# ---- block 1 ----
## config.mk

```make
export PLATFORM = sky130hd
export DESIGN_NAME = descriptor_streamer
export DESIGN_NICKNAME = d
export VERILOG_FILES = /design/src/rtl/descriptor_pkg.sv /design/src/rtl/byte_serializer.sv /design/src/rtl/descriptor_streamer.sv
export SDC_FILE = /design/constraint.sdc
export NUM_CORES = 1
export LEC_CHECK = 0
export CAP_MARGIN = 20
export CELL_PAD_IN_SITES_DETAIL_PLACEMENT = 1
export CELL_PAD_IN_SITES_GLOBAL_PLACEMENT = 2
export CORE_ASPECT_RATIO = 0.5
export CORE_MARGIN = 3
export CORE_UTILIZATION = 31
export DETAILED_ROUTE_END_ITERATION = 16
export GPL_ROUTABILITY_DRIVEN = 0
export PLACE_DENSITY_LB_ADDON = 0.1
export SLEW_MARGIN = 20
export SYNTH_ARGS = -nofsm -noshare
export SYNTH_HDL_FRONTEND = slang
export SYNTH_SLANG_ARGS = --single-unit
```

## constraint.sdc

```tcl
create_clock -name clk_in -period 2.7 [get_ports clk_in]
set_input_delay 0.54 -clock clk_in [delete_from_list [all_inputs] [get_ports clk_in]]
set_output_delay 0.54 -clock clk_in [all_outputs]
set_load 0.05 [all_outputs]
```

## src/rtl/descriptor_pkg.sv

```systemverilog
// ---------------------------------------------------------------------------
// descriptor_pkg
// Shared types and constants for the descriptor generator / streamer pair.
//   streamer_state_t   : FSM states of descriptor_streamer
//   SYNC_BYTE          : first byte of the optional stream header
//   DEFAULT_DESC_WIDTH : histogram word width (8 bins x 3 bits)
// Optional feature macro: DESCRIPTOR_STREAM_HEADER_EN adds the HEADER state.
// ---------------------------------------------------------------------------
package descriptor_pkg;

  localparam int DEFAULT_DESC_WIDTH = 24;
  localparam logic [7:0] SYNC_BYTE = 8'hA5;

  // Header layout: sync byte followed by the word count as 16 bits.
  localparam int HEADER_BYTES = 3;
  localparam int HEADER_WIDTH = HEADER_BYTES * 8;

  typedef enum logic [2:0] {
    ST_IDLE   = 3'd0,
    ST_FETCH  = 3'd1,
    ST_SEND   = 3'd2,
    ST_DONE   = 3'd3
`ifdef DESCRIPTOR_STREAM_HEADER_EN
    ,
    ST_HEADER = 3'd4
`endif
  } streamer_state_t;

endpackage

```

## src/rtl/byte_serializer.sv

```systemverilog
// ---------------------------------------------------------------------------
// byte_serializer
// Parallel-load shift register that presents its contents one byte at a time,
// MSB first. Used for both header and descriptor words; the caller supplies
// the index of the last byte with each load, so shorter payloads are loaded
// left-aligned.
//   clk_in, rst_n_in : clock, asynchronous active-low reset
//   i_load           : load i_data / i_last_idx, restart at byte 0
//   i_data           : parallel word (left-aligned payload)
//   i_last_idx       : index of the final byte of this payload
//   i_shift          : current byte has been transferred, advance
//   o_byte           : current byte
//   o_last           : current byte is the final one of the payload
// ---------------------------------------------------------------------------
module byte_serializer #(
  parameter  int WIDTH = 24,
  localparam int NB    = WIDTH / 8,
  localparam int IW    = (NB > 1) ? $clog2(NB) : 1
) (
  input  logic             clk_in,
  input  logic             rst_n_in,
  input  logic             i_load,
  input  logic [WIDTH-1:0] i_data,
  input  logic [IW-1:0]    i_last_idx,
  input  logic             i_shift,
  output logic [7:0]       o_byte,
  output logic             o_last
);

  logic [WIDTH-1:0] r_shift;
  logic [IW-1:0]    r_idx;
  logic [IW-1:0]    r_last_idx;

  // Load has priority: a new payload always restarts at its first byte.
  always_ff @(posedge clk_in or negedge rst_n_in) begin
    if (!rst_n_in) begin
      r_shift    <= '0;
      r_idx      <= '0;
      r_last_idx <= '0;
    end else if (i_load) begin
      r_shift    <= i_data;
      r_idx      <= '0;
      r_last_idx <= i_last_idx;
    end else if (i_shift) begin
      r_shift <= r_shift << 8;
      r_idx   <= r_idx + 1'b1;
    end
  end

  assign o_byte = r_shift[WIDTH-1 -: 8];
  assign o_last = (r_idx == r_last_idx);

endmodule

```

## src/rtl/descriptor_streamer.sv

```systemverilog
// ---------------------------------------------------------------------------
// descriptor_streamer
// Reads the descriptor BRAM word by word after the generator finishes and
// serializes each word into bytes (MSB first) on a valid/ready byte port.
//   clk_in, rst_n_in : clock, asynchronous active-low reset
//   start            : one-cycle stream request, honoured only in IDLE
//   desc_count       : number of valid words, sampled on an accepted start
//   desc_read_addr   : BRAM read address
//   desc_read_data   : BRAM read data (BRAM_LATENCY cycles after address)
//   byte_out         : current byte (0 when byte_valid is low)
//   byte_valid       : byte_out is valid
//   byte_ready       : sink accepts the byte
//   busy             : FSM not in IDLE
//   stream_done      : one-cycle pulse when the stream completes
// Optional feature macro: DESCRIPTOR_STREAM_HEADER_EN prefixes each stream
// with A5, count[15:8], count[7:0].
// ---------------------------------------------------------------------------
module descriptor_streamer
  import descriptor_pkg::*;
#(
  parameter  int NUMBER_DESCRIPTORS = 4000,
  parameter  int DESC_WIDTH         = DEFAULT_DESC_WIDTH,
  parameter  int BRAM_LATENCY       = 2,
  localparam int AW                 = $clog2(NUMBER_DESCRIPTORS)
) (
  input  logic                  clk_in,
  input  logic                  rst_n_in,
  input  logic                  start,
  input  logic [AW-1:0]         desc_count,
  output logic [AW-1:0]         desc_read_addr,
  input  logic [DESC_WIDTH-1:0] desc_read_data,
  output logic [7:0]            byte_out,
  output logic                  byte_valid,
  input  logic                  byte_ready,
  output logic                  busy,
  output logic                  stream_done
);

  localparam int NBYTES = DESC_WIDTH / 8;
`ifdef DESCRIPTOR_STREAM_HEADER_EN
  localparam int SER_W = (DESC_WIDTH > HEADER_WIDTH) ? DESC_WIDTH : HEADER_WIDTH;
`else
  localparam int SER_W = DESC_WIDTH;
`endif
  localparam int SER_NB = SER_W / 8;
  localparam int IW     = (SER_NB > 1) ? $clog2(SER_NB) : 1;
  localparam int WW     = $clog2(BRAM_LATENCY + 1);

  streamer_state_t r_state;
  streamer_state_t w_next;

  logic [AW-1:0]    r_cnt;
  logic [AW-1:0]    r_addr;
  logic [WW-1:0]    r_wait;

  logic             w_valid;
  logic             w_xfer;
  logic             w_wait_done;
  logic             w_last_word;
  logic             w_ser_load;
  logic [SER_W-1:0] w_ser_data;
  logic [IW-1:0]    w_ser_last_idx;
  logic [7:0]       w_ser_byte;
  logic             w_ser_last;

  assign w_xfer      = w_valid & byte_ready;
  // FETCH lasts BRAM_LATENCY+1 cycles; the data sampled on the final cycle
  // belongs to the address that was set when FETCH was entered.
  assign w_wait_done = (r_wait == WW'(BRAM_LATENCY));
  // Compare addr+1 against cnt so cnt never has to be decremented.
  assign w_last_word = (AW'(r_addr + 1'b1) == r_cnt);

  // State register.
  always_ff @(posedge clk_in or negedge rst_n_in) begin
    if (!rst_n_in) begin
      r_state <= ST_IDLE;
    end else begin
      r_state <= w_next;
    end
  end

  // Next-state decode plus serializer control and byte_valid.
  always_comb begin
    w_next         = r_state;
    w_valid        = 1'b0;
    w_ser_load     = 1'b0;
    w_ser_data     = '0;
    w_ser_last_idx = '0;
    unique case (r_state)
      ST_IDLE: begin
        if (start) begin
`ifdef DESCRIPTOR_STREAM_HEADER_EN
          w_next         = ST_HEADER;
          w_ser_load     = 1'b1;
          w_ser_data     = SER_W'({SYNC_BYTE, 16'(desc_count)}) << (SER_W - HEADER_WIDTH);
          w_ser_last_idx = IW'(HEADER_BYTES - 1);
`else
          w_next = (desc_count == '0) ? ST_DONE : ST_FETCH;
`endif
        end
      end
`ifdef DESCRIPTOR_STREAM_HEADER_EN
      ST_HEADER: begin
        w_valid = 1'b1;
        if (w_xfer && w_ser_last) begin
          w_next = (r_cnt == '0) ? ST_DONE : ST_FETCH;
        end
      end
`endif
      ST_FETCH: begin
        if (w_wait_done) begin
          w_next         = ST_SEND;
          w_ser_load     = 1'b1;
          w_ser_data     = SER_W'(desc_read_data) << (SER_W - DESC_WIDTH);
          w_ser_last_idx = IW'(NBYTES - 1);
        end
      end
      ST_SEND: begin
        w_valid = 1'b1;
        if (w_xfer && w_ser_last) begin
          w_next = w_last_word ? ST_DONE : ST_FETCH;
        end
      end
      ST_DONE: begin
        w_next = ST_IDLE;
      end
      default: begin
        w_next = ST_IDLE;
      end
    endcase
  end

  // Count latch, read address and BRAM wait counter. The address only moves
  // forward after the final byte of a non-final word, so it never passes
  // cnt-1 and never wraps.
  always_ff @(posedge clk_in or negedge rst_n_in) begin
    if (!rst_n_in) begin
      r_cnt  <= '0;
      r_addr <= '0;
      r_wait <= '0;
    end else begin
      if (r_state == ST_IDLE && start) begin
        r_cnt  <= desc_count;
        r_addr <= '0;
      end
      if (r_state == ST_SEND && w_xfer && w_ser_last && !w_last_word) begin
        r_addr <= r_addr + 1'b1;
      end
      if (r_state == ST_FETCH && !w_wait_done) begin
        r_wait <= r_wait + 1'b1;
      end else begin
        r_wait <= '0;
      end
    end
  end

  byte_serializer #(
    .WIDTH(SER_W)
  ) u_serializer (
    .clk_in     (clk_in),
    .rst_n_in   (rst_n_in),
    .i_load     (w_ser_load),
    .i_data     (w_ser_data),
    .i_last_idx (w_ser_last_idx),
    .i_shift    (w_xfer),
    .o_byte     (w_ser_byte),
    .o_last     (w_ser_last)
  );

  assign byte_valid     = w_valid;
  assign byte_out       = w_valid ? w_ser_byte : 8'h00;
  assign busy           = (r_state != ST_IDLE);
  assign stream_done    = (r_state == ST_DONE);
  assign desc_read_addr = r_addr;

endmodule

```

# ---- block 2 ----
[config.mk]
export PLATFORM = sky130hd
export DESIGN_NAME = pipeline_credit_wrapper
export DESIGN_NICKNAME = d
export VERILOG_FILES = /design/src/rtl/pipeline_credit_pkg.sv /design/src/rtl/pipeline_credit_fifo.sv /design/src/rtl/pipeline_credit_wrapper.sv
export SDC_FILE = /design/constraint.sdc
export NUM_CORES = 1
export LEC_CHECK = 0
export CORE_ASPECT_RATIO = 1.25
export CORE_MARGIN = 2
export CORE_UTILIZATION = 51
export CTS_BUF_LIST = sky130_fd_sc_hd__clkbuf_8
export CTS_CLUSTER_DIAMETER = 100
export DETAILED_ROUTE_END_ITERATION = 10
export PLACE_DENSITY = 0.82
export SLEW_MARGIN = 40
export SYNTH_ARGS = -nofsm -noshare
export SYNTH_HDL_FRONTEND = slang
export SYNTH_HIERARCHICAL = 1
export SYNTH_SLANG_ARGS = --single-unit
export TNS_END_PERCENT = 50
[constraint.sdc]
create_clock -name clk -period 3.12 [get_ports clk]
set_input_delay 0.936 -clock clk [delete_from_list [all_inputs] [get_ports clk]]
set_output_delay 0.936 -clock clk [all_outputs]
set_load 0.005 [all_outputs]
[src/rtl/pipeline_credit_pkg.sv]
// Shared sizing helpers and error-bit indices for the pipeline credit wrapper.
package pipeline_credit_pkg;

  localparam int ERR_UNEXPECTED = 0;
  localparam int ERR_OVERFLOW   = 1;

  function automatic int cnt_width(input int depth);
    return $clog2(depth + 1);
  endfunction

  function automatic int ptr_width(input int depth);
    return (depth > 1) ? $clog2(depth) : 1;
  endfunction

endpackage

[src/rtl/pipeline_credit_fifo.sv]
// Result FIFO: captures every pipeline output and presents the head as registered data.
module pipeline_credit_fifo
  import pipeline_credit_pkg::*;
#(
  parameter int WIDTH = 32,
  parameter int DEPTH = 4
) (
  input  logic                       clk,
  input  logic                       rst_n,
  input  logic                       push_i,
  input  logic                       pop_i,
  input  logic [WIDTH-1:0]           data_i,
  output logic                       empty_o,
  output logic [WIDTH-1:0]           head_o,
  output logic [cnt_width(DEPTH)-1:0] count_o,
  output logic                       overflow_o
);

  localparam int CW = cnt_width(DEPTH);
  localparam int PW = ptr_width(DEPTH);

  logic [WIDTH-1:0] mem_q [DEPTH];
  logic [PW-1:0]    rdPtr_q, rdPtr_d;
  logic [PW-1:0]    wrPtr_q, wrPtr_d;
  logic [CW-1:0]    count_q, count_d;
  logic             full, doPush, doPop;

  function automatic logic [PW-1:0] nextPtr(input logic [PW-1:0] ptr);
    return (ptr == PW'(DEPTH - 1)) ? '0 : ptr + PW'(1);
  endfunction

  assign full       = (count_q == CW'(DEPTH));
  assign empty_o    = (count_q == '0);
  assign doPop      = pop_i & ~empty_o;
  // A pop frees the slot in the same cycle, so a full FIFO may still accept a push alongside it.
  assign doPush     = push_i & (~full | doPop);
  assign overflow_o = push_i & ~doPush;
  assign head_o     = mem_q[rdPtr_q];
  assign count_o    = count_q;

  always_comb begin
    rdPtr_d = doPop ? nextPtr(rdPtr_q) : rdPtr_q;
    wrPtr_d = doPush ? nextPtr(wrPtr_q) : wrPtr_q;
    count_d = count_q;
    case ({doPush, doPop})
      2'b10:   count_d = count_q + CW'(1);
      2'b01:   count_d = count_q - CW'(1);
      default: count_d = count_q;
    endcase
  end

  always_ff @(posedge clk) begin
    if (!rst_n) begin
      rdPtr_q <= '0;
      wrPtr_q <= '0;
      count_q <= '0;
    end else begin
      rdPtr_q <= rdPtr_d;
      wrPtr_q <= wrPtr_d;
      count_q <= count_d;
    end
  end

  always_ff @(posedge clk) begin
    if (rst_n && doPush) begin
      mem_q[wrPtr_q] <= data_i;
    end
  end

endmodule

[src/rtl/pipeline_credit_wrapper.sv]
// Credit-based ready/valid wrapper around a fixed-latency, non-stallable pipeline.
module pipeline_credit_wrapper
  import pipeline_credit_pkg::*;
#(
  parameter int IN_WIDTH  = 32,
  parameter int OUT_WIDTH = 32,
  parameter int DEPTH     = 4
) (
  input  logic                 clk,
  input  logic                 rst_n,
  input  logic                 up_valid,
  output logic                 up_ready,
  input  logic [IN_WIDTH-1:0]  up_data,
  output logic                 pipe_input_valid,
  output logic [IN_WIDTH-1:0]  pipe_x,
  input  logic                 pipe_output_valid,
  input  logic [OUT_WIDTH-1:0] pipe_out,
  output logic                 dn_valid,
  input  logic                 dn_ready,
  output logic [OUT_WIDTH-1:0] dn_data,
  output logic [1:0]           err
);

  localparam int CW = cnt_width(DEPTH);

  logic [CW-1:0] inflight_q, inflight_d;
  logic [1:0]    err_q, err_d;
  logic [CW-1:0] fifoCount;
  logic [CW:0]   occupancy;
  logic          upFire, retire, popFire, fifoEmpty, overflow;

  // Every issued item owns a FIFO slot until popped, so the pipeline can never outrun the buffer.
  assign occupancy = {1'b0, inflight_q} + {1'b0, fifoCount};
  assign up_ready  = rst_n & (occupancy < (CW + 1)'(DEPTH));

  assign upFire           = up_valid & up_ready;
  assign pipe_input_valid = upFire;
  assign pipe_x           = up_data;
  assign retire           = pipe_output_valid & (inflight_q != '0);
  assign popFire          = dn_valid & dn_ready;
  assign dn_valid         = ~fifoEmpty;
  assign err              = err_q;

  pipeline_credit_fifo #(
    .WIDTH (OUT_WIDTH),
    .DEPTH (DEPTH)
  ) u_fifo (
    .clk        (clk),
    .rst_n      (rst_n),
    .push_i     (pipe_output_valid),
    .pop_i      (popFire),
    .data_i     (pipe_out),
    .empty_o    (fifoEmpty),
    .head_o     (dn_data),
    .count_o    (fifoCount),
    .overflow_o (overflow)
  );

  always_comb begin
    inflight_d = inflight_q;
    err_d      = err_q;
    case ({upFire, retire})
      2'b10:   inflight_d = inflight_q + CW'(1);
      2'b01:   inflight_d = inflight_q - CW'(1);
      default: inflight_d = inflight_q;
    endcase
    if (pipe_output_valid && (inflight_q == '0)) begin
      err_d[ERR_UNEXPECTED] = 1'b1;
    end
    if (overflow) begin
      err_d[ERR_OVERFLOW] = 1'b1;
    end
  end

  always_ff @(posedge clk) begin
    if (!rst_n) begin
      inflight_q <= '0;
      err_q      <= '0;
    end else begin
      inflight_q <= inflight_d;
      err_q      <= err_d;
    end
  end

endmodule
# ---- block 3 ----
### config.mk
export PLATFORM = sky130hd
export DESIGN_NAME = sdram_minmax_scan
export DESIGN_NICKNAME = d
export VERILOG_FILES = /design/src/rtl/sdram_minmax_scan.sv
export SDC_FILE = /design/constraint.sdc
export NUM_CORES = 1
export LEC_CHECK = 0
export ABC_AREA = 1
export ABC_CLOCK_PERIOD_IN_PS = 6500
export CAP_MARGIN = 10
export CELL_PAD_IN_SITES_DETAIL_PLACEMENT = 2
export CELL_PAD_IN_SITES_GLOBAL_PLACEMENT = 2
export CORE_MARGIN = 2
export CORE_UTILIZATION = 29
export CTS_BUF_LIST = sky130_fd_sc_hd__clkbuf_4
export DETAILED_ROUTE_END_ITERATION = 16
export GPL_ROUTABILITY_DRIVEN = 1
export GPL_TIMING_DRIVEN = 0
export PLACE_DENSITY = 0.75
export SYNTH_ARGS = -nofsm -noshare
export SYNTH_HDL_FRONTEND = slang
export SYNTH_SLANG_ARGS = --single-unit
export TNS_END_PERCENT = 10
### constraint.sdc
create_clock -name clk -period 6.5 [get_ports clk]
set_clock_uncertainty 0.2 [all_clocks]
set_input_delay 1.3 -clock clk [delete_from_list [all_inputs] [get_ports clk]]
set_output_delay 1.3 -clock clk [all_outputs]
set_load 0.1 [all_outputs]
### src/rtl/sdram_minmax_scan.sv
// Avalon-MM master: reads a block of SDRAM words and finds their min and max.
// It writes min to dst_base and max to dst_base+1, then pulses done.
module sdram_minmax_scan #(
  parameter int DATA_W   = 16,
  parameter int ADDR_W   = 32,
  parameter int LEN_W    = 16,
  parameter int MAX_PEND = 4,
  parameter int SIGNED   = 0
) (
  input  logic                clk,
  input  logic                reset,
  input  logic                start,
  input  logic [ADDR_W-1:0]   src_base,
  input  logic [LEN_W-1:0]    num_words,
  input  logic [ADDR_W-1:0]   dst_base,
  output logic                busy,
  output logic                done,
  output logic [DATA_W-1:0]   min_out,
  output logic [DATA_W-1:0]   max_out,
  output logic                chipselect,
  output logic                read_n,
  output logic                write_n,
  output logic [ADDR_W-1:0]   address,
  output logic [DATA_W/8-1:0] byteenable,
  output logic [DATA_W-1:0]   writedata,
  input  logic                waitrequest,
  input  logic                readdatavalid,
  input  logic [DATA_W-1:0]   readdata
);

  typedef enum logic [2:0] {
    S_IDLE, S_READ, S_DRAIN, S_WR_MIN, S_WR_MAX, S_DONE
  } state_t;

  localparam logic [DATA_W-1:0] MIN_ID = (SIGNED != 0) ? {1'b0, {(DATA_W-1){1'b1}}} : {DATA_W{1'b1}};
  localparam logic [DATA_W-1:0] MAX_ID = (SIGNED != 0) ? {1'b1, {(DATA_W-1){1'b0}}} : {DATA_W{1'b0}};
  localparam logic [3:0]        PEND_LIM = 4'(MAX_PEND);

  state_t             state, state_nxt;
  logic [ADDR_W-1:0]  src_q, dst_q;
  logic [LEN_W-1:0]   num_q, issued, received, received_nxt;
  logic [3:0]         pending;
  logic [DATA_W-1:0]  min_acc, max_acc;
  logic               can_issue, rd_accept, data_take, rd_lt, rd_gt, in_scan;

  always_comb begin
    in_scan      = (state == S_READ) || (state == S_DRAIN);
    can_issue    = (state == S_READ) && (issued < num_q) && (pending < PEND_LIM);
    rd_accept    = can_issue && !waitrequest;
    data_take    = readdatavalid && in_scan && (received < num_q);
    received_nxt = data_take ? received + LEN_W'(1) : received;
    if (SIGNED != 0) begin
      rd_lt = $signed(readdata) < $signed(min_acc);
      rd_gt = $signed(readdata) > $signed(max_acc);
    end else begin
      rd_lt = readdata < min_acc;
      rd_gt = readdata > max_acc;
    end
  end

  always_ff @(posedge clk or posedge reset) begin
    if (reset) state <= S_IDLE;
    else       state <= state_nxt;
  end

  always_comb begin
    state_nxt = state;
    case (state)
      S_IDLE:   if (start) state_nxt = (num_words == '0) ? S_WR_MIN : S_READ;
      S_READ:   if (rd_accept && (issued + LEN_W'(1) == num_q)) state_nxt = S_DRAIN;
      S_DRAIN:  if (received_nxt == num_q) state_nxt = S_WR_MIN;
      S_WR_MIN: if (!waitrequest) state_nxt = S_WR_MAX;
      S_WR_MAX: if (!waitrequest) state_nxt = S_DONE;
      S_DONE:   state_nxt = S_IDLE;
      default:  state_nxt = S_IDLE;
    endcase
  end

  always_ff @(posedge clk or posedge reset) begin
    if (reset) begin
      src_q    <= '0;
      dst_q    <= '0;
      num_q    <= '0;
      issued   <= '0;
      received <= '0;
      pending  <= '0;
      min_acc  <= MIN_ID;
      max_acc  <= MAX_ID;
      min_out  <= '0;
      max_out  <= '0;
    end else if (state == S_IDLE) begin
      if (start) begin
        src_q    <= src_base;
        dst_q    <= dst_base;
        num_q    <= num_words;
        issued   <= '0;
        received <= '0;
        pending  <= '0;
        min_acc  <= MIN_ID;
        max_acc  <= MAX_ID;
      end
    end else begin
      if (rd_accept) issued <= issued + LEN_W'(1);
      if (data_take) begin
        received <= received_nxt;
        if (rd_lt) min_acc <= readdata;
        if (rd_gt) max_acc <= readdata;
      end
      if (rd_accept && !data_take)      pending <= pending + 4'd1;
      else if (!rd_accept && data_take) pending <= pending - 4'd1;
      // Results are loaded on entry to DONE so they are already valid while done is high.
      if (state == S_WR_MAX && !waitrequest) begin
        min_out <= min_acc;
        max_out <= max_acc;
      end
    end
  end

  always_comb begin
    read_n     = 1'b1;
    write_n    = 1'b1;
    chipselect = 1'b0;
    address    = '0;
    writedata  = '0;
    case (state)
      S_READ: begin
        chipselect = 1'b1;
        if (can_issue) begin
          read_n  = 1'b0;
          address = src_q + ADDR_W'(issued);
        end
      end
      S_DRAIN:  chipselect = 1'b1;
      S_WR_MIN: begin
        chipselect = 1'b1;
        write_n    = 1'b0;
        address    = dst_q;
        writedata  = min_acc;
      end
      S_WR_MAX: begin
        chipselect = 1'b1;
        write_n    = 1'b0;
        address    = dst_q + ADDR_W'(1);
        writedata  = max_acc;
      end
      default: ;
    endcase
    byteenable = chipselect ? '1 : '0;
    busy       = (state != S_IDLE);
    done       = (state == S_DONE);
  end

endmodule
# ---- block 4 ----
**config.mk**
```make
export PLATFORM = sky130hd
export DESIGN_NAME = time_display_scanner
export DESIGN_NICKNAME = d
export VERILOG_FILES = /design/src/rtl/time_disp_pkg.sv /design/src/rtl/bcd_to_7seg.sv /design/src/rtl/time_display_scanner.sv
export SDC_FILE = /design/constraint.sdc
export NUM_CORES = 1
export LEC_CHECK = 0
export ABC_AREA = 1
export ABC_CLOCK_PERIOD_IN_PS = 6300
export CORE_MARGIN = 2
export CORE_UTILIZATION = 57
export DETAILED_ROUTE_END_ITERATION = 8
export PLACE_DENSITY = 0.9
export SLEW_MARGIN = 20
export SYNTH_ARGS = -nofsm -noshare
export SYNTH_HDL_FRONTEND = slang
export SYNTH_SLANG_ARGS = --single-unit
```
**constraint.sdc**
```tcl
create_clock -name clk -period 6.3 [get_ports clk]
set_input_delay 1.26 -clock clk [delete_from_list [all_inputs] [get_ports clk]]
set_output_delay 1.26 -clock clk [all_outputs]
set_load 0.02 [all_outputs]
```
**src/rtl/time_disp_pkg.sv**
```systemverilog
// time_disp_pkg: digit indices, segment constants and snapshot layout for the time display scanner.
package time_disp_pkg;
   localparam logic [2:0] DIG_SU = 3'd0;
   localparam logic [2:0] DIG_ST = 3'd1;
   localparam logic [2:0] DIG_MU = 3'd2;
   localparam logic [2:0] DIG_MT = 3'd3;
   localparam logic [2:0] DIG_HU = 3'd4;
   localparam logic [2:0] DIG_HT = 3'd5;
   localparam logic [6:0] SEG_BLANK = 7'h00;
   localparam logic [6:0] SEG_DASH = 7'h40;
   // active-high {g..a}, entry 0 is the rightmost
   localparam logic [9:0][6:0] SEG_TABLE = {7'h6F, 7'h7F, 7'h07, 7'h7D, 7'h6D,
                                            7'h66, 7'h4F, 7'h5B, 7'h06, 7'h3F};
   typedef struct packed {
      logic [1:0] ht;
      logic [3:0] hu;
      logic [3:0] mt;
      logic [3:0] mu;
      logic [3:0] st;
      logic [3:0] su;
   } time_t;
endpackage

```
**src/rtl/bcd_to_7seg.sv**
```systemverilog
// bcd_to_7seg: BCD digit to active-high {g..a} segments, dash for values above 9.
module bcd_to_7seg
   import time_disp_pkg::*;
(
   input  logic [3:0] i_bcd,
   output logic [6:0] o_seg
);
   assign o_seg = i_bcd > 4'd9 ? SEG_DASH : SEG_TABLE[i_bcd];
endmodule

```
**src/rtl/time_display_scanner.sv**
```systemverilog
// time_display_scanner: multiplexes a frame-consistent snapshot of HH.MM.SS onto six
// active-low common-anode digits, blanking the first cycle of every slot to avoid ghosting.
module time_display_scanner
   import time_disp_pkg::*;
#(
   parameter int SCAN_DIV = 50000
) (
   input  logic       clk,
   input  logic       reset,
   input  logic [3:0] sec_units,
   input  logic [3:0] sec_tens,
   input  logic [3:0] min_units,
   input  logic [3:0] min_tens,
   input  logic [3:0] hour_units,
   input  logic [1:0] hour_tens,
   input  logic       show_sec,
   output logic [5:0] an_n,
   output logic [6:0] seg_n,
   output logic       dp_n
);
   localparam int PW = $clog2(SCAN_DIV);
   localparam logic [PW-1:0] P_LAST = PW'(SCAN_DIV - 1);

   logic [PW-1:0] r_p;
   logic [2:0]    r_idx;
   time_t         r_snap;
   logic          r_first;
   logic [5:0]    r_an_n;
   logic [6:0]    r_seg_n;
   logic          r_dp_n;

   time_t      w_in;
   logic       w_wrap;
   logic       w_en;
   logic       w_dp;
   logic [3:0] w_digit;
   logic [6:0] w_bcd_seg;
   logic [6:0] w_seg;

   bcd_to_7seg u_dec (
      .i_bcd (w_digit),
      .o_seg (w_bcd_seg)
   );

   always_comb begin
      w_in    = {hour_tens, hour_units, min_tens, min_units, sec_tens, sec_units};
      w_wrap  = r_p == P_LAST;
      w_digit = r_idx == DIG_SU ? r_snap.su :
                r_idx == DIG_ST ? r_snap.st :
                r_idx == DIG_MU ? r_snap.mu :
                r_idx == DIG_MT ? r_snap.mt :
                r_idx == DIG_HU ? r_snap.hu : {2'b00, r_snap.ht};
      // hour tens of 2 or 3 is illegal on a 12-hour clock, shown as a dash
      w_seg   = (r_idx == DIG_HT && r_snap.ht[1]) ? SEG_DASH : w_bcd_seg;
      w_en    = r_p != '0
                && !(r_idx == DIG_HT && r_snap.ht == 2'd0)
                && !(!show_sec && (r_idx == DIG_SU || r_idx == DIG_ST));
      w_dp    = (r_idx == DIG_HU || (r_idx == DIG_MU && show_sec)) && !r_snap.su[0];
   end

   always_ff @(posedge clk) begin
      if (!reset) begin
         r_p     <= '0;
         r_idx   <= '0;
         r_snap  <= '0;
         r_first <= 1'b1;
         r_an_n  <= 6'h3F;
         r_seg_n <= ~SEG_BLANK;
         r_dp_n  <= 1'b1;
      end else begin
         r_p     <= w_wrap ? '0 : r_p + 1'b1;
         r_first <= 1'b0;
         if (w_wrap)
            r_idx <= r_idx == DIG_HT ? DIG_SU : r_idx + 3'd1;
         if (r_first || (w_wrap && r_idx == DIG_HT))
            r_snap <= w_in;
         r_an_n  <= w_en ? ~(6'd1 << r_idx) : 6'h3F;
         r_seg_n <= w_en ? ~w_seg : ~SEG_BLANK;
         r_dp_n  <= !(w_en && w_dp);
      end
   end

   assign an_n  = r_an_n;
   assign seg_n = r_seg_n;
   assign dp_n  = r_dp_n;
endmodule
```

==> notes/layouts.md <==
Pictures saved along the way, in no particular order.

Power grid.
Plate I
Scale: 2 px per um. Pins as bars on the die edge.
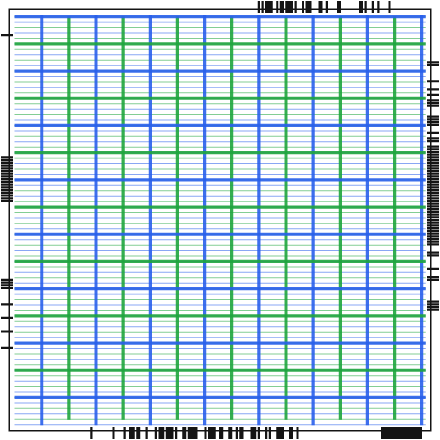
Plate II
Scale: 6 px per um. Pins as bars on the die edge.
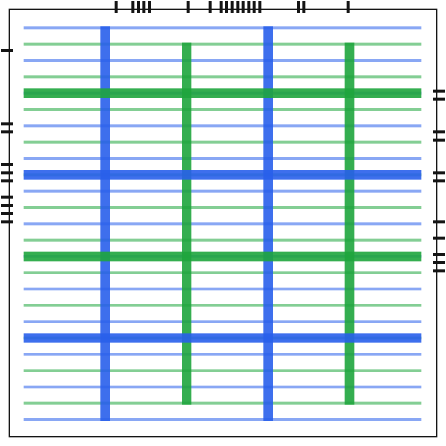
Plate III
Scale: 4 px per um. Pins as bars on the die edge.
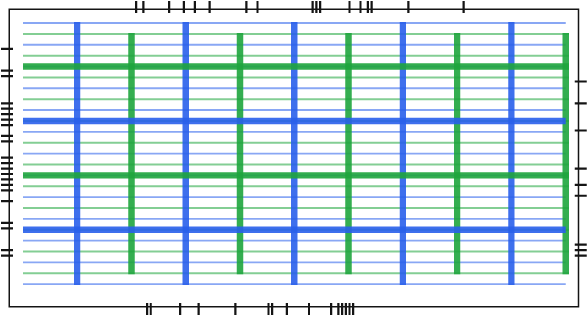
Plate IV
Scale: 4 px per um. Pins as bars on the die edge.
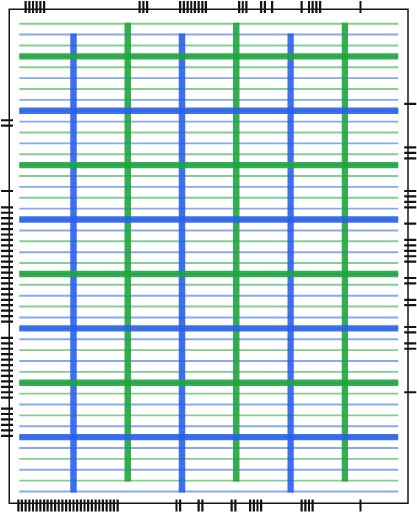
Plate IV -> block 2
Plate III -> block 1
Plate II -> block 4
Plate I -> block 3
The one with the smallest die is Plate II.
The one with the largest die is Plate I.

block_2/wire_density.png
Scale: 3 px per um. The die is cut into 20 by 25 equal tiles; dark purple is low, yellow is high, scaled to the fullest tile. Values are wire area over tile area, all layers added.
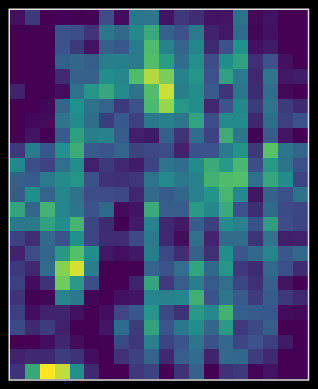
The mean over all tiles is 0.13. 12% of the tiles are over half the peak. The fullest tile reaches 0.48. The emptiest ninth of the die: top left. 13% of the tiles are nearly empty.
Wirelength per Cell: 19.4 um
vias: 2828
total track usage: 17.2%
final wirelength: 9.92 mm

block_2/drive_strength.png
Scale: 2 px per um.
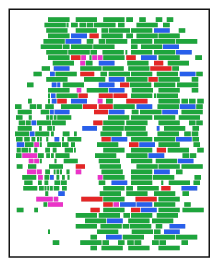
Red marks drive 6 and up, cells 27, most used clkbuf_8. Magenta marks drive 3 to 4, cells 19, most used buf_4. Blue marks drive 2, cells 47, most used mux4_2. Green marks drive 1 or less, cells 284, most used edfxtp_1.
nonclk buf count: 90
setup slack after layout: 0.0655 ns
Finished Cell Area: 6980 um^2
Layout area overhead: 20.6%

==> impl_metrics.env, block 2 <==
# source this file to load flow results
export IMPL_run_status="complete, no violations"
export IMPL_ys_ff=142
export IMPL_power_frac_comb_pct=9.6
export IMPL_combAreaFraction_pct=18.5
export IMPL_seq_share_pct=59.1
export IMPL_max_slew_margin_pct=65.1
export IMPL_yosysChipArea_um2=5790
export IMPL_synth_cell_types=41
export IMPL_yosys_area_share_aoi_pct=2.62
export IMPL_ys_cells=298
export IMPL_h_tree_depth=4
export IMPL_grt_busiest_layer="met2"
export IMPL_port_buffer_count=73
export IMPL_hold_buffers=0
export IMPL_tightest_slew_ns=0.523
export IMPL_first_global_vias=2978
export IMPL_most_common_cell="edfxtp_1"
export IMPL_met1_length_mm=3.75
export IMPL_die_x_um=99.3
export IMPL_clk_pin_slew_ns=0.07
export IMPL_logic_gates=102
export IMPL_layout_min_cycle_time_ns=3.05
export IMPL_preCtsSetupSlack_ns=-0.517
export IMPL_powerComb_mw=0.391
export IMPL_arrival_ns=2.12
export IMPL_fp_row_count=43
export IMPL_dr_pass1_iters=5
export IMPL_p_clk_mw=1.49
export IMPL_dominant_cells="flip-flops and latches"
export IMPL_setup_violations=0
export IMPL_routed_top_layer="met4"
export IMPL_fp_nets=377
export IMPL_cts_sinks=142
export IMPL_final_core_util_pct=63.0
export IMPL_synth_main_ff_cell="edfxtp_1"
export IMPL_critPathTopFamily="simple AND/OR/NAND/NOR gates"
export IMPL_initialDrtViolationCount=200
export IMPL_cts_tree="built"
## block 2: final timing paths
| check | from | endpoint | slack (ns) | depth (start not counted) |
|---|---|---|---|---|
| setup / recovery | rst_n | pipe_input_valid | 0.07 | 5 |
| hold / removal | err[1]$_SDFFE_PN0P_ | err[1]$_SDFFE_PN0P_ | 0.47 | 1 |
| setup reg to reg | inflight_q[2]$_SDFFE_PN0P_ | inflight_q[2]$_SDFFE_PN0P_ | 0.69 | 10 |
| hold reg to reg | err[1]$_SDFFE_PN0P_ | err[1]$_SDFFE_PN0P_ | 0.47 | 1 |
## block 2: stage by stage
stage / area, um^2 / setup TNS (ns) / cells / power (mW) / hold slack [ns]
finish: 6980 / 0 / 512 / 4.06 / 0.472
global route: 6980 / 0 / 512 / 4.21 / 0.498
CTS: 6980 / 0 / 512 / 4.09 / 0.480
detailed placement: 6550 / -1.03 / 480 / 2.61 / 0.456
global placement: 6550 / -0.891 / 480 / 2.58 / 0.455
floorplan: 5790 / 0 / 298 / 2.44 / 0.463
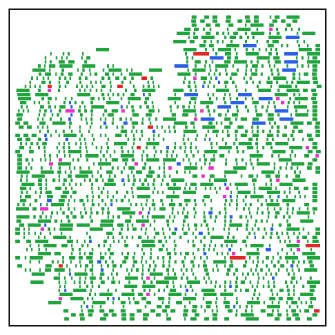
block_3/drive_strength.png
Scale: 1.5 px per um.
Magenta marks drive 3 to 4, cells 30, most used clkbuf_4. Blue marks drive 2, cells 65. Red marks drive 6 and up, cells 10, most used inv_6. Green marks drive 1 or less, cells 1800, most used nand2_1.
nonclk buf count: 243
Layout area overhead: 23.7%
setup slack after layout: 0.288 ns
Finished Cell Area: 15200 um^2

block_3/zoom.png
Window x 80 to 130, y 122 to 172 um. Cells in gray, sequential cells in the stronger gray; small squares are vias.
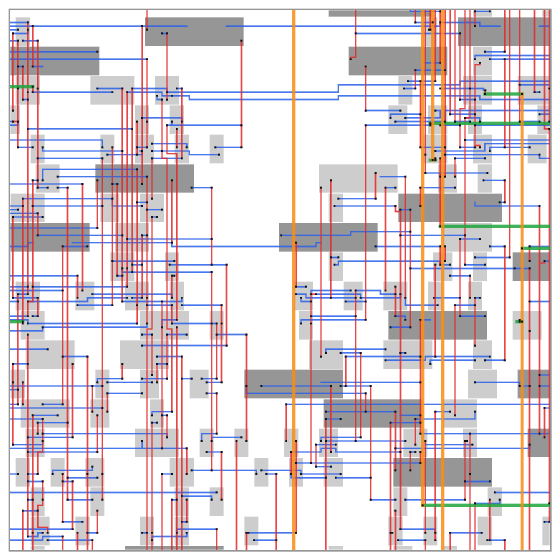
Orange marks met4. Red marks met2. Green marks met3. Blue marks met1.
109 logic cells have their middle in the window. Most frequent: nand2_1 (28), inv_1 (12), dfrtp_1 (11). Netlist names of flops here include pending (4), received (4), max_acc (2). Sequential cells in the window: 12.

==> impl_metrics.env, block 3 <==
# source this file to load flow results
export IMPL_run_status="complete, no violations"
export IMPL_port_buffer_count=187
export IMPL_power_density_nw_per_um2=530
export IMPL_cts_path_max_buffers=2
export IMPL_worstSetupEndpointType="output pin"
export IMPL_synth_async_reset_ratio_pct=100
export IMPL_crit_required_ns=5.00
export IMPL_max_slew_margin_pct=32.6
export IMPL_clock_latency_ns=0.79
export IMPL_place_congestion=0.900
export IMPL_grt_pass1_wl_mm=80.3
export IMPL_initialDrtViolationCount=612
export IMPL_fp_utilization_pct=29.4
export IMPL_most_common_cell="nand2_1"
export IMPL_hold_ws_ns=0.301
export IMPL_num_io_pins=188
export IMPL_wirelength_mm=51.3
export IMPL_hold_viol=0
export IMPL_crit_chain="inv_1 -> ha_1 -> a21oi_1 -> o21ai_1 -> inv_1 -> nor2_1 -> nor3b_1 -> nand4_1 -> clkbuf_1 -> o221ai_1 -> clkdlybuf4s50_1"
export IMPL_synth_area_per_cell_um2=7.31
export IMPL_power_frac_comb_pct=66.4
export IMPL_clockPowerShare_pct=8.9
export IMPL_preCtsSetupSlack_ns=0.860
export IMPL_setup_tns_ns=0
export IMPL_globalRouteTotalUtil_pct=23.8
export IMPL_p_int_mw=3.17
export IMPL_top_logic_kind="simple AND/OR/NAND/NOR gates"
export IMPL_fp_nets=1870
export IMPL_h_tree_depth=4
export IMPL_grt_overflow=0
export IMPL_crit_path_max_incr_delay_ns=1.19
export IMPL_place_area_um2=14900
export IMPL_area_leaders="dfrtp_1, nand2_1, ha_1, o21ai_0, inv_1"
export IMPL_nNetsFinal=2078
export IMPL_irDropWorstVdd_uv=290
export IMPL_via_per_inst=5.24
export IMPL_hpwl_mm=41.0
export IMPL_postCtsSetupBuffers=0
export IMPL_grt_busiest_layer="met2"
export IMPL_syn_area_um2=12300
export IMPL_cpMaxStageDelayCell="clkdlybuf4s50_1"
export IMPL_cts_tree="built"
==> block 3: path summary, 6_finish.rpt <==
path,start,to,slack [ns],depth (start not counted)
worst min register to register,src_q[0]$_DFFE_PP0P_,src_q[0]$_DFFE_PP0P_,0.30,2
worst max-delay path,num_q[9]$_DFFE_PP0P_,address[7],0.29,11
worst max register to register,num_q[9]$_DFFE_PP0P_,pending[3]$_DFFE_PP0P_,2.52,15
worst min-delay path,src_q[0]$_DFFE_PP0P_,src_q[0]$_DFFE_PP0P_,0.30,2
max in group asynchronous,reset,num_q[6]$_DFFE_PP0P_,4.33,3
min in group asynchronous,reset,dst_q[28]$_DFFE_PP0P_,0.75,2
==> block 3: final cells by class <==
class	instances	area, um^2
antenna	3	7.51
buffer	54	246
clock buffer	19	143
clock inverter	13	146
fill	4910	26700
inverter	200	758
multi-input combinational	1247	6720
sequential	183	4600
tap	539	674
timing repair buffer	189	1940
==> block 3: timing repair <==
action                                  in CTS  in global routing
gates resized                                6                 17
pin swaps                                    0                  0
endpoints found under the setup margin       6                 17
block_4/registers.png
Scale: 6 px per um.
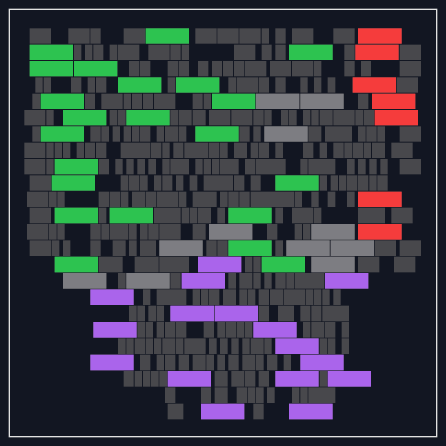
Green marks r_snap, flops 22. Purple marks r_p, flops 16. Red marks seg_n, flops 7.
Another 11 sequential cells are not colored.
sequential cell area: 1120 um^2
Seq area share: 36.9%
post-layout util: 70.3%
sequential power: 0.375 mW

==> impl_metrics.env, block 4 <==
# source this file to load flow results
export IMPL_run_status="complete, no violations"
export IMPL_start_kind="input port"
export IMPL_dp_cells=428
export IMPL_num_io_pins=39
export IMPL_postCtsSetupBuffers=0
export IMPL_worstSetupEndpointType="flip-flop"
export IMPL_regToRegSetupSlack_ns=3.86
export IMPL_arrival_ns=3.22
export IMPL_syn_area_um2=2560
export IMPL_hpwl_mm=4.00
export IMPL_worstSetupPathType="input port to flip-flop"
export IMPL_synthSimpleGateAreaFrac_pct=28.3
export IMPL_whs_path_depth=2
export IMPL_fp_utilization_pct=59.1
export IMPL_crit_start="reset"
export IMPL_leakage_nw=1.25
export IMPL_coreArea_um2=4320
export IMPL_yosysChipArea_um2=2560
export IMPL_yosys_warnings=0
export IMPL_drv_cap=0
export IMPL_synthTopCellsByCount="dfxtp_1, nand2_1, inv_1"
export IMPL_antenna_left=0
export IMPL_rr_startpoint="r_idx[2]$_SDFFE_PN0N_"
export IMPL_wirelength_mm=5.36
export IMPL_finalMaxSlewViolations=0
export IMPL_hp_class="flip-flop to flip-flop"
export IMPL_cts_tree="built"
export IMPL_first_global_vias=2288
export IMPL_grt_pass1_wl_mm=9.40
export IMPL_routed_top_layer="met4"
export IMPL_power_density_nw_per_um2=214
export IMPL_fp_row_count=24
export IMPL_tightest_slew_ns=0.682
export IMPL_largest_reg_flops=22
export IMPL_synth_cell_types=32
export IMPL_crit_fanout=25
export IMPL_ys_ff=56
export IMPL_irDropWorstVdd_uv=134
[block 4: critical path, stage by stage]
cell	delay, ns
clkdlybuf4s50_1	0.91
inv_1	0.23
nor2_4	0.25
clkinv_1	0.28
nor3b_1	0.27
[block 4: where the power goes]
group / switching [mW] / total [mW] / internal [mW] / leakage, nW
sequential: 0.00654 / 0.375 / 0.369 / 0.459
clock: 0.108 / 0.198 / 0.0899 / 0.0455
combinational: 0.0416 / 0.0773 / 0.0358 / 0.749
[block 4: cell usage in the layout, fill, tap and decap left out, types with 6 or more instances in the layout]
| master | instances |
|---|---|
| nand2_1 | 56 |
| dfxtp_1 | 56 |
| inv_1 | 49 |
| nor2_1 | 40 |
| clkdlybuf4s50_1 | 38 |
| o21ai_0 | 30 |
| a21oi_1 | 28 |
| nand3_1 | 22 |
| nand4_1 | 8 |
| ha_1 | 6 |
| clkbuf_8 | 6 |
[block 4: final cells by class]
type | count | area (um^2) | area share [%]
timing repair buffer | 38 | 380 | 12.5
sequential | 56 | 1120 | 36.9
multi-input combinational | 227 | 1180 | 38.7
tap | 52 | 65.1 | 2.14
clock buffer | 8 | 90.1 | 2.96
inverter | 55 | 206 | 6.79
block_1/wire_density.png
Scale: 3 px per um. The die is cut into 28 by 15 equal tiles; dark purple is low, yellow is high, scaled to the fullest tile. Values are wire area over tile area, all layers added.
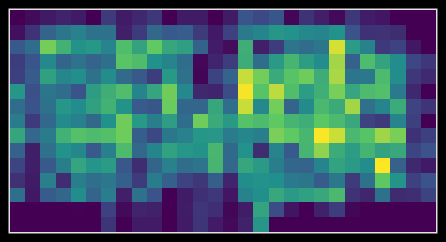
30% of the tiles are over half the peak. 12% of the tiles are nearly empty. The mean over all tiles is 0.12. The emptiest ninth of the die: bottom left.
final wirelength: 7.87 mm
Wirelength per Cell: 16.9 um
vias: 2344

block_1/registers.png
Scale: 3 px per um.
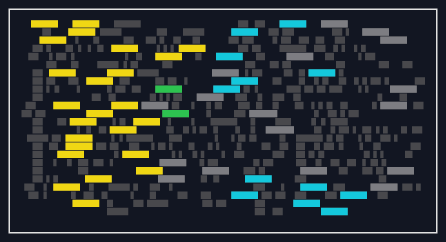
Cyan marks r_cnt, flops 12. Yellow marks u_serializer.r_shift, flops 24. Green marks u_serializer.r_idx, flops 2.
Seq area share: 35.7%
sequential power: 1.33 mW
post-layout util: 43.6%

==> impl_metrics.env, block 1 <==
# source this file to load flow results
export IMPL_run_status="complete, no violations"
export IMPL_met1_length_mm=3.78
export IMPL_mostFrequentLayoutCell="dfrtp_1"
export IMPL_h_tree_depth=2
export IMPL_synthSimpleGateAreaFrac_pct=18.8
export IMPL_cts_tree="built"
export IMPL_grt_pass1_wl_mm=13.1
export IMPL_postCtsSetupBuffers=0
export IMPL_fp_row_count=24
export IMPL_preCtsSetupSlack_ns=-0.129
export IMPL_ys_ff=55
export IMPL_mi_logic_area_um2=1380
export IMPL_worst_slack_ns=0.217
export IMPL_final_cell_mix="dfrtp_1, clkdlybuf4s50_1, nand2_1"
export IMPL_rsz0062_at_grt="false"
export IMPL_synth_cell_types=41
export IMPL_fin_area_um2=3860
export IMPL_p_clk_mw=0.674
export IMPL_ys_sh_mux_pct=9.65
export IMPL_crit_path_max_incr_delay_ns=0.42
export IMPL_synth_edff_count=0
export IMPL_yosys_area_share_aoi_pct=12.5
export IMPL_crit_required_ns=2.88
export IMPL_start_kind="flip-flop"
export IMPL_grt_busiest_layer="met2"
export IMPL_seqCellArea_um2=1380
export IMPL_initialDrtViolationCount=108
export IMPL_hp_class="input port to asynchronous set/reset pin"
export IMPL_crit_chain="ha_2 -> and2_2 -> nand3_2 -> xnor2_1 -> nor4_2 -> and4_4 -> buf_4 -> nor3_1 -> a221o_1"
## block 1: timing repair
item,in CTS,in global routing
pin swaps,0,1
resized,1,7
setup endpoints to repair,11,12
## block 1: cells in the mapped netlist, types with 3 or more instances
master / count / area share (%)
buf_2: 4 / 0.70
nand3_1: 9 / 1.6
and2_1: 12 / 2.6
nor2_1: 19 / 2.5
or2_2: 3 / 0.66
a22oi_1: 5 / 1.3
dfrtp_1: 55 / 48
xor2_1: 8 / 2.4
a22o_1: 9 / 2.8
a221o_1: 8 / 2.8
mux2i_1: 13 / 4.5
mux2_2: 13 / 5.1
xnor2_1: 10 / 3.1
nand4_1: 4 / 0.87
nor4_1: 3 / 0.66
o21ai_0: 19 / 3.3
inv_1: 4 / 0.52
nand2_1: 34 / 4.5
and3_1: 4 / 0.87
a21oi_1: 3 / 0.52
nor3_1: 10 / 1.7
clkbuf_1: 12 / 1.6
## block 1: final cells by class
cell class | instances | share of cell area, %
multi-input combinational | 206 | 35.8
sequential | 55 | 35.7
timing repair buffer | 75 | 20.5
tap | 117 | 3.79
clock buffer | 7 | 3.69
inverter | 4 | 0.388
clock inverter | 1 | 0.227

# ---- block 5 ----
File: config.mk
export PLATFORM = sky130hd
export DESIGN_NAME = typing_round_monitor
export DESIGN_NICKNAME = d
export VERILOG_FILES = /design/src/rtl/typing_round_monitor.sv
export SDC_FILE = /design/constraint.sdc
export NUM_CORES = 1
export LEC_CHECK = 0
export ABC_CLOCK_PERIOD_IN_PS = 3200
export CAP_MARGIN = 20
export CORE_ASPECT_RATIO = 1.2
export CORE_MARGIN = 2
export CORE_UTILIZATION = 52
export CTS_BUF_LIST = sky130_fd_sc_hd__clkbuf_16
export DETAILED_ROUTE_END_ITERATION = 10
export PLACE_DENSITY = 0.8
export SYNTH_ARGS = -nofsm -noshare
export SYNTH_HDL_FRONTEND = slang
export SYNTH_SLANG_ARGS = --single-unit
export TNS_END_PERCENT = 50
File: constraint.sdc
create_clock -name clk -period 3.2 [get_ports clk]
set_clock_uncertainty 0.15 [all_clocks]
set_input_delay 0.48 -clock clk [delete_from_list [all_inputs] [get_ports clk]]
set_output_delay 0.48 -clock clk [all_outputs]
set_load 0.01 [all_outputs]
File: src/rtl/typing_round_monitor.sv
// Round controller for a typing test: drives the elapsed-time counter, extends its
// wrapping output to a wider time base, counts keystrokes and latches the round result.
module typing_round_monitor #(
  parameter int TIME_W     = 4,
  parameter int EXT_W      = 8,
  parameter int CNT_W      = 8,
  parameter int TIME_LIMIT = 60,
  parameter int MAX_ERRORS = 10
) (
  input  logic              clk,
  input  logic              reset,
  input  logic              start,
  input  logic              stop,
  input  logic [TIME_W-1:0] time_in,
  input  logic              char_valid,
  input  logic              char_correct,
  output logic              timer_clear,
  output logic              timer_enable,
  output logic              round_active,
  output logic              done,
  output logic [1:0]        end_reason,
  output logic [EXT_W-1:0]  final_time,
  output logic [CNT_W-1:0]  correct_count,
  output logic [CNT_W-1:0]  error_count
);

  localparam int WRAP_W = EXT_W - TIME_W;
  localparam logic [EXT_W-1:0] TIME_LIMIT_C = EXT_W'(TIME_LIMIT);
  localparam logic [CNT_W-1:0] MAX_ERRORS_C = CNT_W'(MAX_ERRORS);

  typedef enum logic [1:0] {S_IDLE, S_ARM, S_RUN, S_DONE} state_e;

  localparam logic [1:0] REASON_NONE  = 2'b00;
  localparam logic [1:0] REASON_STOP  = 2'b01;
  localparam logic [1:0] REASON_TIME  = 2'b10;
  localparam logic [1:0] REASON_ERROR = 2'b11;

  state_e            state_q, state_d;
  // Extra top bit marks that the extended time has reached its ceiling.
  logic [WRAP_W:0]   wrap_q, wrap_d;
  logic [TIME_W-1:0] prev_time_q, prev_time_d;
  logic [CNT_W-1:0]  correct_q, correct_d;
  logic [CNT_W-1:0]  error_q, error_d;
  logic [1:0]        end_reason_q, end_reason_d;
  logic [EXT_W-1:0]  final_time_q, final_time_d;
  logic              timer_clear_q, timer_clear_d;
  logic              timer_enable_q, timer_enable_d;
  logic              round_active_q, round_active_d;
  logic              done_q, done_d;

  logic [WRAP_W:0]   wrap_step;
  logic [EXT_W-1:0]  ext_time;
  logic [CNT_W-1:0]  correct_step;
  logic [CNT_W-1:0]  error_step;

  // NOTE: every variable gets a default at the top so no path leaves one unassigned
  // (which would infer a latch).
  always_comb begin
    state_d      = state_q;
    wrap_d       = wrap_q;
    prev_time_d  = prev_time_q;
    correct_d    = correct_q;
    error_d      = error_q;
    end_reason_d = end_reason_q;
    final_time_d = final_time_q;

    wrap_step = wrap_q;
    if ((time_in < prev_time_q) && !wrap_q[WRAP_W]) begin
      wrap_step = wrap_q + (WRAP_W+1)'(1);
    end
    ext_time = wrap_step[WRAP_W] ? '1 : {wrap_step[WRAP_W-1:0], time_in};

    correct_step = correct_q;
    error_step   = error_q;
    if (char_valid && char_correct && (correct_q != '1)) begin
      correct_step = correct_q + CNT_W'(1);
    end
    if (char_valid && !char_correct && (error_q != '1)) begin
      error_step = error_q + CNT_W'(1);
    end

    case (state_q)
      S_IDLE: if (start) state_d = S_ARM;
      S_ARM:  state_d = S_RUN;
      S_RUN: begin
        wrap_d      = wrap_step;
        prev_time_d = time_in;
        correct_d   = correct_step;
        error_d     = error_step;
        if (stop) begin
          state_d      = S_DONE;
          end_reason_d = REASON_STOP;
          final_time_d = ext_time;
        end else if (ext_time >= TIME_LIMIT_C) begin
          state_d      = S_DONE;
          end_reason_d = REASON_TIME;
          final_time_d = ext_time;
        end else if (error_step >= MAX_ERRORS_C) begin
          state_d      = S_DONE;
          end_reason_d = REASON_ERROR;
          final_time_d = ext_time;
        end
      end
      S_DONE: if (start) state_d = S_ARM;
      default: state_d = S_IDLE;
    endcase

    // Entering ARM wipes the previous round so the results read zero before RUN.
    if (state_d == S_ARM) begin
      wrap_d       = '0;
      prev_time_d  = '0;
      correct_d    = '0;
      error_d      = '0;
      end_reason_d = REASON_NONE;
      final_time_d = '0;
    end

    timer_clear_d  = (state_d == S_ARM);
    timer_enable_d = (state_d == S_RUN);
    round_active_d = (state_d == S_RUN);
    done_d         = (state_d == S_DONE);
  end

  // NOTE: sequential state uses non-blocking assignments so all flops update together.
  always_ff @(posedge clk) begin
    if (reset) begin
      state_q        <= S_IDLE;
      wrap_q         <= '0;
      prev_time_q    <= '0;
      correct_q      <= '0;
      error_q        <= '0;
      end_reason_q   <= REASON_NONE;
      final_time_q   <= '0;
      timer_clear_q  <= 1'b0;
      timer_enable_q <= 1'b0;
      round_active_q <= 1'b0;
      done_q         <= 1'b0;
    end else begin
      state_q        <= state_d;
      wrap_q         <= wrap_d;
      prev_time_q    <= prev_time_d;
      correct_q      <= correct_d;
      error_q        <= error_d;
      end_reason_q   <= end_reason_d;
      final_time_q   <= final_time_d;
      timer_clear_q  <= timer_clear_d;
      timer_enable_q <= timer_enable_d;
      round_active_q <= round_active_d;
      done_q         <= done_d;
    end
  end

  assign timer_clear   = timer_clear_q;
  assign timer_enable  = timer_enable_q;
  assign round_active  = round_active_q;
  assign done          = done_q;
  assign end_reason    = end_reason_q;
  assign final_time    = final_time_q;
  assign correct_count = correct_q;
  assign error_count   = error_q;

endmodule

# ---- block 6 ----
==> config.mk <==
export PLATFORM = sky130hd
export DESIGN_NAME = gtxe2_chnl_tx_oob_flat
export DESIGN_NICKNAME = d
export VERILOG_FILES = /design/src/rtl/gtxe2_chnl_tx_oob_pkg.sv /design/src/rtl/gtxe2_chnl_tx_oob_if.sv /design/src/rtl/gtxe2_chnl_tx_oob.sv /design/src/flat_wrapper.sv
export SDC_FILE = /design/constraint.sdc
export NUM_CORES = 1
export LEC_CHECK = 0
export CAP_MARGIN = 20
export CORE_MARGIN = 3
export CORE_UTILIZATION = 37
export CTS_BUF_LIST = sky130_fd_sc_hd__clkbuf_4 sky130_fd_sc_hd__clkbuf_8
export DETAILED_ROUTE_END_ITERATION = 8
export GPL_TIMING_DRIVEN = 0
export PLACE_DENSITY = 0.56
export SLEW_MARGIN = 5
export SYNTH_ARGS = -nofsm -noshare
export SYNTH_HDL_FRONTEND = slang
export SYNTH_SLANG_ARGS = --single-unit
export TNS_END_PERCENT = 20
==> constraint.sdc <==
create_clock -name clk -period 3.5 [get_ports clk]
set_input_delay 0.7 -clock clk [delete_from_list [all_inputs] [get_ports clk]]
set_output_delay 0.7 -clock clk [all_outputs]
set_load 0.05 [all_outputs]
==> src/rtl/gtxe2_chnl_tx_oob_pkg.sv <==
// Shared definitions for the GTXE2 channel OOB logic: FSM state encoding and
// default SATA OOB timing, common to the TX generator and the RX detector.
package gtxe2_chnl_tx_oob_pkg;

  typedef enum logic [1:0] {
    S_IDLE  = 2'd0,
    S_BURST = 2'd1,
    S_GAP   = 2'd2
  } oob_state_e;

  // Lengths in serial_clk cycles at 1.5 Gb/s.
  localparam int unsigned SATA_BURST_LEN          = 160;
  localparam int unsigned SATA_GAP_LEN_INIT       = 480;
  localparam int unsigned SATA_GAP_LEN_WAKE       = 160;
  localparam int unsigned SATA_BURST_SEQ_LEN_DFLT = 6;

  function automatic int unsigned max3(input int unsigned a,
                                       input int unsigned b,
                                       input int unsigned c);
    int unsigned m;
    m = (a > b) ? a : b;
    return (m > c) ? m : c;
  endfunction

endpackage

==> src/rtl/gtxe2_chnl_tx_oob_if.sv <==
// Line-side and control signals of the TX OOB generator.
// Inputs are levels sampled on the serial clock edge; there is no handshake,
// TXCOMFINISH is a single-cycle completion strobe.
interface gtxe2_chnl_tx_oob_if;
  import gtxe2_chnl_tx_oob_pkg::*;

  logic       TXCOMINIT;
  logic       TXCOMWAKE;
  logic       TXELECIDLE;
  logic       indata_ser;
  logic       TXP;
  logic       TXN;
  logic       TXCOMFINISH;
  logic       oob_active;
  oob_state_e state_dbg;

  modport slave (
    input  TXCOMINIT, TXCOMWAKE, TXELECIDLE, indata_ser,
    output TXP, TXN, TXCOMFINISH, oob_active, state_dbg
  );

  modport master (
    output TXCOMINIT, TXCOMWAKE, TXELECIDLE, indata_ser,
    input  TXP, TXN, TXCOMFINISH, oob_active, state_dbg
  );

endinterface

==> src/rtl/gtxe2_chnl_tx_oob.sv <==
// TX OOB burst generator and line driver: emits COMINIT/COMWAKE burst/gap
// sequences, otherwise drives electrical idle or passes serial data through.
module gtxe2_chnl_tx_oob
  import gtxe2_chnl_tx_oob_pkg::*;
#(
  parameter int unsigned BURST_LEN          = SATA_BURST_LEN,
  parameter int unsigned GAP_LEN_INIT       = SATA_GAP_LEN_INIT,
  parameter int unsigned GAP_LEN_WAKE       = SATA_GAP_LEN_WAKE,
  parameter int unsigned SATA_BURST_SEQ_LEN = SATA_BURST_SEQ_LEN_DFLT
) (
  input logic                clk,
  input logic                rst_n,
  gtxe2_chnl_tx_oob_if.slave oob
);

  localparam int unsigned CW = $clog2(max3(BURST_LEN, GAP_LEN_INIT, GAP_LEN_WAKE) + 1);

  localparam logic [CW-1:0] BURST_RELOAD = CW'(BURST_LEN);
  localparam logic [CW-1:0] GAP_INIT_RL  = CW'(GAP_LEN_INIT);
  localparam logic [CW-1:0] GAP_WAKE_RL  = CW'(GAP_LEN_WAKE);
  localparam logic [3:0]    SEQ_LEN      = 4'(SATA_BURST_SEQ_LEN);

  oob_state_e    state_q, state_d;
  logic [CW-1:0] cnt_q, cnt_d;
  logic [3:0]    burst_q, burst_d;
  logic          toggle_q, toggle_d;
  logic          init_q, init_d;
  logic          finish_q, finish_d;

  logic [CW-1:0] gap_len;
  logic          req;
  logic          cnt_legal;
  logic          txp, txn;

  assign gap_len = init_q ? GAP_INIT_RL : GAP_WAKE_RL;
  assign req     = oob.TXCOMINIT | oob.TXCOMWAKE;

  // Out-of-range counters can only come from corruption; they force S_IDLE.
  always_comb begin
    cnt_legal = 1'b1;
    if (state_q == S_BURST) begin
      cnt_legal = (cnt_q != '0) && (cnt_q <= BURST_RELOAD) &&
                  (burst_q != 4'd0) && (burst_q <= SEQ_LEN);
    end else if (state_q == S_GAP) begin
      cnt_legal = (cnt_q != '0) && (cnt_q <= gap_len) &&
                  (burst_q != 4'd0) && (burst_q <= SEQ_LEN);
    end
  end

  always_ff @(posedge clk or negedge rst_n) begin
    if (!rst_n) begin
      state_q  <= S_IDLE;
      cnt_q    <= '0;
      burst_q  <= 4'd0;
      toggle_q <= 1'b0;
      init_q   <= 1'b0;
      finish_q <= 1'b0;
    end else begin
      state_q  <= state_d;
      cnt_q    <= cnt_d;
      burst_q  <= burst_d;
      toggle_q <= toggle_d;
      init_q   <= init_d;
      finish_q <= finish_d;
    end
  end

  always_comb begin
    state_d  = state_q;
    cnt_d    = cnt_q;
    burst_d  = burst_q;
    toggle_d = toggle_q;
    init_d   = init_q;
    finish_d = 1'b0;

    if (state_q != S_IDLE && (!oob.TXELECIDLE || !cnt_legal)) begin
      // Abort: back to idle without a completion strobe.
      state_d  = S_IDLE;
      cnt_d    = '0;
      burst_d  = 4'd0;
      toggle_d = 1'b0;
    end else begin
      unique case (state_q)
        S_IDLE: begin
          if (oob.TXELECIDLE && req) begin
            state_d  = S_BURST;
            cnt_d    = BURST_RELOAD;
            burst_d  = 4'd1;
            toggle_d = 1'b1;
            init_d   = oob.TXCOMINIT;
          end
        end
        S_BURST: begin
          if (cnt_q == CW'(1)) begin
            state_d  = S_GAP;
            cnt_d    = gap_len;
            toggle_d = 1'b0;
          end else begin
            cnt_d    = cnt_q - CW'(1);
            toggle_d = ~toggle_q;
          end
        end
        S_GAP: begin
          if (cnt_q != CW'(1)) begin
            cnt_d = cnt_q - CW'(1);
          end else if (burst_q < SEQ_LEN) begin
            state_d  = S_BURST;
            cnt_d    = BURST_RELOAD;
            burst_d  = burst_q + 4'd1;
            toggle_d = 1'b1;
          end else begin
            state_d  = S_IDLE;
            cnt_d    = '0;
            burst_d  = 4'd0;
            finish_d = 1'b1;
          end
        end
        default: begin
          state_d  = S_IDLE;
          cnt_d    = '0;
          burst_d  = 4'd0;
          toggle_d = 1'b0;
        end
      endcase
    end
  end

  // Line mux; reset forces electrical idle even when data would pass through.
  always_comb begin
    txp = 1'b0;
    txn = 1'b0;
    if (rst_n) begin
      if (state_q == S_BURST) begin
        txp = toggle_q;
        txn = ~toggle_q;
      end else if (state_q == S_IDLE && !oob.TXELECIDLE) begin
        txp = oob.indata_ser;
        txn = ~oob.indata_ser;
      end
    end
  end

  assign oob.TXP         = txp;
  assign oob.TXN         = txn;
  assign oob.TXCOMFINISH = finish_q;
  assign oob.oob_active  = (state_q != S_IDLE);
  assign oob.state_dbg   = state_q;

endmodule
==> src/flat_wrapper.sv <==
// flat-port wrapper written by rule: the top's interface ports become plain ports
module gtxe2_chnl_tx_oob_flat import gtxe2_chnl_tx_oob_pkg::*;
#(
  parameter int unsigned BURST_LEN          = SATA_BURST_LEN,
  parameter int unsigned GAP_LEN_INIT       = SATA_GAP_LEN_INIT,
  parameter int unsigned GAP_LEN_WAKE       = SATA_GAP_LEN_WAKE,
  parameter int unsigned SATA_BURST_SEQ_LEN = SATA_BURST_SEQ_LEN_DFLT
)
  (clk, rst_n, oob_TXCOMINIT, oob_TXCOMWAKE, oob_TXELECIDLE, oob_indata_ser, oob_TXP, oob_TXN, oob_TXCOMFINISH, oob_oob_active, oob_state_dbg);
  gtxe2_chnl_tx_oob_if oob_i ();
  input logic clk;
  input logic rst_n;
  input wire logic [$bits(oob_i.TXCOMINIT)-1:0] oob_TXCOMINIT;
  input wire logic [$bits(oob_i.TXCOMWAKE)-1:0] oob_TXCOMWAKE;
  input wire logic [$bits(oob_i.TXELECIDLE)-1:0] oob_TXELECIDLE;
  input wire logic [$bits(oob_i.indata_ser)-1:0] oob_indata_ser;
  output wire logic [$bits(oob_i.TXP)-1:0] oob_TXP;
  output wire logic [$bits(oob_i.TXN)-1:0] oob_TXN;
  output wire logic [$bits(oob_i.TXCOMFINISH)-1:0] oob_TXCOMFINISH;
  output wire logic [$bits(oob_i.oob_active)-1:0] oob_oob_active;
  output wire logic [$bits(oob_i.state_dbg)-1:0] oob_state_dbg;
  assign oob_i.TXCOMINIT = oob_TXCOMINIT;
  assign oob_i.TXCOMWAKE = oob_TXCOMWAKE;
  assign oob_i.TXELECIDLE = oob_TXELECIDLE;
  assign oob_i.indata_ser = oob_indata_ser;
  assign oob_TXP = oob_i.TXP;
  assign oob_TXN = oob_i.TXN;
  assign oob_TXCOMFINISH = oob_i.TXCOMFINISH;
  assign oob_oob_active = oob_i.oob_active;
  assign oob_state_dbg = oob_i.state_dbg;
  gtxe2_chnl_tx_oob #(.BURST_LEN(BURST_LEN), .GAP_LEN_INIT(GAP_LEN_INIT), .GAP_LEN_WAKE(GAP_LEN_WAKE), .SATA_BURST_SEQ_LEN(SATA_BURST_SEQ_LEN)) u_core (.clk(clk), .rst_n(rst_n), .oob(oob_i));
endmodule
# ---- block 7 ----
### config.mk
export PLATFORM = sky130hd
export DESIGN_NAME = branch_predictor_flat
export DESIGN_NICKNAME = d
export VERILOG_FILES = /design/src/rtl/branch_predictor_if.sv /design/src/rtl/branch_predictor.sv /design/src/flat_wrapper.sv
export SDC_FILE = /design/constraint.sdc
export NUM_CORES = 2
export LEC_CHECK = 0
export CAP_MARGIN = 40
export CORE_UTILIZATION = 61
export DETAILED_ROUTE_END_ITERATION = 6
export GPL_ROUTABILITY_DRIVEN = 0
export PLACE_DENSITY = 0.81
export SLEW_MARGIN = 20
export SYNTH_ARGS = -nofsm -noshare
export SYNTH_HDL_FRONTEND = slang
export SYNTH_SLANG_ARGS = --single-unit
### constraint.sdc
create_clock -name clk -period 8.6 [get_ports clk]
set_input_delay 2.15 -clock clk [delete_from_list [all_inputs] [get_ports clk]]
set_output_delay 2.15 -clock clk [all_outputs]
set_load 0.1 [all_outputs]
### src/rtl/branch_predictor_if.sv
//------------------------------------------------------------------------------
// branch_predictor_if : fetch-lookup and EX-resolve signals of the predictor
// Revision: 1.0
//------------------------------------------------------------------------------
`default_nettype none

interface branch_predictor_if;
    logic [31:0] if_pc_i;
    logic        pred_taken_o;
    logic [31:0] pred_target_o;
    logic        ex_valid_i;
    logic        ex_is_branch_i;
    logic [31:0] ex_pc_i;
    logic        ex_taken_i;
    logic [31:0] ex_target_i;
    logic        ex_pred_taken_i;
    logic [31:0] ex_pred_target_i;
    logic        mispredict_o;
    logic [31:0] redirect_pc_o;
    logic [31:0] branch_cnt_o;
    logic [31:0] mispred_cnt_o;

    modport slave (
        input  if_pc_i, ex_valid_i, ex_is_branch_i, ex_pc_i, ex_taken_i,
               ex_target_i, ex_pred_taken_i, ex_pred_target_i,
        output pred_taken_o, pred_target_o, mispredict_o, redirect_pc_o,
               branch_cnt_o, mispred_cnt_o
    );

    modport master (
        output if_pc_i, ex_valid_i, ex_is_branch_i, ex_pc_i, ex_taken_i,
               ex_target_i, ex_pred_taken_i, ex_pred_target_i,
        input  pred_taken_o, pred_target_o, mispredict_o, redirect_pc_o,
               branch_cnt_o, mispred_cnt_o
    );
endinterface

`default_nettype wire

### src/rtl/branch_predictor.sv
//------------------------------------------------------------------------------
// branch_predictor : direct-mapped BTB with 2-bit counters and mispredict stats
// Revision: 1.0
//------------------------------------------------------------------------------
`default_nettype none

module branch_predictor #(
    parameter int ENTRIES = 16,
    parameter int IDX_W   = $clog2(ENTRIES),
    parameter int TAG_W   = 30 - IDX_W
) (
    input  logic               clk,
    input  logic               rst_n,
    branch_predictor_if.slave  bp
);

    logic             valid_q  [ENTRIES];
    logic [TAG_W-1:0] tag_q    [ENTRIES];
    logic [31:0]      target_q [ENTRIES];
    logic [1:0]       ctr_q    [ENTRIES];

    logic [31:0] branch_cnt_q, branch_cnt_d;
    logic [31:0] mispred_cnt_q, mispred_cnt_d;

    logic [IDX_W-1:0] lk_idx, ex_idx;
    logic [TAG_W-1:0] lk_tag, ex_tag;
    logic             lk_hit, ex_hit, res;
    logic             mp_taken, mp_not_taken;
    logic             upd_en;
    logic [1:0]       upd_ctr;
    logic [31:0]      upd_tgt;
    logic             unused_pc_lsbs;

    assign unused_pc_lsbs = ^{bp.if_pc_i[1:0], bp.ex_pc_i[1:0]};

    // Lookup reads only registered state, so an update is never bypassed
    assign lk_idx = bp.if_pc_i[IDX_W+1:2];
    assign lk_tag = bp.if_pc_i[31:IDX_W+2];
    assign lk_hit = valid_q[lk_idx] && (tag_q[lk_idx] == lk_tag);

    assign bp.pred_taken_o  = lk_hit && ctr_q[lk_idx][1];
    assign bp.pred_target_o = bp.pred_taken_o ? target_q[lk_idx] : bp.if_pc_i + 32'd4;

    assign res          = bp.ex_valid_i && bp.ex_is_branch_i;
    assign mp_taken     = bp.ex_taken_i &&
                          (!bp.ex_pred_taken_i || (bp.ex_pred_target_i != bp.ex_target_i));
    assign mp_not_taken = !bp.ex_taken_i && bp.ex_pred_taken_i;

    assign bp.mispredict_o  = res && (mp_taken || mp_not_taken);
    assign bp.redirect_pc_o = !res         ? 32'd0 :
                              mp_taken     ? bp.ex_target_i :
                              mp_not_taken ? bp.ex_pc_i + 32'd4 : 32'd0;

    assign ex_idx = bp.ex_pc_i[IDX_W+1:2];
    assign ex_tag = bp.ex_pc_i[31:IDX_W+2];
    assign ex_hit = valid_q[ex_idx] && (tag_q[ex_idx] == ex_tag);

    always_comb begin
        upd_en  = 1'b0;
        upd_ctr = ctr_q[ex_idx];
        upd_tgt = target_q[ex_idx];
        if (res) begin
            if (ex_hit) begin
                upd_en = 1'b1;
                if (bp.ex_taken_i) begin
                    upd_ctr = (ctr_q[ex_idx] == 2'b11) ? 2'b11 : ctr_q[ex_idx] + 2'd1;
                    upd_tgt = bp.ex_target_i;
                end else begin
                    upd_ctr = (ctr_q[ex_idx] == 2'b00) ? 2'b00 : ctr_q[ex_idx] - 2'd1;
                end
            end else if (bp.ex_taken_i) begin
                upd_en  = 1'b1;
                upd_ctr = 2'b10;
                upd_tgt = bp.ex_target_i;
            end
        end
    end

    always_ff @(posedge clk) begin
        if (!rst_n) begin
            for (int i = 0; i < ENTRIES; i++) begin
                valid_q[i]  <= 1'b0;
                tag_q[i]    <= '0;
                target_q[i] <= '0;
                ctr_q[i]    <= 2'b01;
            end
        end else if (upd_en) begin
            valid_q[ex_idx]  <= 1'b1;
            tag_q[ex_idx]    <= ex_tag;
            target_q[ex_idx] <= upd_tgt;
            ctr_q[ex_idx]    <= upd_ctr;
        end
    end

    // Statistics saturate rather than wrap
    always_comb begin
        branch_cnt_d  = branch_cnt_q;
        mispred_cnt_d = mispred_cnt_q;
        if (res && (branch_cnt_q != 32'hFFFF_FFFF))
            branch_cnt_d = branch_cnt_q + 32'd1;
        if (bp.mispredict_o && (mispred_cnt_q != 32'hFFFF_FFFF))
            mispred_cnt_d = mispred_cnt_q + 32'd1;
    end

    always_ff @(posedge clk) begin
        if (!rst_n) begin
            branch_cnt_q  <= '0;
            mispred_cnt_q <= '0;
        end else begin
            branch_cnt_q  <= branch_cnt_d;
            mispred_cnt_q <= mispred_cnt_d;
        end
    end

    assign bp.branch_cnt_o  = branch_cnt_q;
    assign bp.mispred_cnt_o = mispred_cnt_q;

endmodule

`default_nettype wire

### src/flat_wrapper.sv
// flat-port wrapper written by rule: the top's interface ports become plain ports
module branch_predictor_flat 
#(
    parameter int ENTRIES = 16,
    parameter int IDX_W   = $clog2(ENTRIES),
    parameter int TAG_W   = 30 - IDX_W
)
  (clk, rst_n, bp_if_pc_i, bp_ex_valid_i, bp_ex_is_branch_i, bp_ex_pc_i, bp_ex_taken_i, bp_ex_target_i, bp_ex_pred_taken_i, bp_ex_pred_target_i, bp_pred_taken_o, bp_pred_target_o, bp_mispredict_o, bp_redirect_pc_o, bp_branch_cnt_o, bp_mispred_cnt_o);
  branch_predictor_if bp_i ();
  input  logic clk;
  input  logic rst_n;
  input wire logic [$bits(bp_i.if_pc_i)-1:0] bp_if_pc_i;
  input wire logic [$bits(bp_i.ex_valid_i)-1:0] bp_ex_valid_i;
  input wire logic [$bits(bp_i.ex_is_branch_i)-1:0] bp_ex_is_branch_i;
  input wire logic [$bits(bp_i.ex_pc_i)-1:0] bp_ex_pc_i;
  input wire logic [$bits(bp_i.ex_taken_i)-1:0] bp_ex_taken_i;
  input wire logic [$bits(bp_i.ex_target_i)-1:0] bp_ex_target_i;
  input wire logic [$bits(bp_i.ex_pred_taken_i)-1:0] bp_ex_pred_taken_i;
  input wire logic [$bits(bp_i.ex_pred_target_i)-1:0] bp_ex_pred_target_i;
  output wire logic [$bits(bp_i.pred_taken_o)-1:0] bp_pred_taken_o;
  output wire logic [$bits(bp_i.pred_target_o)-1:0] bp_pred_target_o;
  output wire logic [$bits(bp_i.mispredict_o)-1:0] bp_mispredict_o;
  output wire logic [$bits(bp_i.redirect_pc_o)-1:0] bp_redirect_pc_o;
  output wire logic [$bits(bp_i.branch_cnt_o)-1:0] bp_branch_cnt_o;
  output wire logic [$bits(bp_i.mispred_cnt_o)-1:0] bp_mispred_cnt_o;
  assign bp_i.if_pc_i = bp_if_pc_i;
  assign bp_i.ex_valid_i = bp_ex_valid_i;
  assign bp_i.ex_is_branch_i = bp_ex_is_branch_i;
  assign bp_i.ex_pc_i = bp_ex_pc_i;
  assign bp_i.ex_taken_i = bp_ex_taken_i;
  assign bp_i.ex_target_i = bp_ex_target_i;
  assign bp_i.ex_pred_taken_i = bp_ex_pred_taken_i;
  assign bp_i.ex_pred_target_i = bp_ex_pred_target_i;
  assign bp_pred_taken_o = bp_i.pred_taken_o;
  assign bp_pred_target_o = bp_i.pred_target_o;
  assign bp_mispredict_o = bp_i.mispredict_o;
  assign bp_redirect_pc_o = bp_i.redirect_pc_o;
  assign bp_branch_cnt_o = bp_i.branch_cnt_o;
  assign bp_mispred_cnt_o = bp_i.mispred_cnt_o;
  branch_predictor #(.ENTRIES(ENTRIES), .IDX_W(IDX_W), .TAG_W(TAG_W)) u_core (.clk(clk), .rst_n(rst_n), .bp(bp_i));
endmodule

==> gallery <==
Cell outlines without signal wires.
panel A
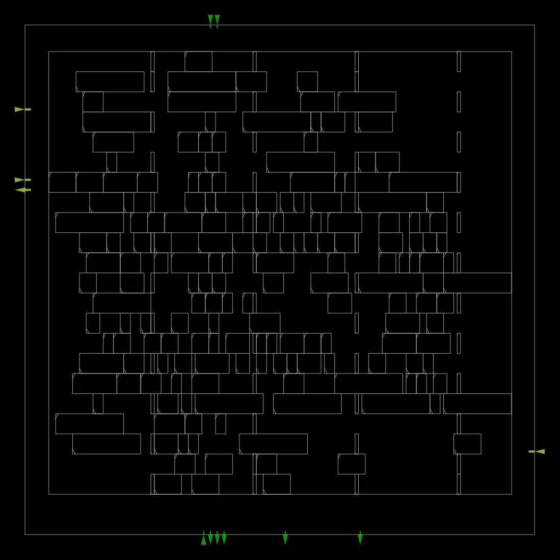
panel B
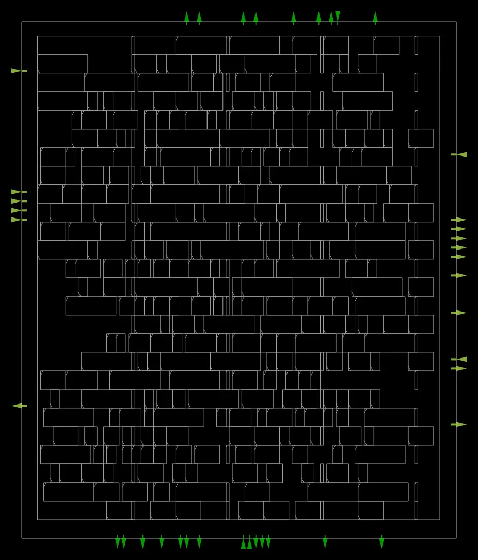
panel C
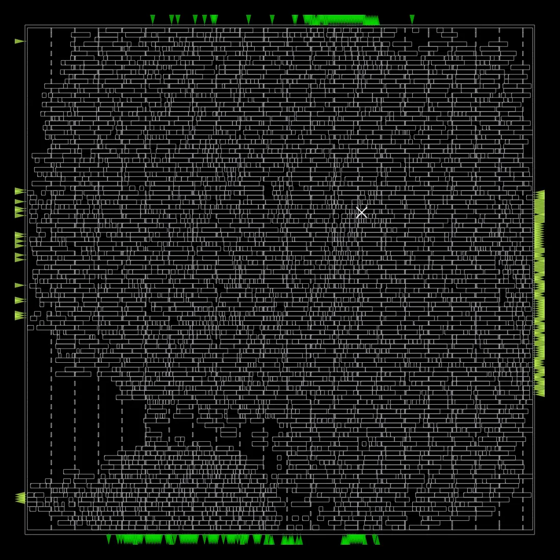
Of these, fewest sequential cells: panel A
Of these, fewest cells: panel A
block 7: panel C
block 6: panel A
block 5: panel B

block_5/drive_strength.png
Scale: 4 px per um.
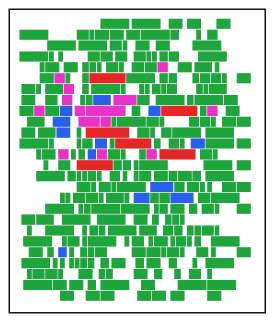
Green marks drive 1 or less, cells 271, most used dfxtp_1. Red marks drive 6 and up, cells 6, most used clkbuf_16. Magenta marks drive 3 to 4, cells 14, most used buf_4. Blue marks drive 2, cells 12, most used or2_2.
Layout area overhead: 29.5%
nonclk buf count: 50
Finished Cell Area: 2870 um^2
setup slack after layout: 0.136 ns

block_5/pdn.png
Scale: 6 px per um. Pins as bars on the die edge.
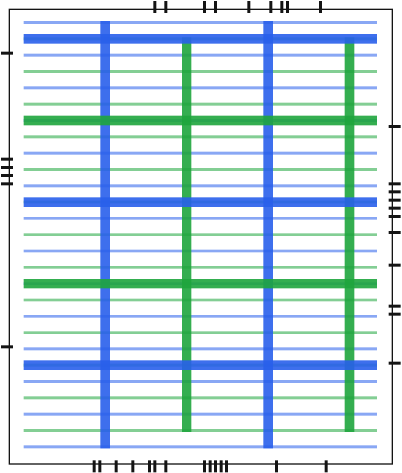
Blue marks VSS. Green marks VDD.
The core has 26 rows. 40 signal pins sit on the boundary. 4 straps on met4. 5 straps on met5.
Die Span Y: 75.5 um
die width: 63.6 um

==> impl_metrics.env, block 5 <==
# source this file to load flow results
export IMPL_powerSeq_mw=0.598
export IMPL_rsz0062_at_grt="false"
export IMPL_final_cell_mix="dfxtp_1, nor2_1, clkdlybuf4s50_1"
export IMPL_vias=1997
export IMPL_yosys_area_share_aoi_pct=22.3
export IMPL_via_per_inst=5.56
export IMPL_syn_instance_count=257
export IMPL_place_area_um2=2710
export IMPL_cts_root_buf="clkbuf_16"
export IMPL_run_status="complete, no violations"
export IMPL_cts_sinks=40
export IMPL_coreArea_um2=4160
export IMPL_nNetsFinal=320
export IMPL_dp_cells=351
export IMPL_start_kind="input port"
export IMPL_irDropWorstVdd_uv=411
export IMPL_antenna_left=0
export IMPL_leakage_nw=1.08
export IMPL_crit_required_ns=3.21
export IMPL_initialDrtViolationCount=86
export IMPL_setup_tns_ns=0
export IMPL_postCtsSetupBuffers=0
export IMPL_clock_latency_ns=0.28
export IMPL_crit_chain="clkdlybuf4s50_1 -> ha_1 -> a211o_2 -> a211oi_2 -> mux2_4 -> a2111oi_4 -> buf_4 -> o32ai_1 -> a211o_1"
export IMPL_grt_start_max_net_pins=27
export IMPL_tightest_slew_ns=0.697
export IMPL_finalMaxSlewViolations=0
export IMPL_fp_nets=275
export IMPL_dieArea_um2=4800
export IMPL_area_leaders="dfxtp_1, nor2_1, ha_1, xor2_1, mux2i_1"
export IMPL_hp_class="flip-flop to flip-flop"
export IMPL_yosysChipArea_um2=2220
export IMPL_cts_buffers=5
export IMPL_hold_buffers=0
export IMPL_ys_seq_share_pct=36.1
export IMPL_clk_pin_slew_ns=0.06
export IMPL_largest_area_cell="dfxtp_1"
export IMPL_cts_path_max_buffers=2
==> block 5: worst paths after layout <==
path | slack (ns) | startpoint | depth (start not counted) | endpoint
setup reg to reg | 0.44 | prev_time_q[3]$_SDFFE_PP0P_ | 9 | final_time[4]$_SDFFE_PP0P_
setup / recovery | 0.14 | time_in[3] | 9 | final_time[4]$_SDFFE_PP0P_
hold / removal | 0.31 | end_reason[0]$_SDFFE_PP0P_ | 2 | end_reason[0]$_SDFFE_PP0P_
hold reg to reg | 0.31 | end_reason[0]$_SDFFE_PP0P_ | 2 | end_reason[0]$_SDFFE_PP0P_
==> block 5: layout make-up <==
class	count	area, um^2	share of cell area [%]
clock buffer	5	125	4.36
clock inverter	3	37.5	1.31
inverter	18	67.6	2.35
multi-input combinational	187	1300	45.2
sequential	40	801	27.9
tap	56	70.1	2.44
timing repair buffer	50	473	16.5
==> block 5: per-layer routing <==
layer / track usage (%) / vias to the layer above / share of wire, % / routed length (um)
met5: 0 / - / 0 / 0
met4: 6.76 / 0 / 1.2 / 57
met3: 2.66 / 7 / 3.1 / 148
met2: 38.8 / 44 / 52 / 2450
met1: 24.7 / 935 / 44 / 2060
li1: - / 1011 / - / -
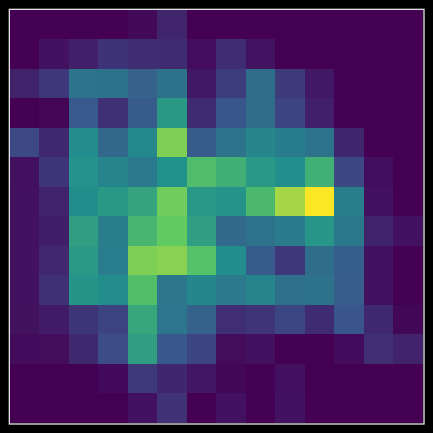
block_6/wire_density.png
Scale: 6 px per um. The die is cut into 14 by 14 equal tiles; dark purple is low, yellow is high, scaled to the fullest tile. Values are wire area over tile area, all layers added.
The fullest tile reaches 0.56. The densest ninth of the die: middle. The emptiest ninth of the die: top right. The mean over all tiles is 0.12. 14% of the tiles are over half the peak.
total track usage: 17.8%
final wirelength: 3.74 mm
vias: 1336
Wirelength per Cell: 16.4 um

==> impl_metrics.env, block 6 <==
# source this file to load flow results
export IMPL_yosysChipArea_um2=1460
export IMPL_p_int_mw=0.711
export IMPL_dieArea_um2=4740
export IMPL_period_used_pct=93.3
export IMPL_synth_top_area_share_pct=30.8
export IMPL_finalMaxSlewViolations=0
export IMPL_die_y_um=68.9
export IMPL_drc=0
export IMPL_crit_fanout=19
export IMPL_antenna_found_initial=0
export IMPL_rsz0062_at_grt="false"
export IMPL_ys_sh_adder_pct=6.84
export IMPL_hold_buffers=0
export IMPL_synth_main_ff_cell="dfrtp_1"
export IMPL_warning_count=30
export IMPL_tightest_slew_ns=0.863
export IMPL_worstSetupPathType="input port to output pin"
export IMPL_cts_tree="built"
export IMPL_fill_cells=388
export IMPL_use_met2_pct=29.9
export IMPL_run_status="complete, no violations"
export IMPL_synth_async_reset_ratio_pct=100
export IMPL_area_leaders="dfrtp_1, ha_1, nand2_1, nor2_1, o21ai_0"
export IMPL_r2r_end="u_core.burst_q[0]$_DFFE_PN0P_"
export IMPL_irDropWorstVdd_uv=298
export IMPL_wl_met3_um=169
export IMPL_largest_area_cell="dfrtp_1"
export IMPL_ys_cells=165
export IMPL_synth_edff_count=0
==> block 6: power groups by stage <==
stage / logic (mW) / clock network, mW / registers (mW)
6_report: 0.902 / 0.179 / 0.336
5_1_grt: 0.989 / 0.192 / 0.345
4_1_cts: 0.903 / 0.180 / 0.336
3_5_place_dp: 0.895 / 0 / 0.340
3_3_place_gp: 0.881 / 0 / 0.336
2_1_floorplan: 0.677 / 0 / 0.344
==> block 6: worst max-delay path: stages <==
cell	delay [ns]
clkdlybuf4s15_1	0.74
nand2b_1	0.16
nor2_1	0.14
clkdlybuf4s50_1	0.82
==> block 6: stage by stage <==
stage	instance area [um^2]	util, %	power (mW)	setup slack (ns)
after floorplan	1460	-	1.02	1.09
after global placement	1630	43.6	1.22	-0.0839
after detailed placement	1630	43.6	1.23	-0.156
after CTS	1690	45.1	1.42	0.118
after global routing	1690	45.1	1.53	0.0375
final	1690	45.1	1.42	0.236
==> block 6: layout make-up <==
cell class	instances	area, um^2	share of cell area, %
tap	48	60.1	3.56
timing repair buffer	11	110	6.52
sequential	18	450	26.7
clock buffer	4	55.1	3.26
multi-input combinational	134	951	56.3
buffer	3	23.8	1.41
inverter	10	37.5	2.22
block_7/zoom.png
Window x 124 to 174, y 184 to 234 um. Cells in gray, sequential cells in the stronger gray; small squares are vias.
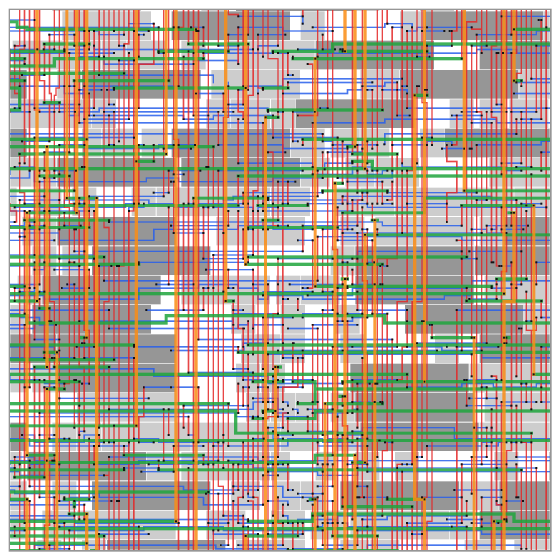
Red marks met2. Orange marks met4. Green marks met3. Blue marks met1.
Most frequent: and2_1 (34), edfxtp_1 (29), mux4_2 (16). Netlist names of flops here include u_core.tag_q (29). Sequential cells in the window: 29. 130 logic cells have their middle in the window.

block_7/wire_density.png
Scale: 1 px per um. The die is cut into 30 by 30 equal tiles; dark purple is low, yellow is high, scaled to the fullest tile. Values are wire area over tile area, all layers added.
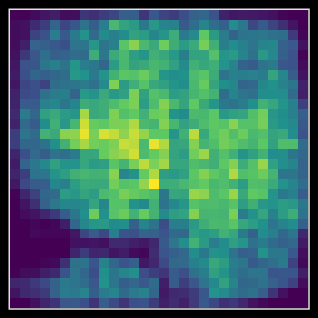
41% of the tiles are over half the peak. 5.2% of the tiles are nearly empty. The fullest tile reaches 0.84. The mean over all tiles is 0.36.
vias: 37100
final wirelength: 176 mm
total track usage: 39.8%
Wirelength per Cell: 33.0 um

==> impl_metrics.env, block 7 <==
# source this file to load flow results
export IMPL_setup_violations=0
export IMPL_antenna_left=0
export IMPL_drc=5
export IMPL_clockPowerShare_pct=39.3
export IMPL_dr_pass1_iters=7
export IMPL_max_slew_margin_pct=34.3
export IMPL_setup_tns_ns=0
export IMPL_irDropWorstVdd_uv=167
export IMPL_wl_met3_mm=26.4
export IMPL_drive_above_1_share_pct=22.3
export IMPL_worstSetupPathType="input port to output pin"
export IMPL_whs_path_depth=2
export IMPL_run_status="finished with violations"
export IMPL_coreArea_um2=86900
export IMPL_fill_cells=5260
export IMPL_cts_tree="built"
export IMPL_violations="DRC"
export IMPL_grt_busiest_layer="met2"
-- block 7: logic make-up (layout without fill, tap and decap cells) --
family	Yosys count	after routing	share of synthesized area (%)
AOI/OAI and AO/OA	231	231	3.01
muxes	504	504	17.6
and+or+nand+nor	1479	1479	16.1
DFF	1040	1040	56.9
other	0	8	0
adders and majority gates	8	8	0.182
buffers and inverters	387	743	3.14
xor gates and xnor gates	187	187	3.06
-- block 7: final cells by class --
class                   count  area share [%]
flip-flops and latches   1040            48.1
multi-input cells        2409            34.4
repair buffers            522            9.47
clock buffers             132            4.54
well taps                1155            2.28
clock inverters            66            1.11
inverters                  23           0.136
diodes                      8          0.0316
-- block 7: worst register-to-register path: stages (launching register included) --
cell and delay [ns]:
edfxtp_1 0.41, mux4_2 0.50, mux2i_1 0.28, xnor2_1 0.18, a2111oi_0 0.80, a41oi_1 0.17
or4_1 0.71, o21ba_4 0.41, buf_12 0.24, o21ai_4 0.37, buf_12 0.27
-- block 7: power groups by stage --
stage,registers (mW),logic [mW],clock network [mW]
CTS,5.85,1.45,4.75
global route,5.87,1.52,4.95
floorplan,5.93,0.868,0
detailed placement,5.96,1.44,0
finish,5.86,1.49,4.75
global placement,5.94,1.41,0

# ---- block 8 ----
block_8/pdn.png
Scale: 3 px per um. Pins as bars on the die edge.
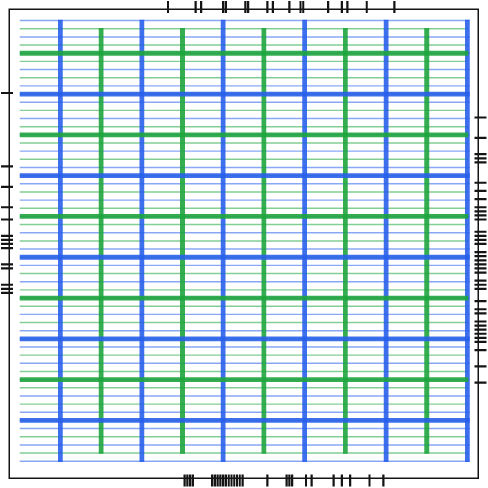

===== src/rtl/pot_scan_sched.sv =====
// pot_scan_sched: sequences six A2D pot conversions and publishes them atomically per scan.
module pot_scan_sched #(
  parameter int SCAN_GAP = 50000,
  parameter int CNV_TMO = 1024
) (
  input  logic        clk,
  input  logic        rst_n,
  input  logic        en,
  input  logic        err_clr,
  input  logic        cnv_cmplt,
  input  logic [11:0] res,
  output logic        strt_cnv,
  output logic [2:0]  chnnl,
  output logic [11:0] LP_gain,
  output logic [11:0] B1_gain,
  output logic [11:0] B2_gain,
  output logic [11:0] B3_gain,
  output logic [11:0] HP_gain,
  output logic [11:0] volume,
  output logic        scan_done,
  output logic        tmo_err
);
  localparam int TW = $clog2(CNV_TMO + 1);
  localparam int GW = $clog2(SCAN_GAP + 1);
  typedef enum logic [1:0] {IDLE, START, WAIT, GAP} state_t;
  state_t state, nxt;
  logic [TW-1:0] tmr;
  logic [GW-1:0] gcnt;
  logic [2:0] slot;
  logic [5:0][11:0] shd, pots;
  logic pub, tmo_hit, slot_done;
  assign tmo_hit = state == WAIT && tmr == TW'(CNV_TMO - 1) && !cnv_cmplt;
  assign slot_done = state == WAIT && (cnv_cmplt || tmo_hit);
  assign strt_cnv = state == START;
  assign {volume, HP_gain, B3_gain, B2_gain, B1_gain, LP_gain} = pots;
  always_comb begin
    chnnl = slot == 3'd0 ? 3'd1 : slot == 3'd1 ? 3'd0 : slot == 3'd2 ? 3'd4 :
            slot == 3'd3 ? 3'd2 : slot == 3'd4 ? 3'd3 : 3'd7;
  end
  always_comb begin
    nxt = state;
    case (state)
      IDLE:  nxt = en ? START : IDLE;
      START: nxt = WAIT;
      WAIT:  nxt = !slot_done ? WAIT : !en ? IDLE : slot == 3'd5 ? GAP : START;
      GAP:   nxt = gcnt != GW'(SCAN_GAP - 1) ? GAP : en ? START : IDLE;
      default: nxt = IDLE;
    endcase
  end
  always_ff @(posedge clk) begin
    if (!rst_n) begin
      state <= IDLE;
      tmr <= '0;
      gcnt <= '0;
      slot <= '0;
      shd <= '0;
      pots <= '0;
      pub <= 1'b0;
      scan_done <= 1'b0;
      tmo_err <= 1'b0;
    end else begin
      state <= nxt;
      tmr <= state == WAIT ? tmr + TW'(1) : '0;
      gcnt <= state == GAP ? gcnt + GW'(1) : '0;
      if (slot_done) slot <= (slot == 3'd5 || !en) ? 3'd0 : slot + 3'd1;
      if (state == WAIT && cnv_cmplt) shd[slot] <= res;
      // publish one cycle later so the slot-5 result is already in shadow
      pub <= slot_done && slot == 3'd5;
      scan_done <= pub;
      if (pub) pots <= shd;
      tmo_err <= tmo_hit | (tmo_err & ~err_clr);
    end
  end
endmodule


===== config.mk =====
export PLATFORM = sky130hd
export DESIGN_NAME = pot_scan_sched
export DESIGN_NICKNAME = d
export VERILOG_FILES = /design/src/rtl/pot_scan_sched.sv
export SDC_FILE = /design/constraint.sdc
export NUM_CORES = 1
export LEC_CHECK = 0
export ABC_AREA = 1
export ABC_CLOCK_PERIOD_IN_PS = 2800
export CORE_MARGIN = 3
export CORE_UTILIZATION = 30
export CTS_CLUSTER_DIAMETER = 200
export DETAILED_ROUTE_END_ITERATION = 10
export GPL_TIMING_DRIVEN = 0
export MAX_ROUTING_LAYER = met4
export SYNTH_ARGS = -nofsm -noshare
export SYNTH_HDL_FRONTEND = slang
export SYNTH_SLANG_ARGS = --single-unit

===== constraint.sdc =====
create_clock -name clk -period 2.8 [get_ports clk]
set_input_delay 0.28 -clock clk [delete_from_list [all_inputs] [get_ports clk]]
set_output_delay 0.28 -clock clk [all_outputs]
set_load 0.005 [all_outputs]

# ---- block 9 ----
### config.mk
export PLATFORM = sky130hd
export DESIGN_NAME = mem_wb_pipe_stage_flat
export DESIGN_NICKNAME = d
export VERILOG_FILES = /design/src/rtl/mem_wb_pkg.sv /design/src/rtl/mem_wb_pipe_stage_if.sv /design/src/rtl/mem_wb_pipe_stage_slot.sv /design/src/rtl/mem_wb_pipe_stage.sv /design/src/flat_wrapper.sv
export SDC_FILE = /design/constraint.sdc
export NUM_CORES = 1
export LEC_CHECK = 0
export ABC_AREA = 1
export CORE_UTILIZATION = 44
export CTS_CLUSTER_SIZE = 14
export DETAILED_ROUTE_END_ITERATION = 16
export GPL_TIMING_DRIVEN = 0
export PLACE_DENSITY_LB_ADDON = 0.05
export SYNTH_ARGS = -nofsm -noshare
export SYNTH_HDL_FRONTEND = slang
export SYNTH_SLANG_ARGS = --single-unit
### constraint.sdc
create_clock -name clk -period 2.1 [get_ports clk]
set_clock_uncertainty 0.15 [all_clocks]
set_input_delay 0.315 -clock clk [delete_from_list [all_inputs] [get_ports clk]]
set_output_delay 0.315 -clock clk [all_outputs]
set_load 0.02 [all_outputs]
### src/rtl/mem_wb_pkg.sv
// Shared constants and payload layout for the MEM->WB pipeline register.
package mem_wb_pkg;

  localparam int XLEN     = 32;
  localparam int WB_SEL_W = 2;
  localparam int RD_W     = 5;

  localparam logic [WB_SEL_W-1:0] WB_ALU = 2'd0;
  localparam logic [WB_SEL_W-1:0] WB_MEM = 2'd1;
  localparam logic [WB_SEL_W-1:0] WB_PC4 = 2'd2;

  typedef struct packed {
    logic [XLEN-1:0]     jump_result_plus4;
    logic [XLEN-1:0]     mem_result;
    logic [XLEN-1:0]     alu_out;
    logic [WB_SEL_W-1:0] wb_sel;
    logic                reg_write;
    logic [RD_W-1:0]     rd;
  } mem_wb_payload_t;

endpackage

### src/rtl/mem_wb_pipe_stage_if.sv
// Handshake and payload bundle between the memory stage, the MEM->WB register and writeback.
interface mem_wb_pipe_stage_if
  import mem_wb_pkg::*;
#(
  parameter int XLEN     = mem_wb_pkg::XLEN,
  parameter int WB_SEL_W = mem_wb_pkg::WB_SEL_W,
  parameter int RD_W     = mem_wb_pkg::RD_W,
  parameter int CNT_W    = 16
);
  logic                flush;
  logic                in_valid;
  logic                in_ready;
  logic [XLEN-1:0]     jump_result_plus4M;
  logic [XLEN-1:0]     mem_resultM;
  logic [XLEN-1:0]     alu_outM;
  logic [WB_SEL_W-1:0] wb_selM;
  logic                reg_writeM;
  logic [RD_W-1:0]     rdM;

  logic                out_valid;
  logic                out_ready;
  logic [XLEN-1:0]     jump_result_plus4W;
  logic [XLEN-1:0]     mem_resultW;
  logic [XLEN-1:0]     alu_outW;
  logic [WB_SEL_W-1:0] wb_selW;
  logic                reg_writeW;
  logic [RD_W-1:0]     rdW;
  logic [CNT_W-1:0]    bubble_cnt;

  modport master (
    output flush, in_valid, jump_result_plus4M, mem_resultM, alu_outM, wb_selM,
           reg_writeM, rdM, out_ready,
    input  in_ready, out_valid, jump_result_plus4W, mem_resultW, alu_outW, wb_selW,
           reg_writeW, rdW, bubble_cnt
  );

  modport slave (
    input  flush, in_valid, jump_result_plus4M, mem_resultM, alu_outM, wb_selM,
           reg_writeM, rdM, out_ready,
    output in_ready, out_valid, jump_result_plus4W, mem_resultW, alu_outW, wb_selW,
           reg_writeW, rdW, bubble_cnt
  );
endinterface

### src/rtl/mem_wb_pipe_stage_slot.sv
// One payload+valid register: clear beats load, otherwise hold.
module mem_wb_slot #(
  parameter int W = 1
) (
  input  logic         clk,
  input  logic         rst_n,
  input  logic         load,
  input  logic         clear,
  input  logic [W-1:0] d,
  output logic         valid,
  output logic [W-1:0] payload
);
  logic         valid_q, valid_d;
  logic [W-1:0] payload_q, payload_d;

  always_comb begin
    // NOTE: defaults first so every path assigns the next state and no latch is inferred.
    valid_d   = valid_q;
    payload_d = payload_q;
    if (clear) begin
      valid_d = 1'b0;
    end else if (load) begin
      valid_d   = 1'b1;
      payload_d = d;
    end
  end

  always_ff @(posedge clk or negedge rst_n) begin
    // NOTE: the payload is reset too, so a freshly reset stage presents all-zero outputs.
    if (!rst_n) begin
      valid_q   <= 1'b0;
      payload_q <= '0;
    end else begin
      // NOTE: non-blocking so every flop samples pre-edge values regardless of order.
      valid_q   <= valid_d;
      payload_q <= payload_d;
    end
  end

  assign valid   = valid_q;
  assign payload = payload_q;
endmodule

### src/rtl/mem_wb_pipe_stage.sv
// MEM->WB pipeline register with valid/ready, flush and gated reg-write.
// Define MEM_WB_SKID_EN to add a skid slot and a registered in_ready.
module mem_wb_pipe_stage
  import mem_wb_pkg::*;
#(
  parameter int XLEN     = mem_wb_pkg::XLEN,
  parameter int WB_SEL_W = mem_wb_pkg::WB_SEL_W,
  parameter int RD_W     = mem_wb_pkg::RD_W,
  parameter int CNT_W    = 16
) (
  input logic           clk,
  input logic           rst_n,
  mem_wb_pipe_stage_if.slave bus
);
  localparam int PW = 3 * XLEN + WB_SEL_W + 1 + RD_W;

  logic [PW-1:0] in_payload;
  logic [PW-1:0] main_payload;
  logic [PW-1:0] main_d;
  logic          main_valid;
  logic          main_load;
  logic          main_clear;
  logic          accept;
  logic          transfer;

  assign in_payload = {bus.jump_result_plus4M, bus.mem_resultM, bus.alu_outM,
                       bus.wb_selM, bus.reg_writeM, bus.rdM};
  assign accept     = bus.in_valid && bus.in_ready;
  assign transfer   = main_valid && bus.out_ready;

`ifdef MEM_WB_SKID_EN
  logic          skid_valid;
  logic          skid_load;
  logic          skid_clear;
  logic [PW-1:0] skid_payload;

  // in_ready comes straight from a flop: the skid slot absorbs the one-cycle lag.
  assign bus.in_ready = !skid_valid;

  always_comb begin
    main_load  = 1'b0;
    main_clear = bus.flush;
    main_d     = in_payload;
    skid_load  = 1'b0;
    skid_clear = bus.flush;
    if (!bus.flush) begin
      if (transfer) begin
        if (skid_valid) begin
          main_load  = 1'b1;
          main_d     = skid_payload;
          skid_clear = 1'b1;
        end else if (accept) begin
          main_load = 1'b1;
        end else begin
          main_clear = 1'b1;
        end
      end else if (accept) begin
        if (main_valid) skid_load = 1'b1;
        else            main_load = 1'b1;
      end
    end
  end

  mem_wb_slot #(.W(PW)) u_skid (
    .clk     (clk),
    .rst_n   (rst_n),
    .load    (skid_load),
    .clear   (skid_clear),
    .d       (in_payload),
    .valid   (skid_valid),
    .payload (skid_payload)
  );
`else
  assign bus.in_ready = !main_valid || bus.out_ready;

  always_comb begin
    main_d     = in_payload;
    main_load  = !bus.flush && accept;
    main_clear = bus.flush || (transfer && !accept);
  end
`endif

  mem_wb_slot #(.W(PW)) u_main (
    .clk     (clk),
    .rst_n   (rst_n),
    .load    (main_load),
    .clear   (main_clear),
    .d       (main_d),
    .valid   (main_valid),
    .payload (main_payload)
  );

  logic [CNT_W-1:0] bubble_cnt_q, bubble_cnt_d;

  always_comb begin
    bubble_cnt_d = bubble_cnt_q;
    if (!main_valid && (bubble_cnt_q != {CNT_W{1'b1}})) begin
      bubble_cnt_d = bubble_cnt_q + 1'b1;
    end
  end

  always_ff @(posedge clk or negedge rst_n) begin
    if (!rst_n) bubble_cnt_q <= '0;
    else        bubble_cnt_q <= bubble_cnt_d;
  end

  logic held_reg_write;

  assign {bus.jump_result_plus4W, bus.mem_resultW, bus.alu_outW,
          bus.wb_selW, held_reg_write, bus.rdW} = main_payload;

  // A squashed or empty slot must never write the register file.
  assign bus.reg_writeW = held_reg_write && main_valid;
  assign bus.out_valid  = main_valid;
  assign bus.bubble_cnt = bubble_cnt_q;
endmodule

### src/flat_wrapper.sv
// flat-port wrapper written by rule: the top's interface ports become plain ports
module mem_wb_pipe_stage_flat import mem_wb_pkg::*;
#(
  parameter int XLEN     = mem_wb_pkg::XLEN,
  parameter int WB_SEL_W = mem_wb_pkg::WB_SEL_W,
  parameter int RD_W     = mem_wb_pkg::RD_W,
  parameter int CNT_W    = 16
)
  (clk, rst_n, bus_flush, bus_in_valid, bus_jump_result_plus4M, bus_mem_resultM, bus_alu_outM, bus_wb_selM, bus_reg_writeM, bus_rdM, bus_out_ready, bus_in_ready, bus_out_valid, bus_jump_result_plus4W, bus_mem_resultW, bus_alu_outW, bus_wb_selW, bus_reg_writeW, bus_rdW, bus_bubble_cnt);
  mem_wb_pipe_stage_if #(.XLEN(XLEN), .WB_SEL_W(WB_SEL_W), .RD_W(RD_W), .CNT_W(CNT_W)) bus_i ();
  input logic clk;
  input logic rst_n;
  input wire logic [$bits(bus_i.flush)-1:0] bus_flush;
  input wire logic [$bits(bus_i.in_valid)-1:0] bus_in_valid;
  input wire logic [$bits(bus_i.jump_result_plus4M)-1:0] bus_jump_result_plus4M;
  input wire logic [$bits(bus_i.mem_resultM)-1:0] bus_mem_resultM;
  input wire logic [$bits(bus_i.alu_outM)-1:0] bus_alu_outM;
  input wire logic [$bits(bus_i.wb_selM)-1:0] bus_wb_selM;
  input wire logic [$bits(bus_i.reg_writeM)-1:0] bus_reg_writeM;
  input wire logic [$bits(bus_i.rdM)-1:0] bus_rdM;
  input wire logic [$bits(bus_i.out_ready)-1:0] bus_out_ready;
  output wire logic [$bits(bus_i.in_ready)-1:0] bus_in_ready;
  output wire logic [$bits(bus_i.out_valid)-1:0] bus_out_valid;
  output wire logic [$bits(bus_i.jump_result_plus4W)-1:0] bus_jump_result_plus4W;
  output wire logic [$bits(bus_i.mem_resultW)-1:0] bus_mem_resultW;
  output wire logic [$bits(bus_i.alu_outW)-1:0] bus_alu_outW;
  output wire logic [$bits(bus_i.wb_selW)-1:0] bus_wb_selW;
  output wire logic [$bits(bus_i.reg_writeW)-1:0] bus_reg_writeW;
  output wire logic [$bits(bus_i.rdW)-1:0] bus_rdW;
  output wire logic [$bits(bus_i.bubble_cnt)-1:0] bus_bubble_cnt;
  assign bus_i.flush = bus_flush;
  assign bus_i.in_valid = bus_in_valid;
  assign bus_i.jump_result_plus4M = bus_jump_result_plus4M;
  assign bus_i.mem_resultM = bus_mem_resultM;
  assign bus_i.alu_outM = bus_alu_outM;
  assign bus_i.wb_selM = bus_wb_selM;
  assign bus_i.reg_writeM = bus_reg_writeM;
  assign bus_i.rdM = bus_rdM;
  assign bus_i.out_ready = bus_out_ready;
  assign bus_in_ready = bus_i.in_ready;
  assign bus_out_valid = bus_i.out_valid;
  assign bus_jump_result_plus4W = bus_i.jump_result_plus4W;
  assign bus_mem_resultW = bus_i.mem_resultW;
  assign bus_alu_outW = bus_i.alu_outW;
  assign bus_wb_selW = bus_i.wb_selW;
  assign bus_reg_writeW = bus_i.reg_writeW;
  assign bus_rdW = bus_i.rdW;
  assign bus_bubble_cnt = bus_i.bubble_cnt;
  mem_wb_pipe_stage #(.XLEN(XLEN), .WB_SEL_W(WB_SEL_W), .RD_W(RD_W), .CNT_W(CNT_W)) u_core (.clk(clk), .rst_n(rst_n), .bus(bus_i));
endmodule
# ---- block 10 ----
$ cat config.mk
export PLATFORM = sky130hd
export DESIGN_NAME = reg_file_flags
export DESIGN_NICKNAME = d
export VERILOG_FILES = /design/src/rtl/reg_file_flags_pkg.sv /design/src/rtl/reg_file_flags_flag_reg.sv /design/src/rtl/reg_file_flags.sv
export SDC_FILE = /design/constraint.sdc
export NUM_CORES = 1
export LEC_CHECK = 0
export ABC_AREA = 1
export CAP_MARGIN = 25
export CORE_MARGIN = 5
export CORE_UTILIZATION = 57
export DETAILED_ROUTE_END_ITERATION = 6
export PLACE_DENSITY = 0.8
export SYNTH_ARGS = -nofsm -noshare
export SYNTH_HDL_FRONTEND = slang
export SYNTH_SLANG_ARGS = --single-unit
export TNS_END_PERCENT = 50
$ cat constraint.sdc
create_clock -name clk -period 1.34 [get_ports clk]
set_clock_uncertainty 0.1 [all_clocks]
set_input_delay 0.201 -clock clk [delete_from_list [all_inputs] [get_ports clk]]
set_output_delay 0.201 -clock clk [all_outputs]
set_load 0.02 [all_outputs]
$ cat src/rtl/reg_file_flags_pkg.sv
// Shared definitions for the architectural register file and status flags.
// Default datapath geometry is 8 registers of 8 bits each.
package reg_file_flags_pkg;

  localparam int kRF_W = 8;
  localparam int kRF_D = 3;

  // Status flags captured from the ALU on writeback.
  typedef struct packed {
    logic sc;
    logic zero;
  } flags_t;

  typedef logic [kRF_D-1:0] reg_addr_t;

endpackage

$ cat src/rtl/reg_file_flags_flag_reg.sv
// Two-bit carry/zero flag register with enable and synchronous reset.
// Optional macro RF_BYPASS_EN: when defined, an enabled flag update is
// forwarded combinationally to the outputs in the same cycle.
module flag_reg
  import reg_file_flags_pkg::*;
(
  input  logic   clk,
  input  logic   reset,
  input  logic   wr_en,
  input  flags_t flags_in,
  output flags_t flags_out
);

  flags_t flags_q;

  // Capture the ALU flags on an enabled update; reset always wins.
  always_ff @(posedge clk) begin
    if (reset) begin
      flags_q <= '0;
    end else if (wr_en) begin
      flags_q <= flags_in;
    end
  end

`ifdef RF_BYPASS_EN
  // Forward a same-cycle flag update so the ALU sees the fresh carry.
  always_comb begin
    flags_out = flags_q;
    if (wr_en && !reset) begin
      flags_out = flags_in;
    end
  end
`else
  assign flags_out = flags_q;
`endif

endmodule

$ cat src/rtl/reg_file_flags.sv
// Architectural register file (2**D x W) with two combinational read ports
// and the carry/zero status flag register feeding the ALU.
// Optional macro RF_BYPASS_EN: write-through forwarding from the write port
// to both read ports and from the flag inputs to the flag outputs.
module reg_file_flags
  import reg_file_flags_pkg::*;
#(
  parameter int W = kRF_W,
  parameter int D = kRF_D
) (
  input  logic         clk,
  input  logic         reset,
  input  logic         wr_en,
  input  logic [D-1:0] wr_addr,
  input  logic [W-1:0] wr_data,
  input  logic [D-1:0] rd_addr_a,
  input  logic [D-1:0] rd_addr_b,
  output logic [W-1:0] dat_a_out,
  output logic [W-1:0] dat_b_out,
  input  logic         flag_wr_en,
  input  logic         sc_in,
  input  logic         zero_in,
  output logic         sc_o,
  output logic         zero_o
);

  localparam int NREGS = 2 ** D;

  logic [W-1:0] regs [NREGS];

  flags_t flags_in;
  flags_t flags_out;

  // Register array: clear everything on reset, otherwise one write per cycle.
  always_ff @(posedge clk) begin
    if (reset) begin
      for (int i = 0; i < NREGS; i++) begin
        regs[i] <= '0;
      end
    end else if (wr_en) begin
      regs[wr_addr] <= wr_data;
    end
  end

  // Read port A: zero-latency mux, optionally forwarding the pending write.
  always_comb begin
    dat_a_out = regs[rd_addr_a];
`ifdef RF_BYPASS_EN
    if (wr_en && !reset && (rd_addr_a == wr_addr)) begin
      dat_a_out = wr_data;
    end
`endif
  end

  // Read port B: identical to port A, addressed independently.
  always_comb begin
    dat_b_out = regs[rd_addr_b];
`ifdef RF_BYPASS_EN
    if (wr_en && !reset && (rd_addr_b == wr_addr)) begin
      dat_b_out = wr_data;
    end
`endif
  end

  assign flags_in.sc   = sc_in;
  assign flags_in.zero = zero_in;

  flag_reg u_flag_reg (
    .clk       (clk),
    .reset     (reset),
    .wr_en     (flag_wr_en),
    .flags_in  (flags_in),
    .flags_out (flags_out)
  );

  assign sc_o   = flags_out.sc;
  assign zero_o = flags_out.zero;

endmodule

# ---- block 11 ----
`src/rtl/pattern_seq_pkg.sv`:
```
// Shared types and constants for the test-pattern sequencer.
package pattern_seq_pkg;

  localparam int PATTERN_W     = 4;
  localparam int PAT_FIRST_DEF = 1;
  localparam int PAT_LAST_DEF  = 12;

  // OFF: output pattern 0; SHOW: displaying a pattern; ARMED: manual advance pending
  typedef enum logic [1:0] {
    ST_OFF   = 2'd0,
    ST_SHOW  = 2'd1,
    ST_ARMED = 2'd2
  } seq_state_t;

  // Step to the following pattern, wrapping from the last index back to the first.
  function automatic logic [PATTERN_W-1:0] next_pattern(
    input logic [PATTERN_W-1:0] cur,
    input logic [PATTERN_W-1:0] first,
    input logic [PATTERN_W-1:0] last
  );
    return (cur == last) ? first : cur + 1'b1;
  endfunction

endpackage

```
`src/rtl/sync_edge_detect.sv`:
```
// One-bit registered copy of a level input plus a rising-edge pulse.
// The pulse is combinational: high in the cycle the input is seen high
// while its registered copy is still low.
module sync_edge_detect (
  input  logic i_Clk,
  input  logic rst,
  input  logic i_Sig,
  output logic o_Rise
);

  logic sig_q;

  // Track the previous-cycle value of the input; cleared by reset so a
  // level already high after reset registers as an edge.
  always_ff @(posedge i_Clk) begin
    // NOTE: registers are written with non-blocking assignments so every
    // flop samples pre-edge values, regardless of block ordering.
    if (rst) sig_q <= 1'b0;
    else     sig_q <= i_Sig;
  end

  assign o_Rise = i_Sig & ~sig_q;

endmodule

```
`src/rtl/pattern_sequencer.sv`:
```
// Steps a video pattern generator through a range of pattern indices,
// either automatically after a dwell of N frames or on a manual request.
// Pattern changes only ever take effect on a frame start, never mid-frame.
module pattern_sequencer
  import pattern_seq_pkg::*;
#(
  parameter int DWELL_W   = 8,
  parameter int PAT_FIRST = PAT_FIRST_DEF,
  parameter int PAT_LAST  = PAT_LAST_DEF
) (
  input  logic                 i_Clk,
  input  logic                 rst,
  input  logic                 i_VSync,
  input  logic                 i_Enable,
  input  logic                 i_Auto,
  input  logic                 i_Next,
  input  logic [DWELL_W-1:0]   i_Dwell_Frames,
  output logic [PATTERN_W-1:0] o_Pattern,
  output logic                 o_Frame_Tick,
  output logic                 o_Advance
);

  localparam logic [PATTERN_W-1:0] FIRST_P = PATTERN_W'(PAT_FIRST);
  localparam logic [PATTERN_W-1:0] LAST_P  = PATTERN_W'(PAT_LAST);

  seq_state_t          state;
  logic [DWELL_W-1:0]  dwell_cnt;
  logic                frame_start;
  logic                next_evt;
  logic [DWELL_W:0]    cnt_inc;
  logic [DWELL_W:0]    dwell_eff;
  logic                dwell_done;
  logic [PATTERN_W-1:0] pat_next;

  sync_edge_detect u_vsync_edge (
    .i_Clk  (i_Clk),
    .rst    (rst),
    .i_Sig  (i_VSync),
    .o_Rise (frame_start)
  );

  sync_edge_detect u_next_edge (
    .i_Clk  (i_Clk),
    .rst    (rst),
    .i_Sig  (i_Next),
    .o_Rise (next_evt)
  );

  // One extra bit keeps counter+1 from wrapping before the compare;
  // a dwell of zero frames behaves as one.
  assign cnt_inc    = {1'b0, dwell_cnt} + 1'b1;
  assign dwell_eff  = (i_Dwell_Frames == '0) ? (DWELL_W+1)'(1) : {1'b0, i_Dwell_Frames};
  assign dwell_done = (cnt_inc >= dwell_eff);
  assign pat_next   = next_pattern(o_Pattern, FIRST_P, LAST_P);

  // Sequencer FSM with registered pattern, frame tick and advance pulse.
  // o_Advance marks sequence steps only (first pattern and each advance),
  // not the forced return to pattern 0 on disable.
  always_ff @(posedge i_Clk) begin
    if (rst) begin
      state        <= ST_OFF;
      o_Pattern    <= '0;
      o_Frame_Tick <= 1'b0;
      o_Advance    <= 1'b0;
      dwell_cnt    <= '0;
    end else begin
      o_Frame_Tick <= frame_start;
      o_Advance    <= 1'b0;
      if (!i_Enable) begin
        state     <= ST_OFF;
        o_Pattern <= '0;
        dwell_cnt <= '0;
      end else begin
        unique case (state)
          ST_OFF: begin
            if (frame_start) begin
              state     <= ST_SHOW;
              o_Pattern <= FIRST_P;
              dwell_cnt <= '0;
              o_Advance <= 1'b1;
            end
          end
          ST_SHOW: begin
            // Counting only runs in auto mode, so leaving auto clears it and
            // re-entering auto counts from zero.
            if (!i_Auto) begin
              dwell_cnt <= '0;
            end else if (frame_start) begin
              if (dwell_done) begin
                o_Pattern <= pat_next;
                o_Advance <= 1'b1;
                dwell_cnt <= '0;
              end else begin
                dwell_cnt <= cnt_inc[DWELL_W-1:0];
              end
            end
            // A request in a frame-start cycle arms for the following frame.
            if (next_evt) state <= ST_ARMED;
          end
          ST_ARMED: begin
            // Repeated requests while armed collapse into this one advance.
            if (frame_start) begin
              o_Pattern <= pat_next;
              o_Advance <= 1'b1;
              dwell_cnt <= '0;
              state     <= ST_SHOW;
            end else if (!i_Auto) begin
              dwell_cnt <= '0;
            end
          end
          default: begin
            state     <= ST_OFF;
            o_Pattern <= '0;
            dwell_cnt <= '0;
          end
        endcase
      end
    end
  end

endmodule

```
`config.mk`:
```
export PLATFORM = sky130hd
export DESIGN_NAME = pattern_sequencer
export DESIGN_NICKNAME = d
export VERILOG_FILES = /design/src/rtl/pattern_seq_pkg.sv /design/src/rtl/sync_edge_detect.sv /design/src/rtl/pattern_sequencer.sv
export SDC_FILE = /design/constraint.sdc
export NUM_CORES = 1
export LEC_CHECK = 0
export ABC_AREA = 0
export CAP_MARGIN = 10
export CORE_MARGIN = 2
export CORE_UTILIZATION = 30
export CTS_CLUSTER_SIZE = 16
export DETAILED_ROUTE_END_ITERATION = 10
export HOLD_SLACK_MARGIN = 0.1
export PLACE_DENSITY = 0.49
export SETUP_SLACK_MARGIN = 0.05
export SYNTH_ARGS = -nofsm -noshare
export SYNTH_HDL_FRONTEND = slang
export SYNTH_SLANG_ARGS = --single-unit
export TNS_END_PERCENT = 30
```
`constraint.sdc`:
```
create_clock -name i_Clk -period 5.7 [get_ports i_Clk]
set_clock_uncertainty 0.2 [all_clocks]
set_input_delay 0.855 -clock i_Clk [delete_from_list [all_inputs] [get_ports i_Clk]]
set_output_delay 0.855 -clock i_Clk [all_outputs]
set_load 0.01 [all_outputs]
```
block_8/wire_density.png
Scale: 2 px per um. The die is cut into 31 by 31 equal tiles; dark purple is low, yellow is high, scaled to the fullest tile. Values are wire area over tile area, all layers added.
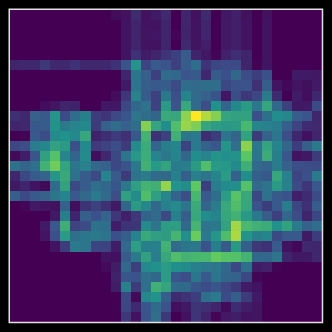
The mean over all tiles is 0.11. The emptiest ninth of the die: top left. The densest ninth of the die: middle.
vias: 5798
Wirelength per Cell: 13.5 um

About block_8/pdn.png:
Blue marks VSS. Green marks VDD.
95 signal pins sit on the boundary. The core has 54 rows. 11 straps on met4. 55 met1 rails follow the rows.
Max IR drop VDD: 402 uV
Die Span Y: 156 um
die width: 156 um

==> impl_metrics.env, block 8 <==
# source this file to load flow results
export IMPL_run_status="complete, no violations"
export IMPL_seqCellArea_um2=3580
export IMPL_nonClkBufAreaFrac_pct=13.7
export IMPL_yosys_area_share_aoi_pct=13.2
export IMPL_postCtsSetupBuffers=0
export IMPL_crit_required_ns=2.52
export IMPL_grt_overflow=0
export IMPL_powerSeq_mw=2.55
export IMPL_hold_buffers=0
export IMPL_powerComb_mw=0.142
export IMPL_cts_path_max_buffers=2
export IMPL_yosysChipArea_um2=6740
export IMPL_clock_latency_ns=0.44
export IMPL_reg2reg_depth=5
export IMPL_hpwl_mm=12.3
export IMPL_clockPowerShare_pct=46.1
export IMPL_worst_slack_ns=0.188
export IMPL_clk_share_pct=6.66
export IMPL_hold_viol=0
export IMPL_first_global_vias=5436
export IMPL_worstSetupPathType="flip-flop to output pin"
export IMPL_fill_cells=2261
export IMPL_cpMaxStageDelayCell="clkdlybuf4s50_1"
export IMPL_via_per_inst=4.48
export IMPL_fp_nets=911
export IMPL_start_kind="flip-flop"
export IMPL_p_sw_share_pct=23.6
export IMPL_finalMaxSlewViolations=0
export IMPL_rsz0062_at_grt="false"
export IMPL_nNetsFinal=1024
block 8: layout by cell type (no fill, tap or decap), types with 2 or more instances in the layout:
master	instances
ha_1	7
clkinv_4	2
clkbuf_16	17
o21ai_1	51
inv_6	3
inv_2	10
xnor2_1	3
clkinvlp_4	3
nor2_1	333
o21ai_0	105
buf_2	5
clkdlybuf4s50_1	94
clkbuf_1	31
or2_2	2
nand4_1	6
inv_8	3
xor2_1	3
nand2_1	49
clkbuf_8	2
a21oi_1	19
dfxtp_1	179
inv_1	43
nor3_1	10
buf_6	8
nand3_1	12
nand3_2	6
block 8: synthesized netlist by cell type:
library cell  number
a21oi_1           19
buf_1              1
buf_2              5
buf_6              8
clkbuf_1          30
clkbuf_2           1
dfxtp_1          179
ha_1               7
inv_1             43
inv_2             10
nand2_1           49
nand3_1           12
nand3_2            6
nand4_1            6
nor2_1           333
nor2_4             1
nor2_8             1
nor3_1            10
o21a_1             1
o21ai_0          105
o21ai_1           51
o21ai_2            1
or2_2              2
xnor2_1            3
xor2_1             3
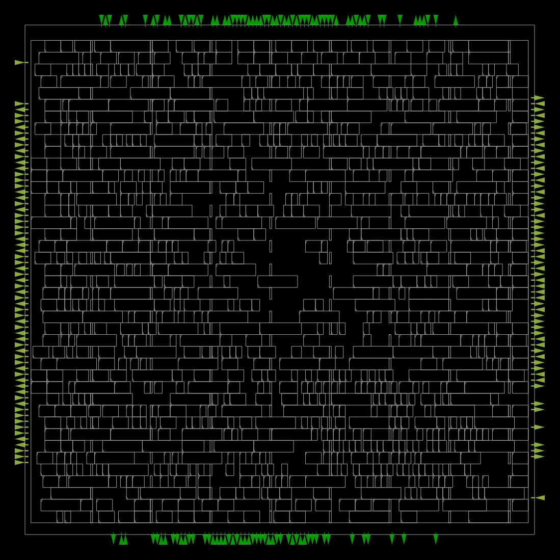
block_9/final_placement.png
post-layout util: 70.0%
Cell Count, Final, Fillers Out: 1146
Fillers: 1076
num rows: 41
Seq area share: 33.8%

block_9/pdn.png
Scale: 4 px per um. Pins as bars on the die edge.
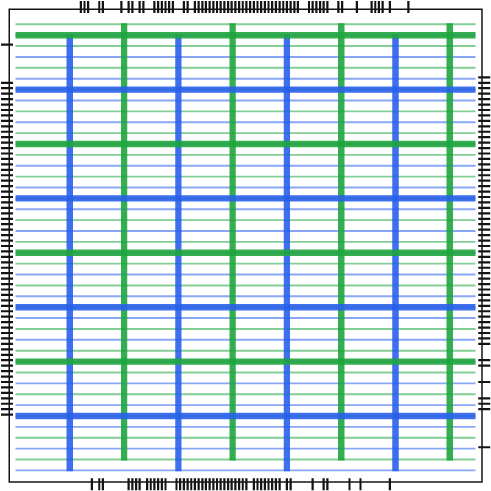
Blue marks VSS. Green marks VDD.
231 signal pins sit on the boundary. The core has 41 rows.
Die Span Y: 118 um
die width: 118 um
core area: 12800 um^2
Max IR drop VDD: 535 uV

==> impl_metrics.env, block 9 <==
# source this file to load flow results
export IMPL_wirelength_mm=15.7
export IMPL_first_global_vias=5285
export IMPL_clk_share_pct=5.70
export IMPL_preCtsSetupSlack_ns=-0.574
export IMPL_setup_violations=0
export IMPL_num_nonclk_inverters=17
export IMPL_r2r_end="u_core.bus.bubble_cnt[0]$_DFFE_PN0P_"
export IMPL_run_status="complete, no violations"
export IMPL_syn_area_um2=5900
export IMPL_cts_sinks=121
export IMPL_drc=0
export IMPL_yosysChipArea_um2=5900
export IMPL_crit_required_ns=1.63
export IMPL_h_tree_depth=4
export IMPL_clock_latency_ns=0.41
export IMPL_logic_gates=438
export IMPL_clockPowerShare_pct=32.2
export IMPL_place_congestion=0.826
export IMPL_dominant_cells="non-clock buffers"
-- block 9: power by group through the flow --
stage	Combinational (mW)	Sequential, mW	Clock [mW]
6_report	2.41	2.93	2.54
5_1_grt	2.59	2.98	2.70
4_1_cts	2.43	2.93	2.59
3_5_place_dp	2.42	2.96	0
3_3_place_gp	2.38	2.95	0
2_1_floorplan	1.29	2.96	0
-- block 9: placed cells by master, fill, tap and decap left out, drive strengths merged --
| cell type | n |
|---|---|
| nand2 | 285 |
| clkdlybuf4s50 | 228 |
| buf | 134 |
| dfrtp | 121 |
| nand3 | 114 |
| clkbuf | 30 |
| nor2 | 22 |
| inv | 17 |
| nand4 | 6 |
| clkinv | 4 |
| xor2 | 3 |
| xnor2 | 2 |
| nand3b | 2 |
| or2 | 1 |
| o21ai | 1 |
| a21oi | 1 |
| ha | 1 |
| dlygate4sd3 | 1 |
| clkdlybuf4s15 | 1 |
-- block 9: metal layers --
metal | vias to the layer above | GRT usage [%] | part of all wire [%]
met5 | - | 0 | 0
met4 | 0 | 10.1 | 1.9
met1 | 2504 | 28.6 | 42
met2 | 175 | 37.8 | 49
met3 | 23 | 7.75 | 6.7
li1 | 2642 | - | -
block_10/final_placement.png
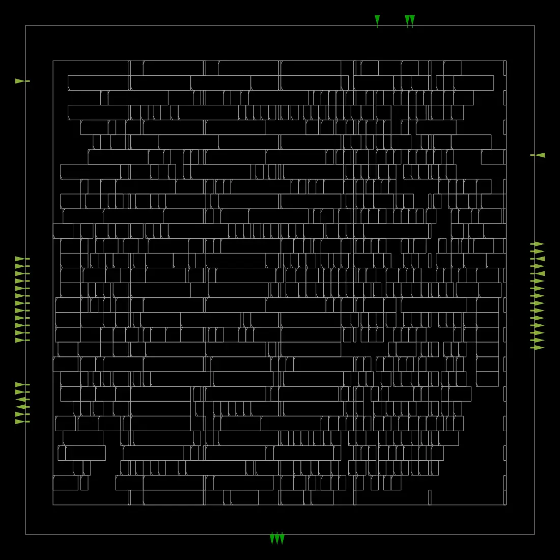
Seq area share: 37.8%
post-layout util: 76.4%

block_10/pdn.png
Scale: 4 px per um. Pins as bars on the die edge.
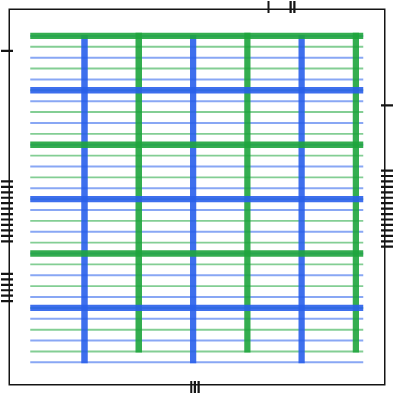
Blue marks VSS. Green marks VDD.
6 straps on met4. 41 signal pins sit on the boundary. 31 met1 rails follow the rows.
Max IR drop VDD: 1090 uV
core area: 6790 um^2
die width: 93.5 um
Die Span Y: 93.5 um

==> impl_metrics.env, block 10 <==
# source this file to load flow results
export IMPL_p_sw_mw=1.45
export IMPL_setup_violations=16
export IMPL_worst_slack_ns=-0.311
export IMPL_power_leader="registers"
export IMPL_violations="setup timing"
export IMPL_reg2reg_depth=2
export IMPL_arrival_ns=1.35
export IMPL_initialDrtViolationCount=411
export IMPL_postCtsSetupBuffers=0
export IMPL_ys_ff=66
export IMPL_run_status="finished with violations"
export IMPL_syn_area_um2=3980
export IMPL_rsz0062_at_grt="true"
export IMPL_hp_class="input port to flip-flop"
export IMPL_antenna_found_initial=0
## block 10: per-layer routing
metal,GRT usage (%),vias to the layer above
met4,9.04,0
met5,0,-
li1,-,1783
met2,39.8,266
met3,6.11,35
met1,36.0,1684
## block 10: cells in the mapped netlist, drive strengths merged
cell type  count  area [um^2]
dfxtp          2         40.0
nand3         64          320
nor2          73          289
buf           23          201
o21ai          2         10.0
inv           84          325
nand2        226          868
edfxtp        64         1920
## block 10: worst max path at each step
stage                                    end  depth (start not counted)
floorplan           regs[0][0]$_SDFFCE_PN0P_                          5
global placement                dat_a_out[6]                          8
detailed placement              dat_a_out[6]                          8
CTS                             dat_b_out[1]                          7
global route                    dat_b_out[7]                          7
finish                          dat_a_out[4]                          7
## block 10: through the flow
stage | cells | hold WS, ns | cell area, um^2 | util [%] | TNS [ns]
after floorplan | 538 | 0.236 | 3980 | - | 0
after global placement | 689 | 0.379 | 4730 | 69.6 | -47.11
after detailed placement | 689 | 0.419 | 4730 | 69.6 | -53.00
after CTS | 707 | 0.347 | 5040 | 74.3 | -4.22
after global routing | 707 | 0.284 | 5190 | 76.4 | -5.36
final | 707 | 0.274 | 5190 | 76.4 | -4.32
block_11/pdn.png
Scale: 6 px per um. Pins as bars on the die edge.
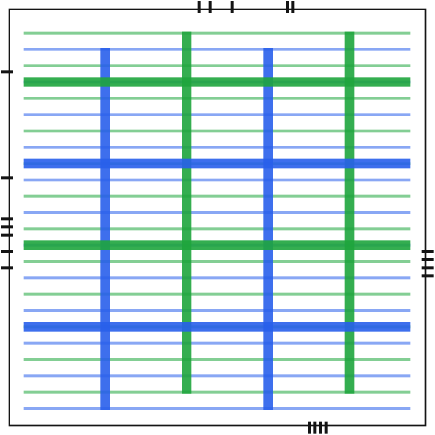
Blue marks VSS. Green marks VDD.
4 straps on met5. 4 straps on met4. 20 signal pins sit on the boundary. 24 met1 rails follow the rows.
die width: 69.1 um
Max IR drop VDD: 104 uV
core area: 4030 um^2
Die Span Y: 69.1 um

==> impl_metrics.env, block 11 <==
# source this file to load flow results
export IMPL_run_status="complete, no violations"
export IMPL_r2r_end="o_Pattern[0]$_SDFFE_PP0P_"
export IMPL_area_leaders="dfxtp_1, ha_1, a21oi_1, inv_1, nand2_1"
export IMPL_worstSetupPathType="input port to flip-flop"
export IMPL_power_frac_comb_pct=16.4
export IMPL_use_met2_pct=20.2
export IMPL_largest_area_cell="dfxtp_1"
export IMPL_worstSetupEndpointType="flip-flop"
export IMPL_antenna_found_initial=0
export IMPL_cp_depth=9
export IMPL_synth_top_area_share_pct=28.3
export IMPL_grt_start_max_net_pins=13
export IMPL_place_area_um2=1510
export IMPL_fin_area_um2=1550
export IMPL_xor_share_pct=3.44
export IMPL_drive_above_1_share_pct=5.11
export IMPL_fin_cells=226
export IMPL_period_used_pct=57.9
export IMPL_regToRegSetupSlack_ns=2.54
export IMPL_logic_gates=121
export IMPL_clock_fmax_mhz=303
-- block 11: synthesized netlist by cell type --
| library cell | n |
|---|---|
| nand2_1 | 15 |
| and4_1 | 1 |
| and3_1 | 4 |
| a22oi_1 | 2 |
| a41o_1 | 1 |
| xnor2_1 | 3 |
| nor4_1 | 1 |
| o21ai_1 | 1 |
| nand2b_1 | 1 |
| and4b_1 | 1 |
| xor2_1 | 2 |
| ha_1 | 15 |
| o21ai_0 | 9 |
| clkbuf_1 | 3 |
| a21oi_1 | 15 |
| or2_2 | 2 |
| or3_1 | 2 |
| o31ai_1 | 1 |
| a211oi_2 | 1 |
| a2111oi_4 | 2 |
| o22ai_1 | 1 |
| nand3b_1 | 2 |
| dfxtp_1 | 18 |
| inv_1 | 15 |
| o311ai_0 | 1 |
| or4_1 | 2 |
| nor2_1 | 11 |
| a31oi_1 | 1 |
| mux2i_1 | 1 |
| nor3_1 | 4 |
| o211ai_1 | 1 |
| a41o_2 | 1 |
| nand3_1 | 7 |
| nor2b_1 | 8 |
| a211oi_1 | 1 |
| buf_4 | 1 |
| a32oi_1 | 1 |


==> layout pictures side by side <==
Where the registers sit.
(a)
Scale: 4 px per um.
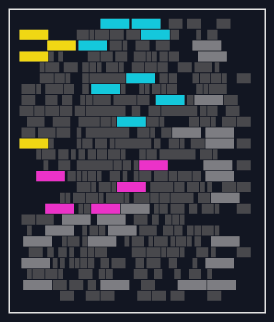
(b)
Scale: 6 px per um.
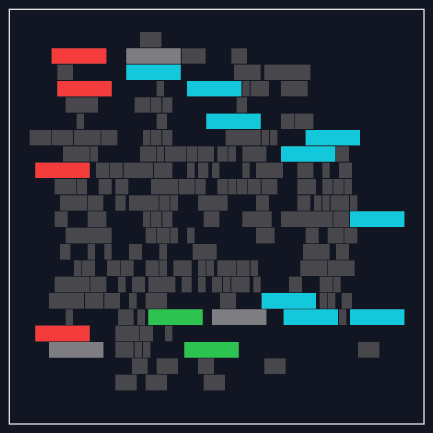
(c)
Scale: 6 px per um.
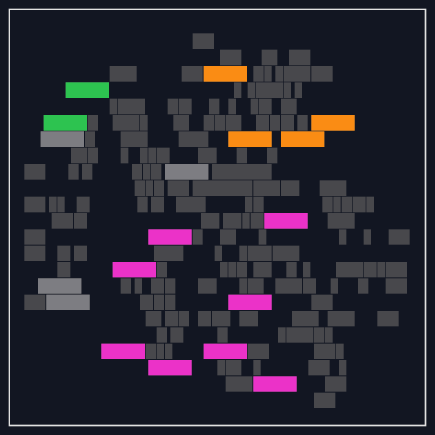
Of these, most cells: (a)
Of these, most sequential cells: (a)
(c) is block 11.
(a) is block 5.
(b) is block 6.

Key to (a):
Yellow marks prev_time_q, flops 4, where top left. Cyan marks final_time, flops 8, where top middle. Magenta marks wrap_q, flops 5.


==> gallery <==
Cell sizes after repair.
picture 1
Scale: 4 px per um.
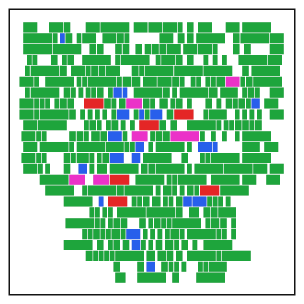
picture 2
Scale: 4 px per um.
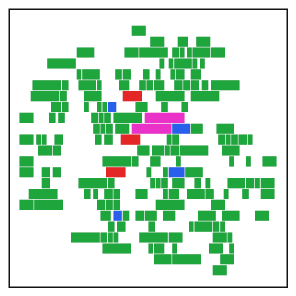
picture 3
Scale: 3 px per um.
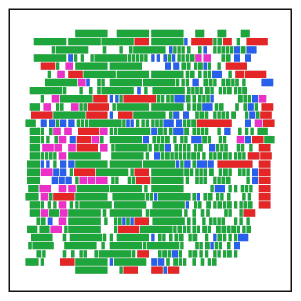
picture 4
Scale: 2 px per um.
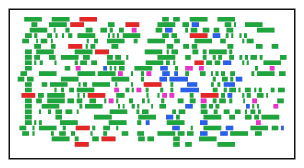
picture 5
Scale: 2 px per um.
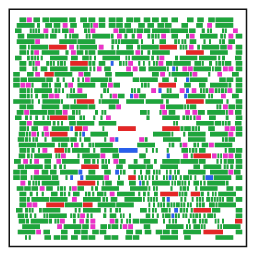
picture 6
Scale: 2 px per um.
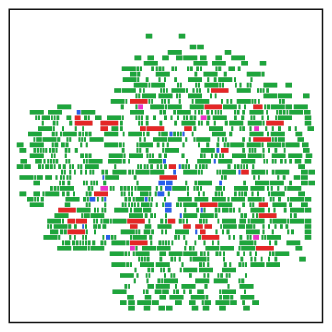
The one with the largest die is picture 6.
block 4: picture 1
block 10: picture 3
block 8: picture 6
block 1: picture 4
block 9: picture 5
block 11: picture 2

Power figures rest on the tool's default switching activity, not on a simulated workload.
